######## alu_result_display ########
**alu_result_display: cell density map**

Scale: 4 px per µm. 7 x 8 tiles, from dark blue (low) to red (high), 0 to 100% covered.
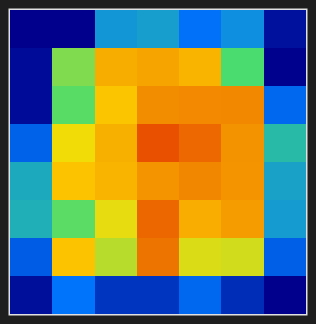

## src/rtl/alu_disp_pkg.sv

```systemverilog
// Shared types and glyph constants for the ALU result display.
// Optional signed display mode is selected with ALU_DISP_SIGNED_EN.
package alu_disp_pkg;

    localparam int unsigned DIGIT_W = 2;

    typedef enum logic [1:0] {
        IDLE   = 2'd0,
        CONV   = 2'd1,
        COMMIT = 2'd2
    } conv_state_e;

    localparam logic [6:0] GLYPH_0     = 7'b1000000;
    localparam logic [6:0] GLYPH_1     = 7'b1111001;
    localparam logic [6:0] GLYPH_2     = 7'b0100100;
    localparam logic [6:0] GLYPH_3     = 7'b0110000;
    localparam logic [6:0] GLYPH_4     = 7'b0011001;
    localparam logic [6:0] GLYPH_5     = 7'b0010010;
    localparam logic [6:0] GLYPH_6     = 7'b0000010;
    localparam logic [6:0] GLYPH_7     = 7'b1111000;
    localparam logic [6:0] GLYPH_8     = 7'b0000000;
    localparam logic [6:0] GLYPH_9     = 7'b0010000;
    localparam logic [6:0] GLYPH_C     = 7'b1000110;
    localparam logic [6:0] GLYPH_DASH  = 7'b0111111;
    localparam logic [6:0] GLYPH_BLANK = 7'b1111111;

    function automatic logic [6:0] digit_glyph(input logic [3:0] v);
        logic [6:0] g;
        case (v)
            4'd0:    g = GLYPH_0;
            4'd1:    g = GLYPH_1;
            4'd2:    g = GLYPH_2;
            4'd3:    g = GLYPH_3;
            4'd4:    g = GLYPH_4;
            4'd5:    g = GLYPH_5;
            4'd6:    g = GLYPH_6;
            4'd7:    g = GLYPH_7;
            4'd8:    g = GLYPH_8;
            4'd9:    g = GLYPH_9;
            default: g = GLYPH_BLANK;
        endcase
        return g;
    endfunction

endpackage

```

## src/rtl/alu_bcd_conv.sv

```systemverilog
// Sequential 5-bit binary to BCD converter (shift-add-3, one bit per clock).
// start_i is taken only in IDLE; done_o pulses for the single COMMIT cycle.
module alu_bcd_conv
    import alu_disp_pkg::*;
(
    input  logic       clk,
    input  logic       rst_n,
    input  logic       start_i,
    input  logic [4:0] bin_i,
    output logic       busy_o,
    output logic       done_o,
    output logic [1:0] tens_o,
    output logic [3:0] ones_o
);

    conv_state_e state_q;
    logic [2:0]  cnt_q;
    logic [4:0]  bin_q;
    logic [1:0]  tens_q;
    logic [3:0]  ones_q;
    logic        busy_q;
    logic        done_q;
    logic [3:0]  ones_adj;

    // Tens never exceeds 3 for a 5-bit input, so only the ones nibble needs the +3 fix-up.
    always_comb begin
        ones_adj = ones_q;
        if (ones_q >= 4'd5) begin
            ones_adj = ones_q + 4'd3;
        end
    end

    always_ff @(posedge clk or negedge rst_n) begin
        if (!rst_n) begin
            state_q <= IDLE;
            cnt_q   <= '0;
            bin_q   <= '0;
            tens_q  <= '0;
            ones_q  <= '0;
            busy_q  <= 1'b0;
            done_q  <= 1'b0;
        end else begin
            done_q <= 1'b0;
            case (state_q)
                IDLE: begin
                    if (start_i) begin
                        bin_q   <= bin_i;
                        tens_q  <= '0;
                        ones_q  <= '0;
                        cnt_q   <= '0;
                        busy_q  <= 1'b1;
                        state_q <= CONV;
                    end
                end
                CONV: begin
                    bin_q  <= {bin_q[3:0], 1'b0};
                    tens_q <= {tens_q[0], ones_adj[3]};
                    ones_q <= {ones_adj[2:0], bin_q[4]};
                    cnt_q  <= cnt_q + 3'd1;
                    if (cnt_q == 3'd4) begin
                        done_q  <= 1'b1;
                        state_q <= COMMIT;
                    end
                end
                COMMIT: begin
                    busy_q  <= 1'b0;
                    state_q <= IDLE;
                end
                default: begin
                    busy_q  <= 1'b0;
                    state_q <= IDLE;
                end
            endcase
        end
    end

    assign busy_o = busy_q;
    assign done_o = done_q;
    assign tens_o = tens_q;
    assign ones_o = ones_q;

endmodule

```

## src/rtl/alu_result_display.sv

```systemverilog
// ALU result capture, BCD conversion and 4-digit multiplexed 7-segment drive.
// Define ALU_DISP_SIGNED_EN to show result as two's-complement with a '-' on digit2.
module alu_result_display
    import alu_disp_pkg::*;
#(
    parameter int unsigned SCAN_DIV = 50000
) (
    input  logic       clk,
    input  logic       rst_n,
    input  logic       load,
    input  logic [4:0] result,
    input  logic       cout,
    output logic       busy,
    output logic [6:0] seg,
    output logic [3:0] an,
    output logic       dp
);

    localparam int unsigned PW = (SCAN_DIV > 2) ? $clog2(SCAN_DIV) : 1;

    logic               conv_busy;
    logic               conv_done;
    logic [1:0]         conv_tens;
    logic [3:0]         conv_ones;
    logic               start;
    logic [4:0]         mag;

    logic               carry_cap_q;
    logic [1:0]         disp_tens_q;
    logic [3:0]         disp_ones_q;
    logic               disp_carry_q;
    logic [PW-1:0]      presc_q, presc_d;
    logic [DIGIT_W-1:0] digit_q, digit_d;

    assign start = load & ~conv_busy;

`ifdef ALU_DISP_SIGNED_EN
    logic neg_cap_q;
    logic disp_neg_q;

    // -16 negates to 5'b10000, which is still the correct unsigned magnitude.
    assign mag = result[4] ? (~result + 5'd1) : result;

    always_ff @(posedge clk or negedge rst_n) begin
        if (!rst_n) begin
            neg_cap_q  <= 1'b0;
            disp_neg_q <= 1'b0;
        end else begin
            if (start) begin
                neg_cap_q <= result[4];
            end
            if (conv_done) begin
                disp_neg_q <= neg_cap_q;
            end
        end
    end
`else
    assign mag = result;
`endif

    alu_bcd_conv u_conv (
        .clk     (clk),
        .rst_n   (rst_n),
        .start_i (start),
        .bin_i   (mag),
        .busy_o  (conv_busy),
        .done_o  (conv_done),
        .tens_o  (conv_tens),
        .ones_o  (conv_ones)
    );

    always_ff @(posedge clk or negedge rst_n) begin
        if (!rst_n) begin
            carry_cap_q  <= 1'b0;
            disp_tens_q  <= '0;
            disp_ones_q  <= '0;
            disp_carry_q <= 1'b0;
        end else begin
            if (start) begin
                carry_cap_q <= cout;
            end
            if (conv_done) begin
                disp_tens_q  <= conv_tens;
                disp_ones_q  <= conv_ones;
                disp_carry_q <= carry_cap_q;
            end
        end
    end

    always_comb begin
        presc_d = presc_q + PW'(1);
        digit_d = digit_q;
        if (presc_q == PW'(SCAN_DIV - 1)) begin
            presc_d = '0;
            digit_d = digit_q + DIGIT_W'(1);
        end
    end

    always_ff @(posedge clk or negedge rst_n) begin
        if (!rst_n) begin
            presc_q <= '0;
            digit_q <= '0;
        end else begin
            presc_q <= presc_d;
            digit_q <= digit_d;
        end
    end

    always_comb begin
        an  = ~(4'b0001 << digit_q);
        seg = GLYPH_BLANK;
        case (digit_q)
            2'd0: seg = digit_glyph(disp_ones_q);
            2'd1: seg = (disp_tens_q == 2'd0) ? GLYPH_BLANK : digit_glyph({2'b00, disp_tens_q});
`ifdef ALU_DISP_SIGNED_EN
            2'd2: seg = disp_neg_q ? GLYPH_DASH : GLYPH_BLANK;
`else
            2'd2: seg = GLYPH_BLANK;
`endif
            default: seg = disp_carry_q ? GLYPH_C : GLYPH_BLANK;
        endcase
    end

    assign busy = conv_busy;
    assign dp   = 1'b1;

endmodule

```

## config.mk

```make
export PLATFORM = sky130hd
export DESIGN_NAME = alu_result_display
export DESIGN_NICKNAME = d
export VERILOG_FILES = /design/src/rtl/alu_disp_pkg.sv /design/src/rtl/alu_bcd_conv.sv /design/src/rtl/alu_result_display.sv
export SDC_FILE = /design/constraint.sdc
export NUM_CORES = 1
export LEC_CHECK = 0
export ABC_AREA = 1
export ABC_CLOCK_PERIOD_IN_PS = 2400
export CAP_MARGIN = 0
export CORE_AREA = 5 5 69 71
export DETAILED_ROUTE_END_ITERATION = 8
export DIE_AREA = 0 0 74 76
export HOLD_SLACK_MARGIN = 0.08
export PLACE_DENSITY = 0.84
export SLEW_MARGIN = 40
export SYNTH_ARGS = -nofsm -noshare
export SYNTH_HDL_FRONTEND = slang
export SYNTH_SLANG_ARGS = --single-unit
```

## constraint.sdc

```tcl
create_clock -name clk -period 2.4 [get_ports clk]
set_clock_uncertainty 0.05 [all_clocks]
set_input_delay 0.36 -clock clk [delete_from_list [all_inputs] [get_ports clk]]
set_output_delay 0.36 -clock clk [all_outputs]
set_load 0.01 [all_outputs]
```

######## shift_reg_seq ########
## config.mk

```make
export PLATFORM = sky130hd
export DESIGN_NAME = shift_reg_seq
export DESIGN_NICKNAME = d
export VERILOG_FILES = /design/src/rtl/shift_reg_pkg.sv /design/src/rtl/shift_step.sv /design/src/rtl/shift_reg_seq.sv
export SDC_FILE = /design/constraint.sdc
export NUM_CORES = 1
export LEC_CHECK = 0
export CELL_PAD_IN_SITES_DETAIL_PLACEMENT = 1
export CELL_PAD_IN_SITES_GLOBAL_PLACEMENT = 1
export CORE_MARGIN = 5
export CORE_UTILIZATION = 38
export DETAILED_ROUTE_END_ITERATION = 6
export GPL_TIMING_DRIVEN = 0
export PLACE_DENSITY = 0.94
export SYNTH_ARGS = -nofsm -noshare
export SYNTH_HDL_FRONTEND = slang
export SYNTH_SLANG_ARGS = --single-unit
```

## constraint.sdc

```tcl
create_clock -name clk -period 3 [get_ports clk]
set_input_delay 0.6 -clock clk [delete_from_list [all_inputs] [get_ports clk]]
set_output_delay 0.6 -clock clk [all_outputs]
set_load 0.02 [all_outputs]
```

## src/rtl/shift_reg_pkg.sv

```systemverilog
// Shared encodings for the sequenced shift register: shift modes, directions
// and sequencer states.
package shift_reg_pkg;

  localparam logic [1:0] MODE_SERIAL = 2'b00;
  localparam logic [1:0] MODE_ARITH  = 2'b01;
  localparam logic [1:0] MODE_ROTATE = 2'b10;
  localparam logic [1:0] MODE_ZERO   = 2'b11;

  localparam logic DIR_LEFT  = 1'b0;
  localparam logic DIR_RIGHT = 1'b1;

  typedef enum logic [1:0] {
    ST_IDLE  = 2'b00,
    ST_SHIFT = 2'b01,
    ST_DONE  = 2'b10
  } state_e;

endpackage

```

## src/rtl/shift_step.sv

```systemverilog
// One single-position shift of a WIDTH-bit word; purely combinational.
// Returns the shifted word and the bit that fell off the end.
module shift_step
  import shift_reg_pkg::*;
#(
  parameter int WIDTH = 8
) (
  input  logic [WIDTH-1:0] q_i,
  input  logic             dir_i,
  input  logic [1:0]       mode_i,
  input  logic             serial_in_i,
  output logic [WIDTH-1:0] q_o,
  output logic             out_bit_o
);

  logic fill;

  always_comb begin
    out_bit_o = (dir_i == DIR_RIGHT) ? q_i[0] : q_i[WIDTH-1];
    fill      = 1'b0;
    case (mode_i)
      MODE_SERIAL: fill = serial_in_i;
      // Arithmetic left shift fills zero; only right shift replicates the sign.
      MODE_ARITH:  fill = (dir_i == DIR_RIGHT) ? q_i[WIDTH-1] : 1'b0;
      MODE_ROTATE: fill = out_bit_o;
      default:     fill = 1'b0;
    endcase
    if (dir_i == DIR_RIGHT) q_o = {fill, q_i[WIDTH-1:1]};
    else                    q_o = {q_i[WIDTH-2:0], fill};
  end

endmodule

```

## src/rtl/shift_reg_seq.sv

```systemverilog
// Shift register with parallel load and a start/busy/done sequencer that
// performs an amount-long shift one position per clock.
module shift_reg_seq
  import shift_reg_pkg::*;
#(
  parameter int WIDTH = 8,
  parameter int AMT_W = 4
) (
  input  logic             clk,
  input  logic             reset_n,
  input  logic             load_n,
  input  logic [WIDTH-1:0] load_val,
  input  logic             start,
  input  logic [AMT_W-1:0] amount,
  input  logic             dir,
  input  logic [1:0]       mode,
  input  logic             serial_in,
  output logic [WIDTH-1:0] q,
  output logic             serial_out,
  output logic             busy,
  output logic             done,
  output logic [1:0]       dbg_state_o
);

  state_e           state_q;
  logic [WIDTH-1:0] q_q;
  logic [WIDTH-1:0] step_d;
  logic             step_out_d;
  logic             so_q;
  logic             busy_q;
  logic             done_q;
  logic [AMT_W-1:0] count_q;
  logic             dir_q;
  logic [1:0]       mode_q;

  shift_step #(.WIDTH(WIDTH)) u_step (
    .q_i        (q_q),
    .dir_i      (dir_q),
    .mode_i     (mode_q),
    .serial_in_i(serial_in),
    .q_o        (step_d),
    .out_bit_o  (step_out_d)
  );

  always_ff @(posedge clk or negedge reset_n) begin
    if (!reset_n) begin
      state_q <= ST_IDLE;
      q_q     <= '0;
      so_q    <= 1'b0;
      busy_q  <= 1'b0;
      done_q  <= 1'b0;
      count_q <= '0;
      dir_q   <= DIR_LEFT;
      mode_q  <= MODE_SERIAL;
    end else begin
      busy_q <= 1'b0;
      done_q <= 1'b0;
      case (state_q)
        ST_SHIFT: begin
          q_q     <= step_d;
          so_q    <= step_out_d;
          count_q <= count_q - 1'b1;
          if (count_q == AMT_W'(1)) begin
            state_q <= ST_DONE;
            done_q  <= 1'b1;
          end else begin
            busy_q  <= 1'b1;
          end
        end
        default: begin
          // DONE behaves like IDLE so a new command can follow the pulse directly.
          if (!load_n) begin
            q_q     <= load_val;
            state_q <= ST_IDLE;
          end else if (start && amount == '0) begin
            state_q <= ST_DONE;
            done_q  <= 1'b1;
          end else if (start) begin
            count_q <= amount;
            dir_q   <= dir;
            mode_q  <= mode;
            state_q <= ST_SHIFT;
            busy_q  <= 1'b1;
          end else begin
            state_q <= ST_IDLE;
          end
        end
      endcase
    end
  end

  assign q           = q_q;
  assign serial_out  = so_q;
  assign busy        = busy_q;
  assign done        = done_q;
  assign dbg_state_o = state_q;

endmodule

```

######## mem_line_reader ########
**config.mk**
```make
export PLATFORM = sky130hd
export DESIGN_NAME = mem_line_reader
export DESIGN_NICKNAME = d
export VERILOG_FILES = /design/src/rtl/mem_line_reader.sv
export SDC_FILE = /design/constraint.sdc
export NUM_CORES = 1
export LEC_CHECK = 0
export CAP_MARGIN = 20
export CORE_MARGIN = 3
export CORE_UTILIZATION = 48
export DETAILED_ROUTE_END_ITERATION = 7
export PLACE_DENSITY = 0.76
export SLEW_MARGIN = 20
export SYNTH_ARGS = -nofsm -noshare
export SYNTH_HDL_FRONTEND = slang
export SYNTH_SLANG_ARGS = --single-unit
```
**constraint.sdc**
```tcl
create_clock -name CLOCK -period 2.1 [get_ports CLOCK]
set_input_delay 0.42 -clock CLOCK [delete_from_list [all_inputs] [get_ports CLOCK]]
set_output_delay 0.42 -clock CLOCK [all_outputs]
set_load 0.03 [all_outputs]
```
**src/rtl/mem_line_reader.sv**
```systemverilog
// mem_line_reader
//   Fetches one 29-bit word from a serial drum memory line. A request names
//   a line (M0-M3, M19 long lines of 108 words; M20, M23 short lines of 4
//   words) and a word address. The reader waits for that word to come round
//   under the heads and shifts it in LSB first. It then holds the result
//   until the consumer takes it.
//
// Ports
//   CLOCK                    system clock, rising edge
//   rst                      synchronous active-high reset
//   BIT_CE                   one-cycle strobe per drum bit time
//   T0                       bit time 0 of every drum word (qualified by BIT_CE)
//   WT[6:0]                  current drum word time, valid with T0
//   M0..M3, M19, M20, M23    serial line bitstreams, LSB first
//   REQ_VALID / REQ_READY    request handshake
//   REQ_LINE[2:0]            0-3 = M0-M3, 4 = M19, 5 = M20, 6 = M23, 7 illegal
//   REQ_WORD[6:0]            word address
//   RSP_VALID / RSP_READY    response handshake
//   RSP_DATA[28:0]           captured word (zero on error)
//   RSP_ERR                  request rejected or framing error
module mem_line_reader (
  input  logic        CLOCK,
  input  logic        rst,
  input  logic        BIT_CE,
  input  logic        T0,
  input  logic [6:0]  WT,
  input  logic        M0,
  input  logic        M1,
  input  logic        M2,
  input  logic        M3,
  input  logic        M19,
  input  logic        M20,
  input  logic        M23,
  input  logic        REQ_VALID,
  output logic        REQ_READY,
  input  logic [2:0]  REQ_LINE,
  input  logic [6:0]  REQ_WORD,
  output logic        RSP_VALID,
  input  logic        RSP_READY,
  output logic [28:0] RSP_DATA,
  output logic        RSP_ERR
);

  typedef enum logic [1:0] {IDLE, WAIT_WORD, SHIFT, HOLD} state_t;

  state_t      r_state, w_state_next;
  logic [2:0]  r_line,  w_line_next;
  logic [6:0]  r_word,  w_word_next;
  logic [28:0] r_data,  w_data_next;
  logic        r_err,   w_err_next;
  logic [4:0]  r_cnt,   w_cnt_next;

  logic w_line_bit;
  logic w_req_illegal;
  logic w_is_short;
  logic w_word_match;

  // The mux follows the latched line code so that a consumer changing
  // REQ_LINE mid-capture cannot corrupt the word being shifted in.
  always_comb begin
    w_line_bit = 1'b0;
    case (r_line)
      3'd0:    w_line_bit = M0;
      3'd1:    w_line_bit = M1;
      3'd2:    w_line_bit = M2;
      3'd3:    w_line_bit = M3;
      3'd4:    w_line_bit = M19;
      3'd5:    w_line_bit = M20;
      3'd6:    w_line_bit = M23;
      default: w_line_bit = 1'b0;
    endcase
  end

  assign w_req_illegal = (REQ_LINE == 3'd7) ||
                         ((REQ_LINE <= 3'd4) && (REQ_WORD > 7'd107)) ||
                         (((REQ_LINE == 3'd5) || (REQ_LINE == 3'd6)) && (REQ_WORD > 7'd3));

  // Short lines recirculate every four word times, so only the low two bits
  // of the word time identify the word.
  assign w_is_short   = (r_line == 3'd5) || (r_line == 3'd6);
  assign w_word_match = w_is_short ? (WT[1:0] == r_word[1:0]) : (WT == r_word);

  always_comb begin
    w_state_next = r_state;
    w_line_next  = r_line;
    w_word_next  = r_word;
    w_data_next  = r_data;
    w_err_next   = r_err;
    w_cnt_next   = r_cnt;
    case (r_state)
      IDLE: begin
        if (REQ_VALID) begin
          w_line_next = REQ_LINE;
          w_word_next = REQ_WORD;
          w_data_next = '0;
          w_cnt_next  = '0;
          if (w_req_illegal) begin
            w_err_next   = 1'b1;
            w_state_next = HOLD;
          end else begin
            w_err_next   = 1'b0;
            w_state_next = WAIT_WORD;
          end
        end
      end
      WAIT_WORD: begin
        // Bit 0 arrives in the same bit time as T0, so it is taken here.
        if (BIT_CE && T0 && w_word_match) begin
          w_data_next[0] = w_line_bit;
          w_cnt_next     = 5'd1;
          w_state_next   = SHIFT;
        end
      end
      SHIFT: begin
        if (BIT_CE) begin
          if (T0) begin
            // A new word started before this one finished: framing error.
            w_err_next   = 1'b1;
            w_data_next  = '0;
            w_state_next = HOLD;
          end else begin
            w_data_next[r_cnt] = w_line_bit;
            if (r_cnt == 5'd28) begin
              w_err_next   = 1'b0;
              w_state_next = HOLD;
            end else begin
              w_cnt_next = r_cnt + 5'd1;
            end
          end
        end
      end
      HOLD: begin
        if (RSP_READY) begin
          w_state_next = IDLE;
        end
      end
      default: w_state_next = IDLE;
    endcase
  end

  always_ff @(posedge CLOCK) begin
    if (rst) begin
      r_state <= IDLE;
      r_line  <= '0;
      r_word  <= '0;
      r_data  <= '0;
      r_err   <= 1'b0;
      r_cnt   <= '0;
    end else begin
      r_state <= w_state_next;
      r_line  <= w_line_next;
      r_word  <= w_word_next;
      r_data  <= w_data_next;
      r_err   <= w_err_next;
      r_cnt   <= w_cnt_next;
    end
  end

  assign REQ_READY = (r_state == IDLE);
  assign RSP_VALID = (r_state == HOLD);
  assign RSP_DATA  = r_data;
  assign RSP_ERR   = r_err;

endmodule

```
######## move_collector ########
`src/rtl/move_collector_pkg.sv`:
```
// ----------------------------------------------------------------------------
// move_collector_pkg : shared chess constants, move-record width, FSM types
// Revision: 1.0
// ----------------------------------------------------------------------------
`default_nettype none

package move_collector_pkg;

   localparam logic WHITE = 1'b0;
   localparam logic BLACK = 1'b1;

   typedef enum logic [2:0] {
      EMPTY  = 3'd0,
      PAWN   = 3'd1,
      KNIGHT = 3'd2,
      BISHOP = 3'd3,
      ROOK   = 3'd4,
      QUEEN  = 3'd5,
      KING   = 3'd6
   } piece_t;

   localparam logic [2:0] ROW1 = 3'd0;
   localparam logic [2:0] ROW2 = 3'd1;
   localparam logic [2:0] ROW3 = 3'd2;
   localparam logic [2:0] ROW4 = 3'd3;
   localparam logic [2:0] ROW5 = 3'd4;
   localparam logic [2:0] ROW6 = 3'd5;
   localparam logic [2:0] ROW7 = 3'd6;
   localparam logic [2:0] ROW8 = 3'd7;

   localparam logic [2:0] COLA = 3'd0;
   localparam logic [2:0] COLB = 3'd1;
   localparam logic [2:0] COLC = 3'd2;
   localparam logic [2:0] COLD = 3'd3;
   localparam logic [2:0] COLE = 3'd4;
   localparam logic [2:0] COLF = 3'd5;
   localparam logic [2:0] COLG = 3'd6;
   localparam logic [2:0] COLH = 3'd7;

   // Square is {row, col}; bit 6 set marks "no square".
   localparam logic [6:0] PVOID = 7'h40;

   localparam int MOVE_DW = 160;

   typedef logic [2:0] col_t;

   typedef enum logic [1:0] {
      SCAN    = 2'd0,
      LATCH   = 2'd1,
      PRESENT = 2'd2
   } state_t;

   function automatic col_t next_col(input col_t c);
      return c + col_t'(1);
   endfunction

endpackage

`default_nettype wire

```
`src/rtl/move_collector_rr_arbiter.sv`:
```
// ----------------------------------------------------------------------------
// rr_arbiter_8 : first requester at or after ptr_i (mod 8), one-hot + index
// Revision: 1.0
// ----------------------------------------------------------------------------
`default_nettype none

module rr_arbiter_8
   import move_collector_pkg::*;
(
   input  logic [7:0] req_i,
   input  col_t       ptr_i,
   output logic [7:0] grant_o,
   output col_t       idx_o,
   output logic       valid_o
);

   col_t w_pos;

   always_comb begin
      w_pos   = '0;
      idx_o   = '0;
      valid_o = 1'b0;
      for (int k = 0; k < 8; k++) begin
         w_pos = ptr_i + col_t'(k);
         if (!valid_o && req_i[w_pos]) begin
            valid_o = 1'b1;
            idx_o   = w_pos;
         end
      end
      grant_o = valid_o ? (8'b1 << idx_o) : 8'b0;
   end

endmodule

`default_nettype wire

```
`src/rtl/move_collector.sv`:
```
// ----------------------------------------------------------------------------
// move_collector : round-robin drain of the column move FIFOs into one stream
// Revision: 1.0
// ----------------------------------------------------------------------------
`default_nettype none

module move_collector
   import move_collector_pkg::*;
#(
   parameter int NCOL = 8,
   parameter int DW   = MOVE_DW,
   parameter int CW   = 16
)(
   input  logic              clk,
   input  logic              reset,
   input  logic [NCOL*DW-1:0] colFifoOut,
   input  logic [NCOL-1:0]   colFifoEmpty,
   input  logic [NCOL-1:0]   colDone,
   output logic [NCOL-1:0]   colRden,
   output logic [DW-1:0]     moveOut,
   output logic [2:0]        moveCol,
   output logic              moveValid,
   input  logic              moveReady,
   output logic [CW-1:0]     moveCount,
   output logic              allDone
);

   state_t        state_q;
   col_t          rrPtr_q;
   col_t          col_q;
   logic [DW-1:0] moveOut_q;
   col_t          moveCol_q;
   logic          moveValid_q;
   logic [CW-1:0] moveCount_q;
   logic          allDone_q;

   logic [NCOL-1:0] w_grant;
   col_t            w_idx;
   logic            w_found;

   logic [DW-1:0]   moveOut_d;
   logic [CW-1:0]   moveCount_d;
   logic            allDone_d;

   rr_arbiter_8 u_arb (
      .req_i   (~colFifoEmpty),
      .ptr_i   (rrPtr_q),
      .grant_o (w_grant),
      .idx_o   (w_idx),
      .valid_o (w_found)
   );

   // The pop must happen in the same cycle the empty flag was seen low,
   // so the read enable is decoded straight from the scan result.
   assign colRden = (state_q == SCAN) ? w_grant : '0;

   assign moveOut_d   = colFifoOut[col_q*DW +: DW];
   assign moveCount_d = (&moveCount_q) ? moveCount_q : moveCount_q + CW'(1);
   assign allDone_d   = (&colDone) & (&colFifoEmpty) &
                        (state_q == SCAN) & ~moveValid_q;

   always_ff @(posedge clk) begin
      if (reset) begin
         state_q     <= SCAN;
         rrPtr_q     <= '0;
         col_q       <= '0;
         moveOut_q   <= '0;
         moveCol_q   <= '0;
         moveValid_q <= 1'b0;
         moveCount_q <= '0;
         allDone_q   <= 1'b0;
      end else begin
         allDone_q <= allDone_d;
         case (state_q)
            SCAN: begin
               if (w_found) begin
                  col_q   <= w_idx;
                  state_q <= LATCH;
               end
            end
            LATCH: begin
               moveOut_q   <= moveOut_d;
               moveCol_q   <= col_q;
               moveValid_q <= 1'b1;
               state_q     <= PRESENT;
            end
            PRESENT: begin
               // Restarting past the served column keeps a busy FIFO from
               // starving its neighbours.
               if (moveReady) begin
                  moveValid_q <= 1'b0;
                  moveCount_q <= moveCount_d;
                  rrPtr_q     <= next_col(col_q);
                  state_q     <= SCAN;
               end
            end
            default: state_q <= SCAN;
         endcase
      end
   end

   assign moveOut   = moveOut_q;
   assign moveCol   = moveCol_q;
   assign moveValid = moveValid_q;
   assign moveCount = moveCount_q;
   assign allDone   = allDone_q;

endmodule

`default_nettype wire

```
`config.mk`:
```
export PLATFORM = sky130hd
export DESIGN_NAME = move_collector
export DESIGN_NICKNAME = d
export VERILOG_FILES = /design/src/rtl/move_collector_pkg.sv /design/src/rtl/move_collector_rr_arbiter.sv /design/src/rtl/move_collector.sv
export SDC_FILE = /design/constraint.sdc
export NUM_CORES = 1
export LEC_CHECK = 0
export ABC_AREA = 1
export CAP_MARGIN = 20
export CORE_AREA = 2 2 581 583
export CTS_CLUSTER_SIZE = 20
export DETAILED_ROUTE_END_ITERATION = 16
export DIE_AREA = 0 0 583 585
export PLACE_DENSITY = 0.3
export SLEW_MARGIN = 10
export SYNTH_ARGS = -nofsm -noshare
export SYNTH_HDL_FRONTEND = slang
export SYNTH_SLANG_ARGS = --single-unit
```
`constraint.sdc`:
```
create_clock -name clk -period 5 [get_ports clk]
set_input_delay 0.5 -clock clk [delete_from_list [all_inputs] [get_ports clk]]
set_output_delay 0.5 -clock clk [all_outputs]
set_load 0.02 [all_outputs]
```

==> gallery <==
Cells colored by class.
shot_01.png
Scale: 4 px per µm.
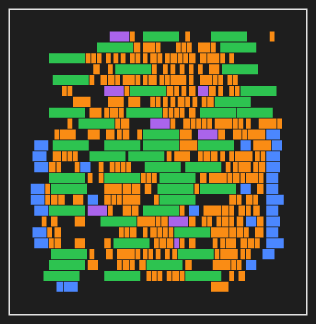
shot_02.png
Scale: 1 px per µm.
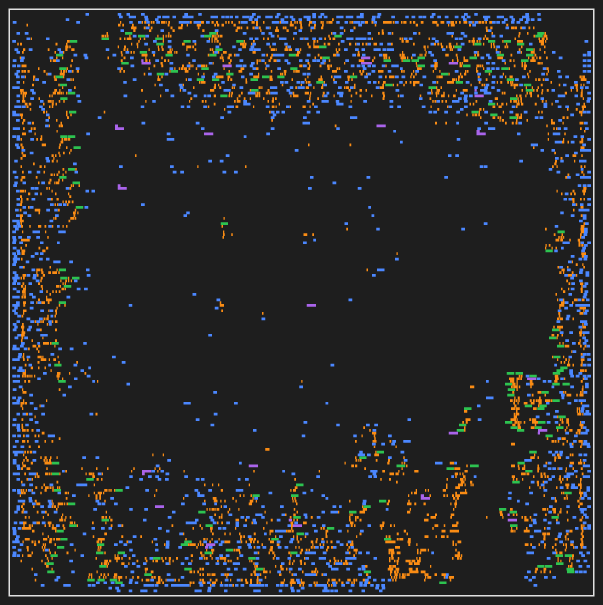
shot_03.png
Scale: 6 px per µm.
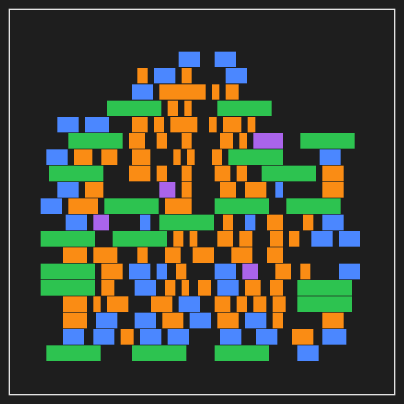
shot_04.png
Scale: 4 px per µm.
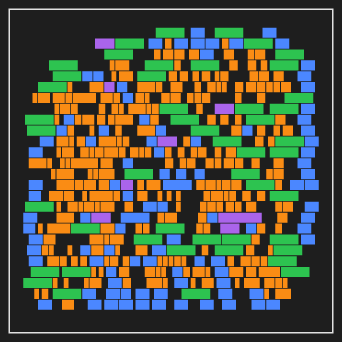
shot_01.png: alu_result_display
shot_02.png: move_collector
shot_03.png: shift_reg_seq
shot_04.png: mem_line_reader
The one with the most sequential cells is shot_02.png.
The one with the fewest sequential cells is shot_03.png.

Key to shot_01.png:
color	class	cells
purple	clock drivers and dummy loads	8
blue	other buffers and delay cells	29
orange	all other logic	262
green	flip-flops	44

**move_collector: port wiring**

Scale: 1 px per µm.
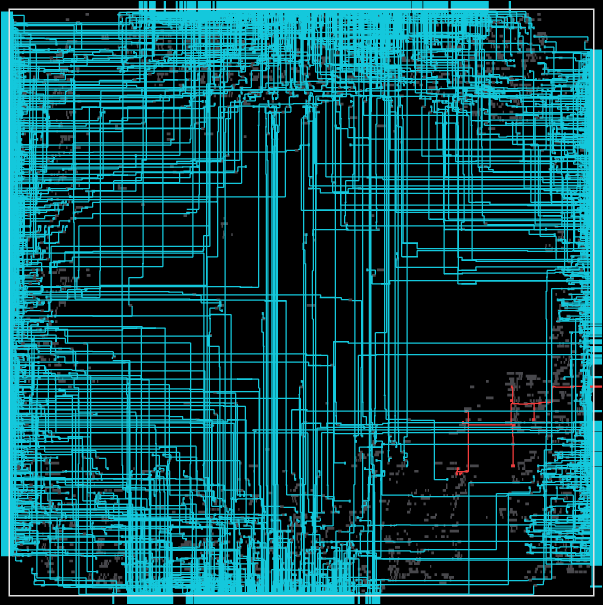
color	port	direction	edge	end cells	wire
red	reset	input	right	13	336 µm
cyan	colFifoOut	input	400 left, 327 right, 315 top, 238 bottom	1280	138 mm

==> flow_summary.yaml, move_collector <==
# generated from flow reports
cells_and_area:
  areaGrowthSynthToFinish_pct: 115
  clkCellAreaFrac: 0.0163
  diodes: 76
  nNonClkInverters: 213
global_routing:
  grt_pass1_wl_um: 357000
  busiest_layer: "met2"
setup_path:
  path_cells: "inv_4 -> ha_1 -> inv_2 -> nand3_1 -> nand2_1 -> nand2_1 -> nand2_1 -> nand3_1 -> nand2_1 -> nor2_1 -> nand3_1 -> nor2_1 -> buf_4 -> nand2_1 -> nor2_1 -> clkdlybuf4s50_1"
  crit_path_top_delay_cell: "clkdlybuf4s50_1"
  r2r_slack_ns: 1.90
floorplan:
  fp_util: 0.0541
  die_height_um: 585
outcome:
  status: "complete, no violations"
sta:
  worst_pin_slew_ns: 1.14
yosys:
  aoi_share: 0.301
  yosysWarnings: 0
routing:
  antenna_left: 0
  highest_layer: "met5"
  drtPass1Iterations: 7
  route.met2.wl_um: 136000
clock_tree:
  clkTransAtPathRegs_ns: 0.10
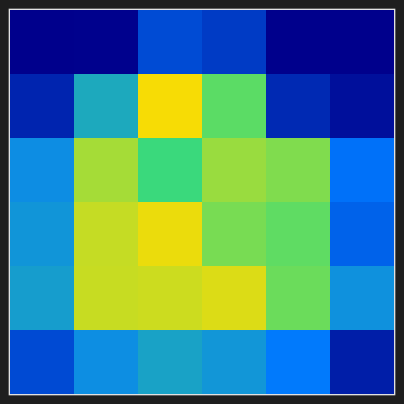
**Above:** shift_reg_seq (cell density map).
Scale: 6 px per µm. 6 x 6 tiles, from dark blue (low) to red (high), 0 to 100% covered.
emptiest ninth of the die	top right
nearly empty tiles	11%
mean over tiles	36%

==> flow_summary.yaml, shift_reg_seq <==
# generated from flow reports
outcome:
  status: "complete, no violations"
global_routing:
  grt_pass1_vias: 1042
  grt_max_degree: 21
cells_and_area:
  multi_input_comb_area_um2: 558
  flops: 20
  clkCellAreaFrac: 0.0243
  regArea_um2: 500
  diodes: 0
  mostFrequentLayoutCells: "clkdlybuf4s50_1, dfrtp_1, mux2i_1"
routing:
  highest_layer: "met4"
  wl_um: 2990
clock_tree:
  worstSkewPairLatency_ns: 0.31
  hold_buffers: 0
pwr:
  vdd_ir_drop_max_uv: 738
  sw_frac_of_total: 0.417
  intPower_uw: 894
  leakagePower_uw: 0.000630
  p_comb_frac: 0.539
min_path:
  holdCritStartpoint: "serial_out"
  hp-class: "reg2reg"
yosys:
  synth-area-yosys_um2: 1110
  synthAdderAreaFrac: 0.0226
  fp_nets: 126
  async_reset_ff_frac: 1.00
setup_path:
  r2r_slack_ns: 1.47
  end_kind: "output pin"
sta:
  fin_worst_hold_slack_ns: 0.528
  relSlewSlack: 0.371
job:
  maxCapViolations: 0
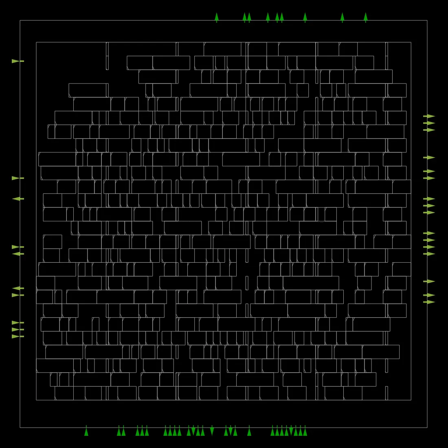
**Above:** mem_line_reader (cell outlines without signal wires).
area of the core: 5240 µm²
Layout Cells excl Fill: 471
row count: 26

==> flow_summary.yaml, mem_line_reader <==
# generated from flow reports
clock_tree:
  cts_tree: "built"
  clkTransAtPathRegs_ns: 0.09
  cts_max_path_buffers: 2
min_path:
  whs_path_depth: 2
sta:
  fmax_mhz: 503
  period_minus_slack_ns: 1.99
global_routing:
  busiest_layer: "met2"
  grt_pass1_wl_um: 12200
pwr:
  vdd_ir_drop_max_uv: 608
  leakagePower_uw: 0.00130
setup_path:
  worstSetupPathType: "reg2reg"
  path_delay_family: "simple AND/OR/NAND/NOR gates"
  r2r_slack_ns: 0.11
cells_and_area:
  flops: 47
  areaGrowthSynthToFinish_pct: 36.3
  logic_gates: 243
  multi_input_comb_area_um2: 1570
outcome:
  status: "complete, no violations"
yosys:
  syn_inst: 321
routing:
  highest_layer: "met4"
floorplan:
  num_io_pins: 62
**alu_result_display: cell outlines without signal wires**

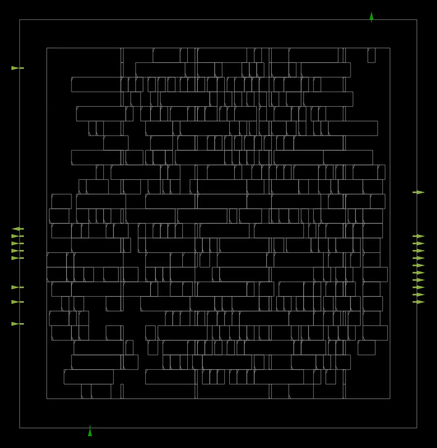
Layout Cells excl Fill: 395
fin util: 0.686
Flops: 44

About 'cell density map' of alu_result_display:
mean over tiles	50%
densest ninth of the die	middle
fullest tile	91%
fp_density: 0.588
area of the core: 4170 µm²

==> flow_summary.yaml, alu_result_display <==
# generated from flow reports
setup_path:
  cp.arrival_ns: 1.88
  r2r_slack_ns: 0.81
  crit_fanout: 5
  path_delay_family: "buffers and inverters"
  worstSetupPathDepth: 8
sta:
  setup_viol: 0
  setup_tns_ns: 0
global_routing:
  antenna_found_initial: 0
  grtUsageMet1: 0.241
  met3_usage: 0.0435
yosys:
  yosysWarnings: 0
  yosys_most_used_dff: "dfrtp_1"
  synthAdderAreaFrac: 0.0816
  yosys.area_share.xor_xnor: 0.0286
pwr:
  intPower_uw: 988
  leakagePower_uw: 0.00146
  power_uw: 1250
  p_comb_frac: 0.025
cells_and_area:
  nNonClkInverters: 48
clock_tree:
  cts_sinks: 44
outcome:
  status: "complete, no violations"
floorplan:
  num_io_pins: 22
  die_height_um: 76

######## ascii_operand_parser ########
**ascii_operand_parser: cell density map**

Scale: 8 px per µm. 11 x 11 tiles, from dark blue (low) to red (high), 0 to 100% covered.
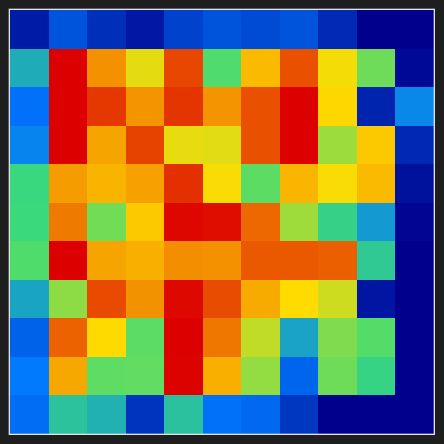

`src/rtl/ascii_pkg.sv`:
```
// Shared constants for the ASCII operand parser: character codes and FSM state encoding.
package ascii_pkg;

  localparam logic [7:0] CH_0     = 8'h30;
  localparam logic [7:0] CH_9     = 8'h39;
  localparam logic [7:0] CH_PLUS  = 8'h2B;
  localparam logic [7:0] CH_EQ    = 8'h3D;
  localparam logic [7:0] CH_SPACE = 8'h20;

  typedef enum logic [2:0] {
    StAFirst,
    StAMore,
    StBFirst,
    StBMore,
    StOut,
    StErr
  } state_e;

endpackage

```
`src/rtl/ascii_char_class.sv`:
```
// Combinational classifier for one ASCII character; anything not flagged is invalid.
module ascii_char_class
  import ascii_pkg::*;
(
  input  logic [7:0] ch_i,
  output logic       is_digit_o,
  output logic       is_plus_o,
  output logic       is_eq_o,
  output logic       is_space_o
);

  assign is_digit_o = (ch_i >= CH_0) && (ch_i <= CH_9);
  assign is_plus_o  = (ch_i == CH_PLUS);
  assign is_eq_o    = (ch_i == CH_EQ);
  assign is_space_o = (ch_i == CH_SPACE);

endmodule

```
`src/rtl/ascii_operand_parser.sv`:
```
// Parses "A+B=" character streams into a pair of packed-BCD operands with a valid/ready output
// handshake and a one-cycle error pulse on malformed input.
module ascii_operand_parser
  import ascii_pkg::*;
#(
  parameter int unsigned MAX_DIGITS = 2
) (
  input  logic                    clk_i,
  input  logic                    rst_n,
  input  logic                    in_valid_i,
  input  logic [7:0]              in_data_i,
  output logic                    in_ready_o,
  output logic                    out_valid_o,
  input  logic                    out_ready_i,
  output logic [4*MAX_DIGITS-1:0] op_a_o,
  output logic [4*MAX_DIGITS-1:0] op_b_o,
  output logic                    err_o
);

  localparam int unsigned W    = 4 * MAX_DIGITS;
  localparam int unsigned CntW = $clog2(MAX_DIGITS + 1);
  localparam logic [CntW-1:0] CntMax = CntW'(MAX_DIGITS);

  state_e          state_q, state_d;
  logic [W-1:0]    op_a_q, op_a_d;
  logic [W-1:0]    op_b_q, op_b_d;
  logic [CntW-1:0] cnt_q, cnt_d;

  logic is_digit, is_plus, is_eq, is_space;
  logic accept;

  ascii_char_class u_char_class (
    .ch_i       (in_data_i),
    .is_digit_o (is_digit),
    .is_plus_o  (is_plus),
    .is_eq_o    (is_eq),
    .is_space_o (is_space)
  );

  // Shift form also covers MAX_DIGITS=1, where a part-select would be empty.
  function automatic logic [W-1:0] shift_in(input logic [W-1:0] op, input logic [3:0] d);
    return (op << 4) | W'(d);
  endfunction

  assign in_ready_o  = (state_q == StAFirst) || (state_q == StAMore) ||
                       (state_q == StBFirst) || (state_q == StBMore);
  assign out_valid_o = (state_q == StOut);
  assign err_o       = (state_q == StErr);
  assign accept      = in_valid_i && in_ready_o;
  assign op_a_o      = op_a_q;
  assign op_b_o      = op_b_q;

  always_comb begin
    state_d = state_q;
    op_a_d  = op_a_q;
    op_b_d  = op_b_q;
    cnt_d   = cnt_q;
    unique case (state_q)
      StAFirst: begin
        if (accept) begin
          if (is_digit) begin
            op_a_d  = shift_in(op_a_q, in_data_i[3:0]);
            cnt_d   = CntW'(1);
            state_d = StAMore;
          end else if (!is_space) begin
            state_d = StErr;
          end
        end
      end
      StAMore: begin
        if (accept) begin
          if (is_digit) begin
            if (cnt_q < CntMax) begin
              op_a_d = shift_in(op_a_q, in_data_i[3:0]);
              cnt_d  = cnt_q + CntW'(1);
            end else begin
              state_d = StErr;
            end
          end else if (is_plus) begin
            cnt_d   = '0;
            state_d = StBFirst;
          end else if (!is_space) begin
            state_d = StErr;
          end
        end
      end
      StBFirst: begin
        if (accept) begin
          if (is_digit) begin
            op_b_d  = shift_in(op_b_q, in_data_i[3:0]);
            cnt_d   = CntW'(1);
            state_d = StBMore;
          end else if (!is_space) begin
            state_d = StErr;
          end
        end
      end
      StBMore: begin
        if (accept) begin
          if (is_digit) begin
            if (cnt_q < CntMax) begin
              op_b_d = shift_in(op_b_q, in_data_i[3:0]);
              cnt_d  = cnt_q + CntW'(1);
            end else begin
              state_d = StErr;
            end
          end else if (is_eq) begin
            state_d = StOut;
          end else if (!is_space) begin
            state_d = StErr;
          end
        end
      end
      StOut: begin
        if (out_ready_i) begin
          op_a_d  = '0;
          op_b_d  = '0;
          cnt_d   = '0;
          state_d = StAFirst;
        end
      end
      StErr: begin
        op_a_d  = '0;
        op_b_d  = '0;
        cnt_d   = '0;
        state_d = StAFirst;
      end
      default: begin
        op_a_d  = '0;
        op_b_d  = '0;
        cnt_d   = '0;
        state_d = StAFirst;
      end
    endcase
  end

  always_ff @(posedge clk_i or negedge rst_n) begin
    if (!rst_n) begin
      state_q <= StAFirst;
      op_a_q  <= '0;
      op_b_q  <= '0;
      cnt_q   <= '0;
    end else begin
      state_q <= state_d;
      op_a_q  <= op_a_d;
      op_b_q  <= op_b_d;
      cnt_q   <= cnt_d;
    end
  end

endmodule

```
`config.mk`:
```
export PLATFORM = sky130hd
export DESIGN_NAME = ascii_operand_parser
export DESIGN_NICKNAME = d
export VERILOG_FILES = /design/src/rtl/ascii_pkg.sv /design/src/rtl/ascii_char_class.sv /design/src/rtl/ascii_operand_parser.sv
export SDC_FILE = /design/constraint.sdc
export NUM_CORES = 1
export LEC_CHECK = 0
export CORE_MARGIN = 1.5
export CORE_UTILIZATION = 48
export CTS_CLUSTER_SIZE = 28
export DETAILED_ROUTE_END_ITERATION = 7
export PLACE_DENSITY = 0.84
export RECOVER_POWER = 25
export SYNTH_ARGS = -nofsm -noshare
export SYNTH_HDL_FRONTEND = slang
export SYNTH_SLANG_ARGS = --single-unit
```
`constraint.sdc`:
```
create_clock -name clk_i -period 2.2 [get_ports clk_i]
set_clock_uncertainty 0.15 [all_clocks]
set_input_delay 0.22 -clock clk_i [delete_from_list [all_inputs] [get_ports clk_i]]
set_output_delay 0.22 -clock clk_i [all_outputs]
set_load 0.01 [all_outputs]
```
######## proc_trace_buffer ########
==> config.mk <==
export PLATFORM = sky130hd
export DESIGN_NAME = proc_trace_buffer
export DESIGN_NICKNAME = d
export VERILOG_FILES = /design/src/rtl/proc_trace_buffer_pkg.sv /design/src/rtl/proc_trace_buffer_trace_ram.sv /design/src/rtl/proc_trace_buffer.sv
export SDC_FILE = /design/constraint.sdc
export NUM_CORES = 1
export LEC_CHECK = 0
export ABC_CLOCK_PERIOD_IN_PS = 7100
export CELL_PAD_IN_SITES_DETAIL_PLACEMENT = 0
export CELL_PAD_IN_SITES_GLOBAL_PLACEMENT = 1
export CORE_MARGIN = 2
export CORE_UTILIZATION = 54
export DETAILED_ROUTE_END_ITERATION = 16
export GPL_ROUTABILITY_DRIVEN = 0
export GPL_TIMING_DRIVEN = 0
export PLACE_DENSITY = 0.85
export SYNTH_ARGS = -nofsm -noshare
export SYNTH_HDL_FRONTEND = slang
export SYNTH_SLANG_ARGS = --single-unit
==> constraint.sdc <==
create_clock -name clk -period 7.1 [get_ports clk]
set_clock_uncertainty 0.1 [all_clocks]
set_input_delay 1.42 -clock clk [delete_from_list [all_inputs] [get_ports clk]]
set_output_delay 1.42 -clock clk [all_outputs]
set_load 0.02 [all_outputs]
==> src/rtl/proc_trace_buffer_pkg.sv <==
// Shared types and widths for the proc execution-trace buffer.
// Entry layout matches the proc observable outputs, opcode first.
package proc_trace_buffer_pkg;

  localparam int OPCODE_WIDTH = 6;
  localparam int VALUE_WIDTH  = 16;
  localparam int MEM_WIDTH    = 8;

  localparam int TRACE_ENTRY_W =
    OPCODE_WIDTH + 3 * (MEM_WIDTH + 2) + VALUE_WIDTH;

  typedef enum logic [2:0] {
    IDLE,
    ARMED,
    POST,
    DONE,
    READ
  } trace_state_t;

  typedef struct packed {
    logic [OPCODE_WIDTH-1:0] op_code;
    logic [1:0]              source1_choice;
    logic [MEM_WIDTH-1:0]    source1_addr;
    logic [1:0]              source2_choice;
    logic [MEM_WIDTH-1:0]    source2_addr;
    logic [1:0]              dest_choice;
    logic [MEM_WIDTH-1:0]    dest_addr;
    logic [VALUE_WIDTH-1:0]  alu_out;
  } trace_entry_t;

endpackage

==> src/rtl/proc_trace_buffer_trace_ram.sv <==
// Trace storage: flop array, one write port, asynchronous read.
// Contents survive reset; only the control pointers are cleared.
module trace_ram #(
  parameter int DEPTH = 16,
  parameter int W     = 8,
  parameter int AW    = $clog2(DEPTH)
) (
  input  logic          clk,
  input  logic          i_we,
  input  logic [AW-1:0] i_waddr,
  input  logic [W-1:0]  i_wdata,
  input  logic [AW-1:0] i_raddr,
  output logic [W-1:0]  o_rdata
);

  logic [W-1:0] r_mem [DEPTH];

  // Single write port; storage is deliberately not reset
  always_ff @(posedge clk) begin
    if (i_we) r_mem[i_waddr] <= i_wdata;
  end

  assign o_rdata = r_mem[i_raddr];

endmodule

==> src/rtl/proc_trace_buffer.sv <==
// Trigger-centred circular trace of proc outputs.
// Freezes POST_TRIG samples after a trigger and streams oldest-first.
module proc_trace_buffer
  import proc_trace_buffer_pkg::*;
#(
  parameter int DEPTH     = 16,
  parameter int POST_TRIG = 8
) (
  input  logic                         clk,
  input  logic                         rst,
  input  logic                         en,
  input  logic [OPCODE_WIDTH-1:0]      op_code,
  input  logic [VALUE_WIDTH-1:0]       alu_out,
  input  logic [MEM_WIDTH-1:0]         source1_addr,
  input  logic [MEM_WIDTH-1:0]         source2_addr,
  input  logic [MEM_WIDTH-1:0]         dest_addr,
  input  logic [1:0]                   source1_choice,
  input  logic [1:0]                   source2_choice,
  input  logic [1:0]                   dest_choice,
  input  logic                         arm,
  input  logic [OPCODE_WIDTH-1:0]      trig_opcode,
  input  logic [OPCODE_WIDTH-1:0]      trig_mask,
  input  logic                         trig_force,
  input  logic                         rd_start,
  input  logic                         rd_ready,
  output logic                         rd_valid,
  output logic [TRACE_ENTRY_W-1:0]     rd_data,
  output logic                         rd_last,
  output logic [$clog2(DEPTH):0]       count,
  output logic                         wrapped,
  output logic [2:0]                   state
);

  localparam int AW = $clog2(DEPTH);
  localparam int CW = AW + 1;

  trace_state_t              r_state;
  trace_state_t              w_state_nxt;
  logic [AW-1:0]             r_wr_ptr;
  logic [AW-1:0]             r_rd_ptr;
  logic [CW-1:0]             r_count;
  logic [CW-1:0]             r_rem;
  logic [AW-1:0]             r_post;
  logic                      r_wrapped;
  logic                      w_hit;
  logic                      w_we;
  logic                      w_arm_ok;
  logic                      w_rd_go;
  logic                      w_xfer;
  trace_entry_t              w_entry;
  logic [TRACE_ENTRY_W-1:0]  w_rdata;

  assign w_hit = en & (trig_force |
    (((op_code ^ trig_opcode) & trig_mask) == '0));
  assign w_we = en & ((r_state == ARMED) | (r_state == POST));
  assign w_arm_ok = arm & ((r_state == IDLE) | (r_state == DONE));
  assign w_rd_go = rd_start & ~arm & (r_state == DONE);
  assign w_xfer = (r_state == READ) & rd_ready;

  assign w_entry = '{
    op_code:        op_code,
    source1_choice: source1_choice,
    source1_addr:   source1_addr,
    source2_choice: source2_choice,
    source2_addr:   source2_addr,
    dest_choice:    dest_choice,
    dest_addr:      dest_addr,
    alu_out:        alu_out
  };

  trace_ram #(
    .DEPTH (DEPTH),
    .W     (TRACE_ENTRY_W),
    .AW    (AW)
  ) u_ram (
    .clk     (clk),
    .i_we    (w_we),
    .i_waddr (r_wr_ptr),
    .i_wdata (w_entry),
    .i_raddr (r_rd_ptr),
    .o_rdata (w_rdata)
  );

  // Capture state register
  always_ff @(posedge clk) begin
    if (rst) r_state <= IDLE;
    else     r_state <= w_state_nxt;
  end

  // Next-state: arm wins over rd_start when both land in DONE
  always_comb begin
    w_state_nxt = r_state;
    unique case (r_state)
      IDLE: if (arm) w_state_nxt = ARMED;
      ARMED: begin
        if (w_hit)
          w_state_nxt = (POST_TRIG == 0) ? DONE : POST;
      end
      POST: if (en && r_post == AW'(1)) w_state_nxt = DONE;
      DONE: begin
        if (arm)           w_state_nxt = ARMED;
        else if (rd_start) w_state_nxt = READ;
      end
      READ: if (rd_ready && r_rem == CW'(1)) w_state_nxt = IDLE;
      default: w_state_nxt = IDLE;
    endcase
  end

  // Pointers, occupancy and post-trigger countdown
  always_ff @(posedge clk) begin
    if (rst) begin
      r_wr_ptr  <= '0;
      r_rd_ptr  <= '0;
      r_count   <= '0;
      r_rem     <= '0;
      r_post    <= '0;
      r_wrapped <= 1'b0;
    end else begin
      if (w_arm_ok) begin
        r_wr_ptr  <= '0;
        r_count   <= '0;
        r_wrapped <= 1'b0;
      end
      if (w_we) begin
        r_wr_ptr <= r_wr_ptr + AW'(1);
        if (r_count == CW'(DEPTH)) r_wrapped <= 1'b1;
        else                       r_count   <= r_count + CW'(1);
      end
      if (r_state == ARMED && w_hit)
        r_post <= AW'(POST_TRIG);
      else if (r_state == POST && en)
        r_post <= r_post - AW'(1);
      if (w_rd_go) begin
        r_rd_ptr <= r_wr_ptr - r_count[AW-1:0];
        r_rem    <= r_count;
      end
      if (w_xfer) begin
        r_rd_ptr <= r_rd_ptr + AW'(1);
        r_rem    <= r_rem - CW'(1);
      end
    end
  end

  assign rd_valid = (r_state == READ);
  assign rd_last  = rd_valid & (r_rem == CW'(1));
  assign rd_data  = rd_valid ? w_rdata : '0;
  assign count    = r_count;
  assign wrapped  = r_wrapped;
  assign state    = r_state;

endmodule

######## demux_rr_sched16_flat ########
### src/rtl/demux_rr_sched16_pkg.sv
// Shared types and sizes for the 16-channel round-robin demux scheduler.
package demux_sched_pkg;

  localparam int N_CH  = 16;
  localparam int SEL_W = 4;

  typedef enum logic [1:0] {
    IDLE  = 2'd0,
    SEEK  = 2'd1,
    DWELL = 2'd2
  } state_e;

endpackage

### src/rtl/demux_rr_sched16_if.sv
// Bundle between the upstream beat source / config and the round-robin scheduler.
interface demux_rr_sched16_if #(
  parameter int DWELL_W = 8
);
  import demux_sched_pkg::*;

  logic               en;
  logic [N_CH-1:0]    ch_mask;
  logic [DWELL_W-1:0] dwell;
  // Handshake: a beat transfers on a rising clk edge where in_valid && in_ready;
  // in_ready depends only on scheduler state and en, never on in_valid.
  logic               in_valid;
  logic               in_data;
  logic               in_ready;
  logic [SEL_W-1:0]   sel;
  logic [N_CH-1:0]    y;
  logic               busy;
  logic               ch_done;
  logic               frame_done;
  state_e             state;

  modport master (
    output en, ch_mask, dwell, in_valid, in_data,
    input  in_ready, sel, y, busy, ch_done, frame_done, state
  );

  modport slave (
    input  en, ch_mask, dwell, in_valid, in_data,
    output in_ready, sel, y, busy, ch_done, frame_done, state
  );

endinterface

### src/rtl/demux_rr_sched16_rr_next16.sv
// Circular next-set-bit search over a 16-bit mask, starting just after cur.
module rr_next16
  import demux_sched_pkg::*;
(
  input  logic [N_CH-1:0]  mask,
  input  logic [SEL_W-1:0] cur,
  output logic [SEL_W-1:0] nxt,
  output logic             wrap,
  output logic             none
);

  logic [SEL_W-1:0] start;
  logic [N_CH-1:0]  rot;
  logic [SEL_W-1:0] off;

  always_comb begin
    start = cur + SEL_W'(1);
    // Rotate so bit 0 is channel cur+1, find the lowest set bit, rotate back.
    rot   = N_CH'({mask, mask} >> start);
    off   = '0;
    for (int i = N_CH - 1; i >= 0; i--) begin
      if (rot[i]) off = SEL_W'(i);
    end
    nxt  = start + off;
    none = (mask == '0);
    wrap = !none && (nxt <= cur);
  end

endmodule

### src/rtl/demux_rr_sched16.sv
// Round-robin channel scheduler for a 1-to-16 serial demux: steps sel over enabled
// channels, holds each for dwell accepted beats, and drives registered gated outputs.
module demux_rr_sched16
  import demux_sched_pkg::*;
#(
  parameter int DWELL_W = 8
) (
  input  logic               clk,
  input  logic               rst,
  demux_rr_sched16_if.slave  bus
);

  state_e             state;
  logic [SEL_W-1:0]   sel_q;
  logic [DWELL_W-1:0] cnt_q;
  logic [N_CH-1:0]    y_q;
  logic [N_CH-1:0]    y_nxt;
  logic               ch_done_q;
  logic               frame_done_q;

  logic [SEL_W-1:0]   nxt;
  logic               wrap;
  logic               none;
  logic               in_ready;
  logic               accept;
  logic               last_beat;
  logic [DWELL_W-1:0] dwell_eff;

  rr_next16 u_next (
    .mask (bus.ch_mask),
    .cur  (sel_q),
    .nxt  (nxt),
    .wrap (wrap),
    .none (none)
  );

  // Dropping en closes the handshake in the same cycle, so no beat slips through.
  assign in_ready  = (state == DWELL) && bus.en;
  assign accept    = in_ready && bus.in_valid;
  assign dwell_eff = (bus.dwell == '0) ? DWELL_W'(1) : bus.dwell;
  assign last_beat = accept && ((cnt_q + DWELL_W'(1)) == dwell_eff);

  always_comb begin
    y_nxt = '0;
    if (accept) y_nxt[sel_q] = bus.in_data;
  end

  always_ff @(posedge clk) begin
    if (rst) begin
      state        <= IDLE;
      sel_q        <= 4'hF;
      cnt_q        <= '0;
      y_q          <= '0;
      ch_done_q    <= 1'b0;
      frame_done_q <= 1'b0;
    end else begin
      y_q          <= y_nxt;
      ch_done_q    <= 1'b0;
      frame_done_q <= 1'b0;
      case (state)
        IDLE: begin
          if (bus.en && (bus.ch_mask != '0)) state <= SEEK;
        end
        SEEK: begin
          if (!bus.en || none) begin
            state <= IDLE;
            cnt_q <= '0;
          end else begin
            // frame_done is registered, so it appears alongside the newly loaded sel.
            sel_q        <= nxt;
            cnt_q        <= '0;
            frame_done_q <= wrap;
            state        <= DWELL;
          end
        end
        DWELL: begin
          if (!bus.en) begin
            state <= IDLE;
            cnt_q <= '0;
          end else if (last_beat) begin
            cnt_q     <= '0;
            ch_done_q <= 1'b1;
            state     <= SEEK;
          end else if (accept) begin
            cnt_q <= cnt_q + DWELL_W'(1);
          end
        end
        default: state <= IDLE;
      endcase
    end
  end

  assign bus.in_ready   = in_ready;
  assign bus.sel        = sel_q;
  assign bus.y          = y_q;
  assign bus.busy       = (state != IDLE);
  assign bus.ch_done    = ch_done_q;
  assign bus.frame_done = frame_done_q;
  assign bus.state      = state;

endmodule
### src/flat_wrapper.sv
// flat-port wrapper written by rule: the top's interface ports become plain ports
module demux_rr_sched16_flat import demux_sched_pkg::*;
#(
  parameter int DWELL_W = 8
)
  (clk, rst, bus_en, bus_ch_mask, bus_dwell, bus_in_valid, bus_in_data, bus_in_ready, bus_sel, bus_y, bus_busy, bus_ch_done, bus_frame_done, bus_state);
  demux_rr_sched16_if #(.DWELL_W(DWELL_W)) bus_i ();
  input  logic clk;
  input  logic rst;
  input wire logic [$bits(bus_i.en)-1:0] bus_en;
  input wire logic [$bits(bus_i.ch_mask)-1:0] bus_ch_mask;
  input wire logic [$bits(bus_i.dwell)-1:0] bus_dwell;
  input wire logic [$bits(bus_i.in_valid)-1:0] bus_in_valid;
  input wire logic [$bits(bus_i.in_data)-1:0] bus_in_data;
  output wire logic [$bits(bus_i.in_ready)-1:0] bus_in_ready;
  output wire logic [$bits(bus_i.sel)-1:0] bus_sel;
  output wire logic [$bits(bus_i.y)-1:0] bus_y;
  output wire logic [$bits(bus_i.busy)-1:0] bus_busy;
  output wire logic [$bits(bus_i.ch_done)-1:0] bus_ch_done;
  output wire logic [$bits(bus_i.frame_done)-1:0] bus_frame_done;
  output wire logic [$bits(bus_i.state)-1:0] bus_state;
  assign bus_i.en = bus_en;
  assign bus_i.ch_mask = bus_ch_mask;
  assign bus_i.dwell = bus_dwell;
  assign bus_i.in_valid = bus_in_valid;
  assign bus_i.in_data = bus_in_data;
  assign bus_in_ready = bus_i.in_ready;
  assign bus_sel = bus_i.sel;
  assign bus_y = bus_i.y;
  assign bus_busy = bus_i.busy;
  assign bus_ch_done = bus_i.ch_done;
  assign bus_frame_done = bus_i.frame_done;
  assign bus_state = bus_i.state;
  demux_rr_sched16 #(.DWELL_W(DWELL_W)) u_core (.clk(clk), .rst(rst), .bus(bus_i));
endmodule
### config.mk
export PLATFORM = sky130hd
export DESIGN_NAME = demux_rr_sched16_flat
export DESIGN_NICKNAME = d
export VERILOG_FILES = /design/src/rtl/demux_rr_sched16_pkg.sv /design/src/rtl/demux_rr_sched16_if.sv /design/src/rtl/demux_rr_sched16_rr_next16.sv /design/src/rtl/demux_rr_sched16.sv /design/src/flat_wrapper.sv
export SDC_FILE = /design/constraint.sdc
export NUM_CORES = 1
export LEC_CHECK = 0
export ABC_AREA = 1
export CAP_MARGIN = 0
export CELL_PAD_IN_SITES_DETAIL_PLACEMENT = 0
export CELL_PAD_IN_SITES_GLOBAL_PLACEMENT = 1
export CORE_ASPECT_RATIO = 0.7
export CORE_MARGIN = 4
export CORE_UTILIZATION = 31
export CTS_CLUSTER_SIZE = 24
export DETAILED_ROUTE_END_ITERATION = 6
export PLACE_DENSITY = 0.83
export RECOVER_POWER = 25
export SLEW_MARGIN = 20
export SYNTH_ARGS = -nofsm -noshare
export SYNTH_HDL_FRONTEND = slang
export SYNTH_SLANG_ARGS = --single-unit
### constraint.sdc
create_clock -name clk -period 4.35 [get_ports clk]
set_clock_uncertainty 0.2 [all_clocks]
set_input_delay 0.87 -clock clk [delete_from_list [all_inputs] [get_ports clk]]
set_output_delay 0.87 -clock clk [all_outputs]
set_load 0.1 [all_outputs]

==> layout pictures side by side <==
Cells colored by class.
(a)
Scale: 3 px per µm.
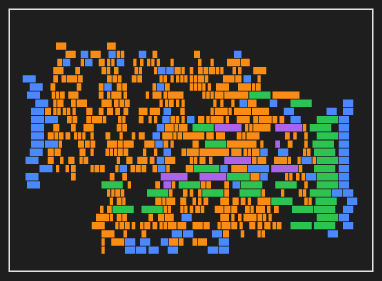
(b)
Scale: 1.5 px per µm.
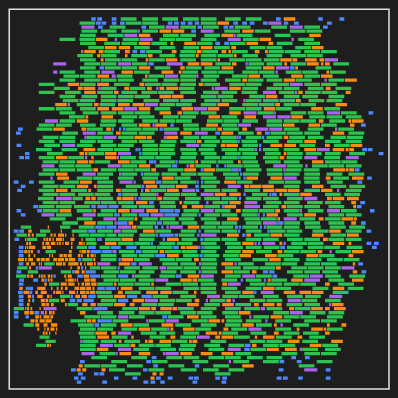
(c)
Scale: 8 px per µm.
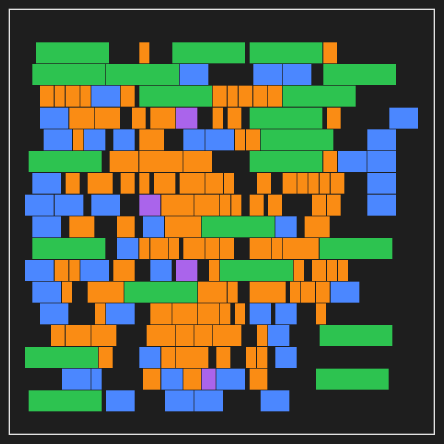
(b) -> proc_trace_buffer
(c) -> ascii_operand_parser
(a) -> demux_rr_sched16_flat
The one with the fewest sequential cells is (c).
The one with the most cells is (b).

**proc_trace_buffer: signal wires on met1**

Scale: 2 px per µm. Supply wires on this layer in gray. Cells faint in the background.
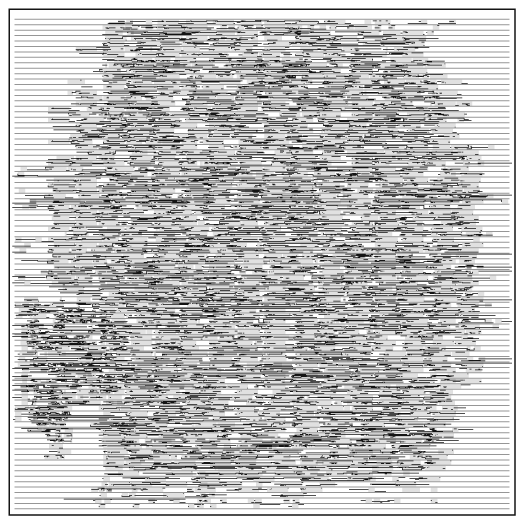
main direction	horizontal
wire length on this layer	29.4 mm
GR met1 Demand/Resource: 0.330
via count: 16600

**proc_trace_buffer: port wiring**

Scale: 1 px per µm.
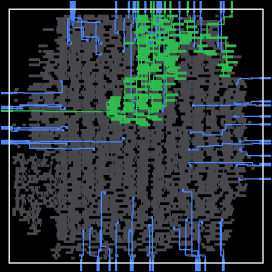
color	port	direction	edge	end cells	wire
blue	rd_data	output	18 top, 15 bottom, 11 right, 8 left	52	2700 µm
green	dest_addr	input	7 top, 1 left	128	1380 µm
Top Ports: 134
Port Buf Inserts: 133

==> flow_summary.yaml, proc_trace_buffer <==
# generated from flow reports
setup_path:
  crit_fanout: 10
  crit_path_top_delay_cell: "clkdlybuf4s50_1"
  required_ns: 5.58
  ff2ff_path_depth: 8
placed_design:
  placedInstanceArea_um2: 36500
outcome:
  status: "complete, no violations"
cells_and_area:
  sh_seq_area: 0.654
  drive_gt1_frac: 0.236
  n_clock_buffer: 113
  area_dominant_class: "sequential cells"
  flops: 862
sta:
  rsz0062_at_grt: "no"
  hold_viol: 0
  setup_viol: 0
  fin_worst_hold_slack_ns: 0.412
  fin_crit_sh: 0.779
  fmax_mhz: 181
routing:
  vias_per_cell: 6.34
  highest_layer: "met5"
  drc: 0
pwr:
  seq-power_uw: 5660
  power_per_cell_area_nw_per_um2: 265
  power_uw: 10400
  pg_comb_uw: 381
  share_seq_of_total_power: 0.546
yosys:
  synth.most_common_cell: "edfxtp_1"
  simple_gate_share: 0.0164
  yosysWarnings: 0
  syn_inst: 1497
global_routing:
  grt_pass1_wl_um: 113000
floorplan:
  fp_util: 0.549
clock_tree:
  htreeDepth: 3
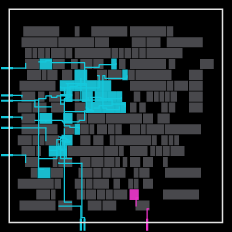
**Above:** ascii_operand_parser (port wiring).
Scale: 4 px per µm.
color	port	direction	edge	end cells	wire
cyan	in_data_i	input	6 left, 2 bottom	22	324 µm
magenta	err_o	output	bottom	1	5.80 µm

**ascii_operand_parser: signal wires on met1**

Scale: 10 px per µm. Supply wires on this layer in gray. Cells faint in the background.
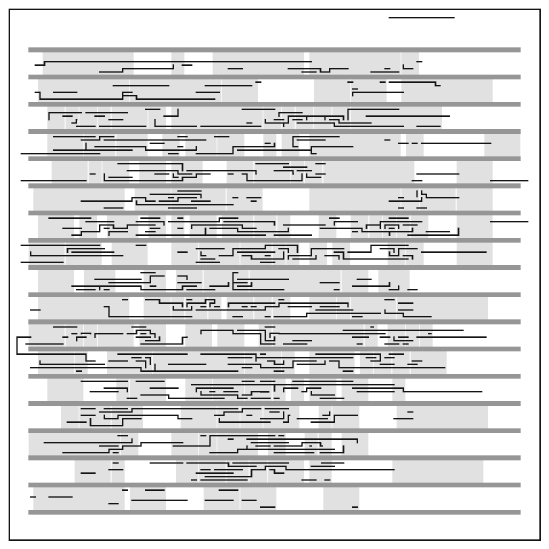
main direction	horizontal
share of all routed wire	43%
longest straight run	26.7 µm
wire length on this layer	1280 µm
final wirelength: 2950 µm
GR met1 Demand/Resource: 0.300
via count: 1190

About 'cell density map' of ascii_operand_parser:
emptiest ninth of the die	bottom right
densest ninth of the die	middle
tiles over 75% full	42%
area of the core: 2280 µm²
fin util: 0.706
fp_density: 0.526

==> flow_summary.yaml, ascii_operand_parser <==
# generated from flow reports
min_path:
  hp-class: "reg2reg"
  whs_path_depth: 2
  holdPathEnd: "op_b_o[4]"
routing:
  wl_met1_um: 1280
  route.met2.wl_um: 1450
  wl_per_cell_um: 14.8
  drtPass1Iterations: 4
cells_and_area:
  mostFrequentLayoutCells: "clkdlybuf4s50_1, nand2_1, dfrtp_1"
  sh_comb_area: 0.373
  logic_gates: 97
  clkCellAreaFrac: 0.0171
  area_dominant_class: "multi-input combinational cells"
  regArea_um2: 526
  layout_top_cell: "clkdlybuf4s50_1"
pwr:
  intPower_uw: 776
  pg_comb_uw: 466
  sw_frac_of_total: 0.348
yosys:
  synth_seq_share: 0.439
  edf_count: 0
  top_logic_kind: "simple AND/OR/NAND/NOR gates"
  top_cell_area_share: 0.439
  post_synth_num_cell_types: 41
  synthAdderAreaFrac: 0.0104
  mux_share: 0.00836
outcome:
  status: "complete, no violations"
placed_design:
  io_buffers: 30
sta:
  worst_pin_slew_ns: 1.13
setup_path:
  setup.worst_path.start_class: "flip-flop"
  required_ns: 1.83
  crit_fanout: 6
clock_tree:
  clkTransAtPathRegs_ns: 0.13
  htreeDepth: 1
  cts_buffers: 3
global_routing:
  antenna_found_initial: 0
  busiest_layer: "met2"
**demux_rr_sched16_flat: port wiring**

Scale: 2 px per µm.
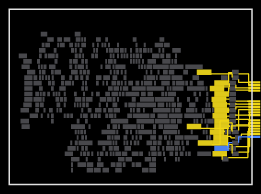
color	port	direction	edge	end cells	wire
yellow	bus_y	output	right	16	281 µm
blue	bus_ch_done	output	right	1	12.5 µm
Port Buf Inserts: 54
Top Ports: 55

==> flow_summary.yaml, demux_rr_sched16_flat <==
# generated from flow reports
outcome:
  status: "complete, no violations"
setup_path:
  worstSetupPathType: "reg2reg"
  path_cells: "nand3_2 -> xor2_4 -> buf_4 -> nand2_1 -> o21ai_1 -> nand2_1 -> a31oi_1 -> o21ai_0 -> nand2_1 -> nand2_1 -> nand2_1 -> inv_1 -> ha_1 -> nand2_1 -> o21ai_2 -> xor2_2 -> xor2_2 -> ha_1 -> nand2_1 -> inv_1 -> nand2_1 -> o211ai_1 -> a21oi_1"
  slowest_delay_ns: 0.52
routing:
  wl_per_cell_um: 13.8
  route.met2.wl_um: 3600
global_routing:
  grtUsageMet1: 0.230
cells_and_area:
  buffers: 83
  area_dominant_class: "multi-input combinational cells"
job:
  maxCapViolations: 0
clock_tree:
  hold_buffers: 0
  postCtsSetupRepairBufs: 0
placed_design:
  gp_congestion: 0.900
yosys:
  syn_area_um2: 2750
floorplan:
  rows: 28


==> layout pictures side by side <==
Cell outlines without signal wires.
picture 1
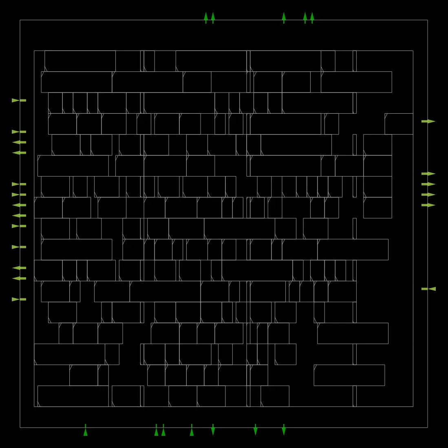
picture 2
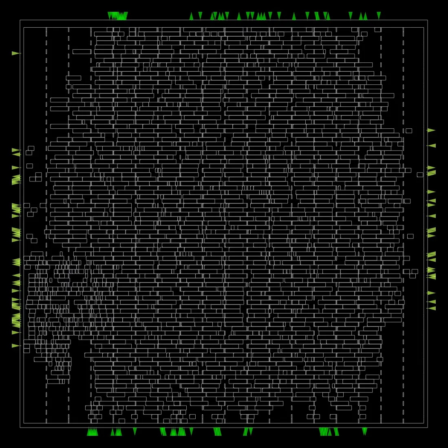
picture 3
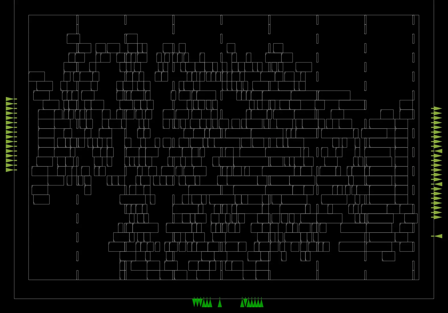
picture 4
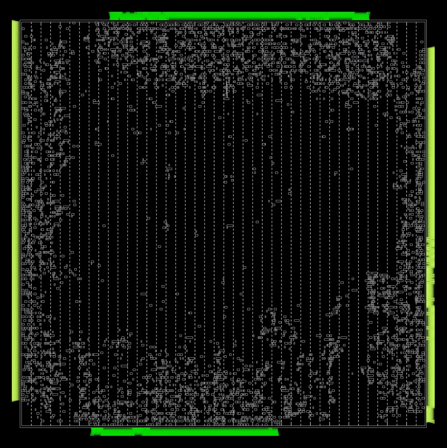
picture 5
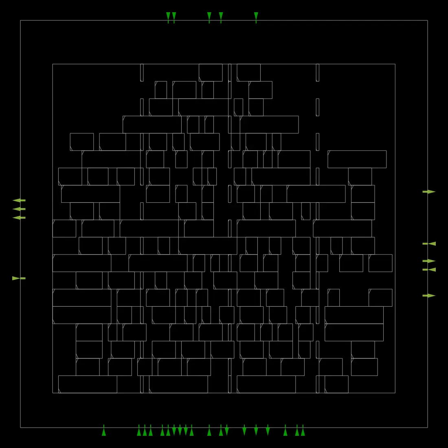
picture 5 -> shift_reg_seq
picture 1 -> ascii_operand_parser
picture 2 -> proc_trace_buffer
picture 3 -> demux_rr_sched16_flat
picture 4 -> move_collector
- lowest utilization: picture 4
- fewest cells: picture 5


==> layout pictures side by side <==
Signal wires on met1.
panel A
Scale: 8 px per µm. Supply wires on this layer in gray. Cells faint in the background.
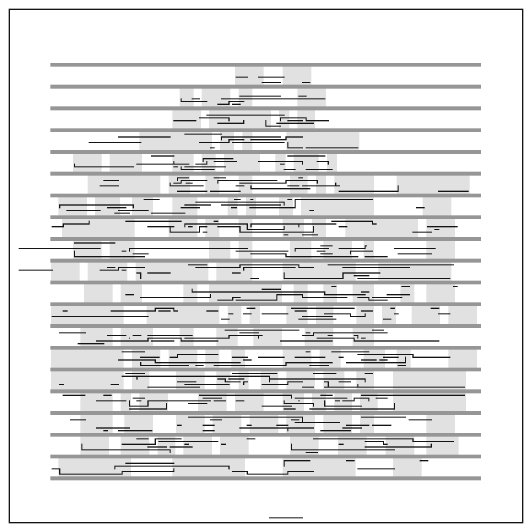
panel B
Scale: 4 px per µm. Supply wires on this layer in gray. Cells faint in the background.
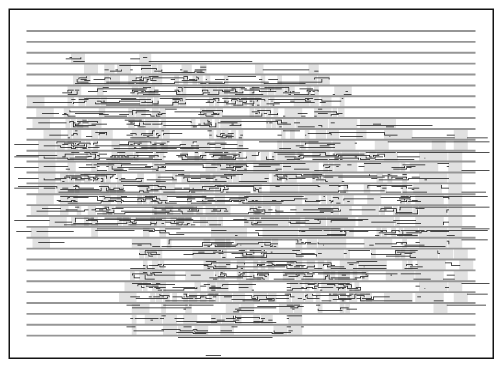
panel C
Scale: 6 px per µm. Supply wires on this layer in gray. Cells faint in the background.
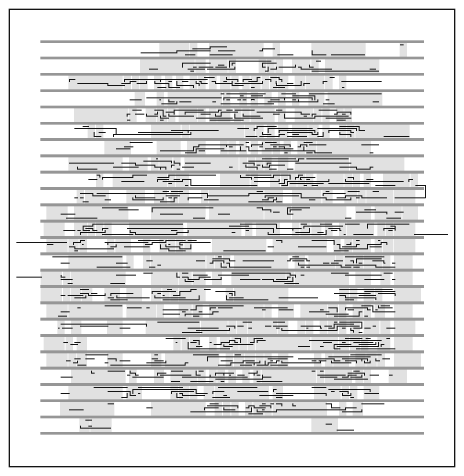
panel D
Scale: 6 px per µm. Supply wires on this layer in gray. Cells faint in the background.
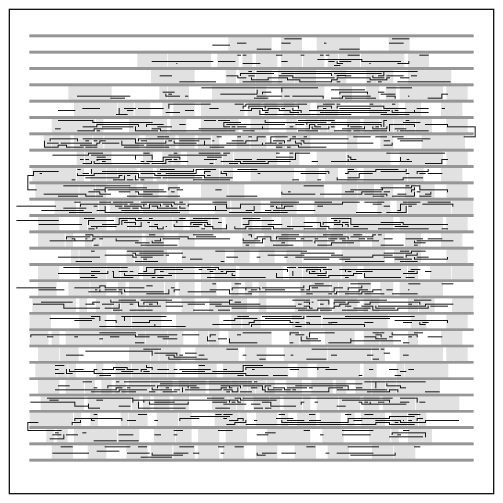
panel E
Scale: 1 px per µm. Supply wires on this layer in gray. Cells faint in the background.
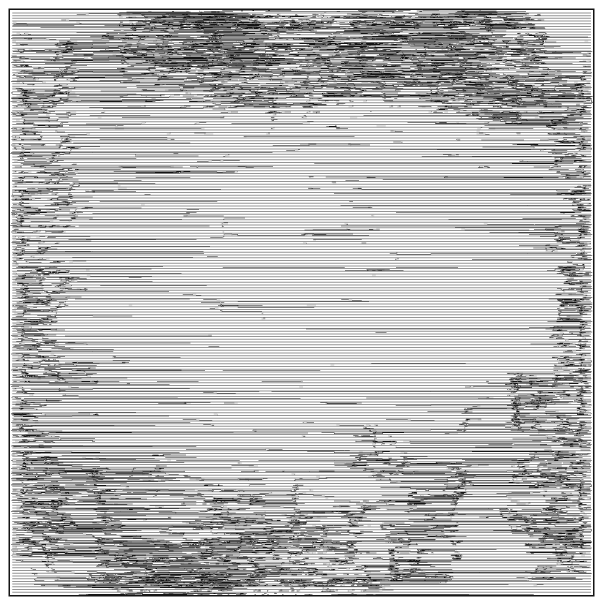
For shift_reg_seq, see panel A.
For mem_line_reader, see panel D.
For demux_rr_sched16_flat, see panel B.
For move_collector, see panel E.
For alu_result_display, see panel C.
- smallest die: panel A
- largest die: panel E

Key to panel B:
main direction	horizontal
share of all routed wire	50%
wire length on this layer	4310 µm
nets with wire on the layer	497

Power is estimated from default activity; no workload was simulated.
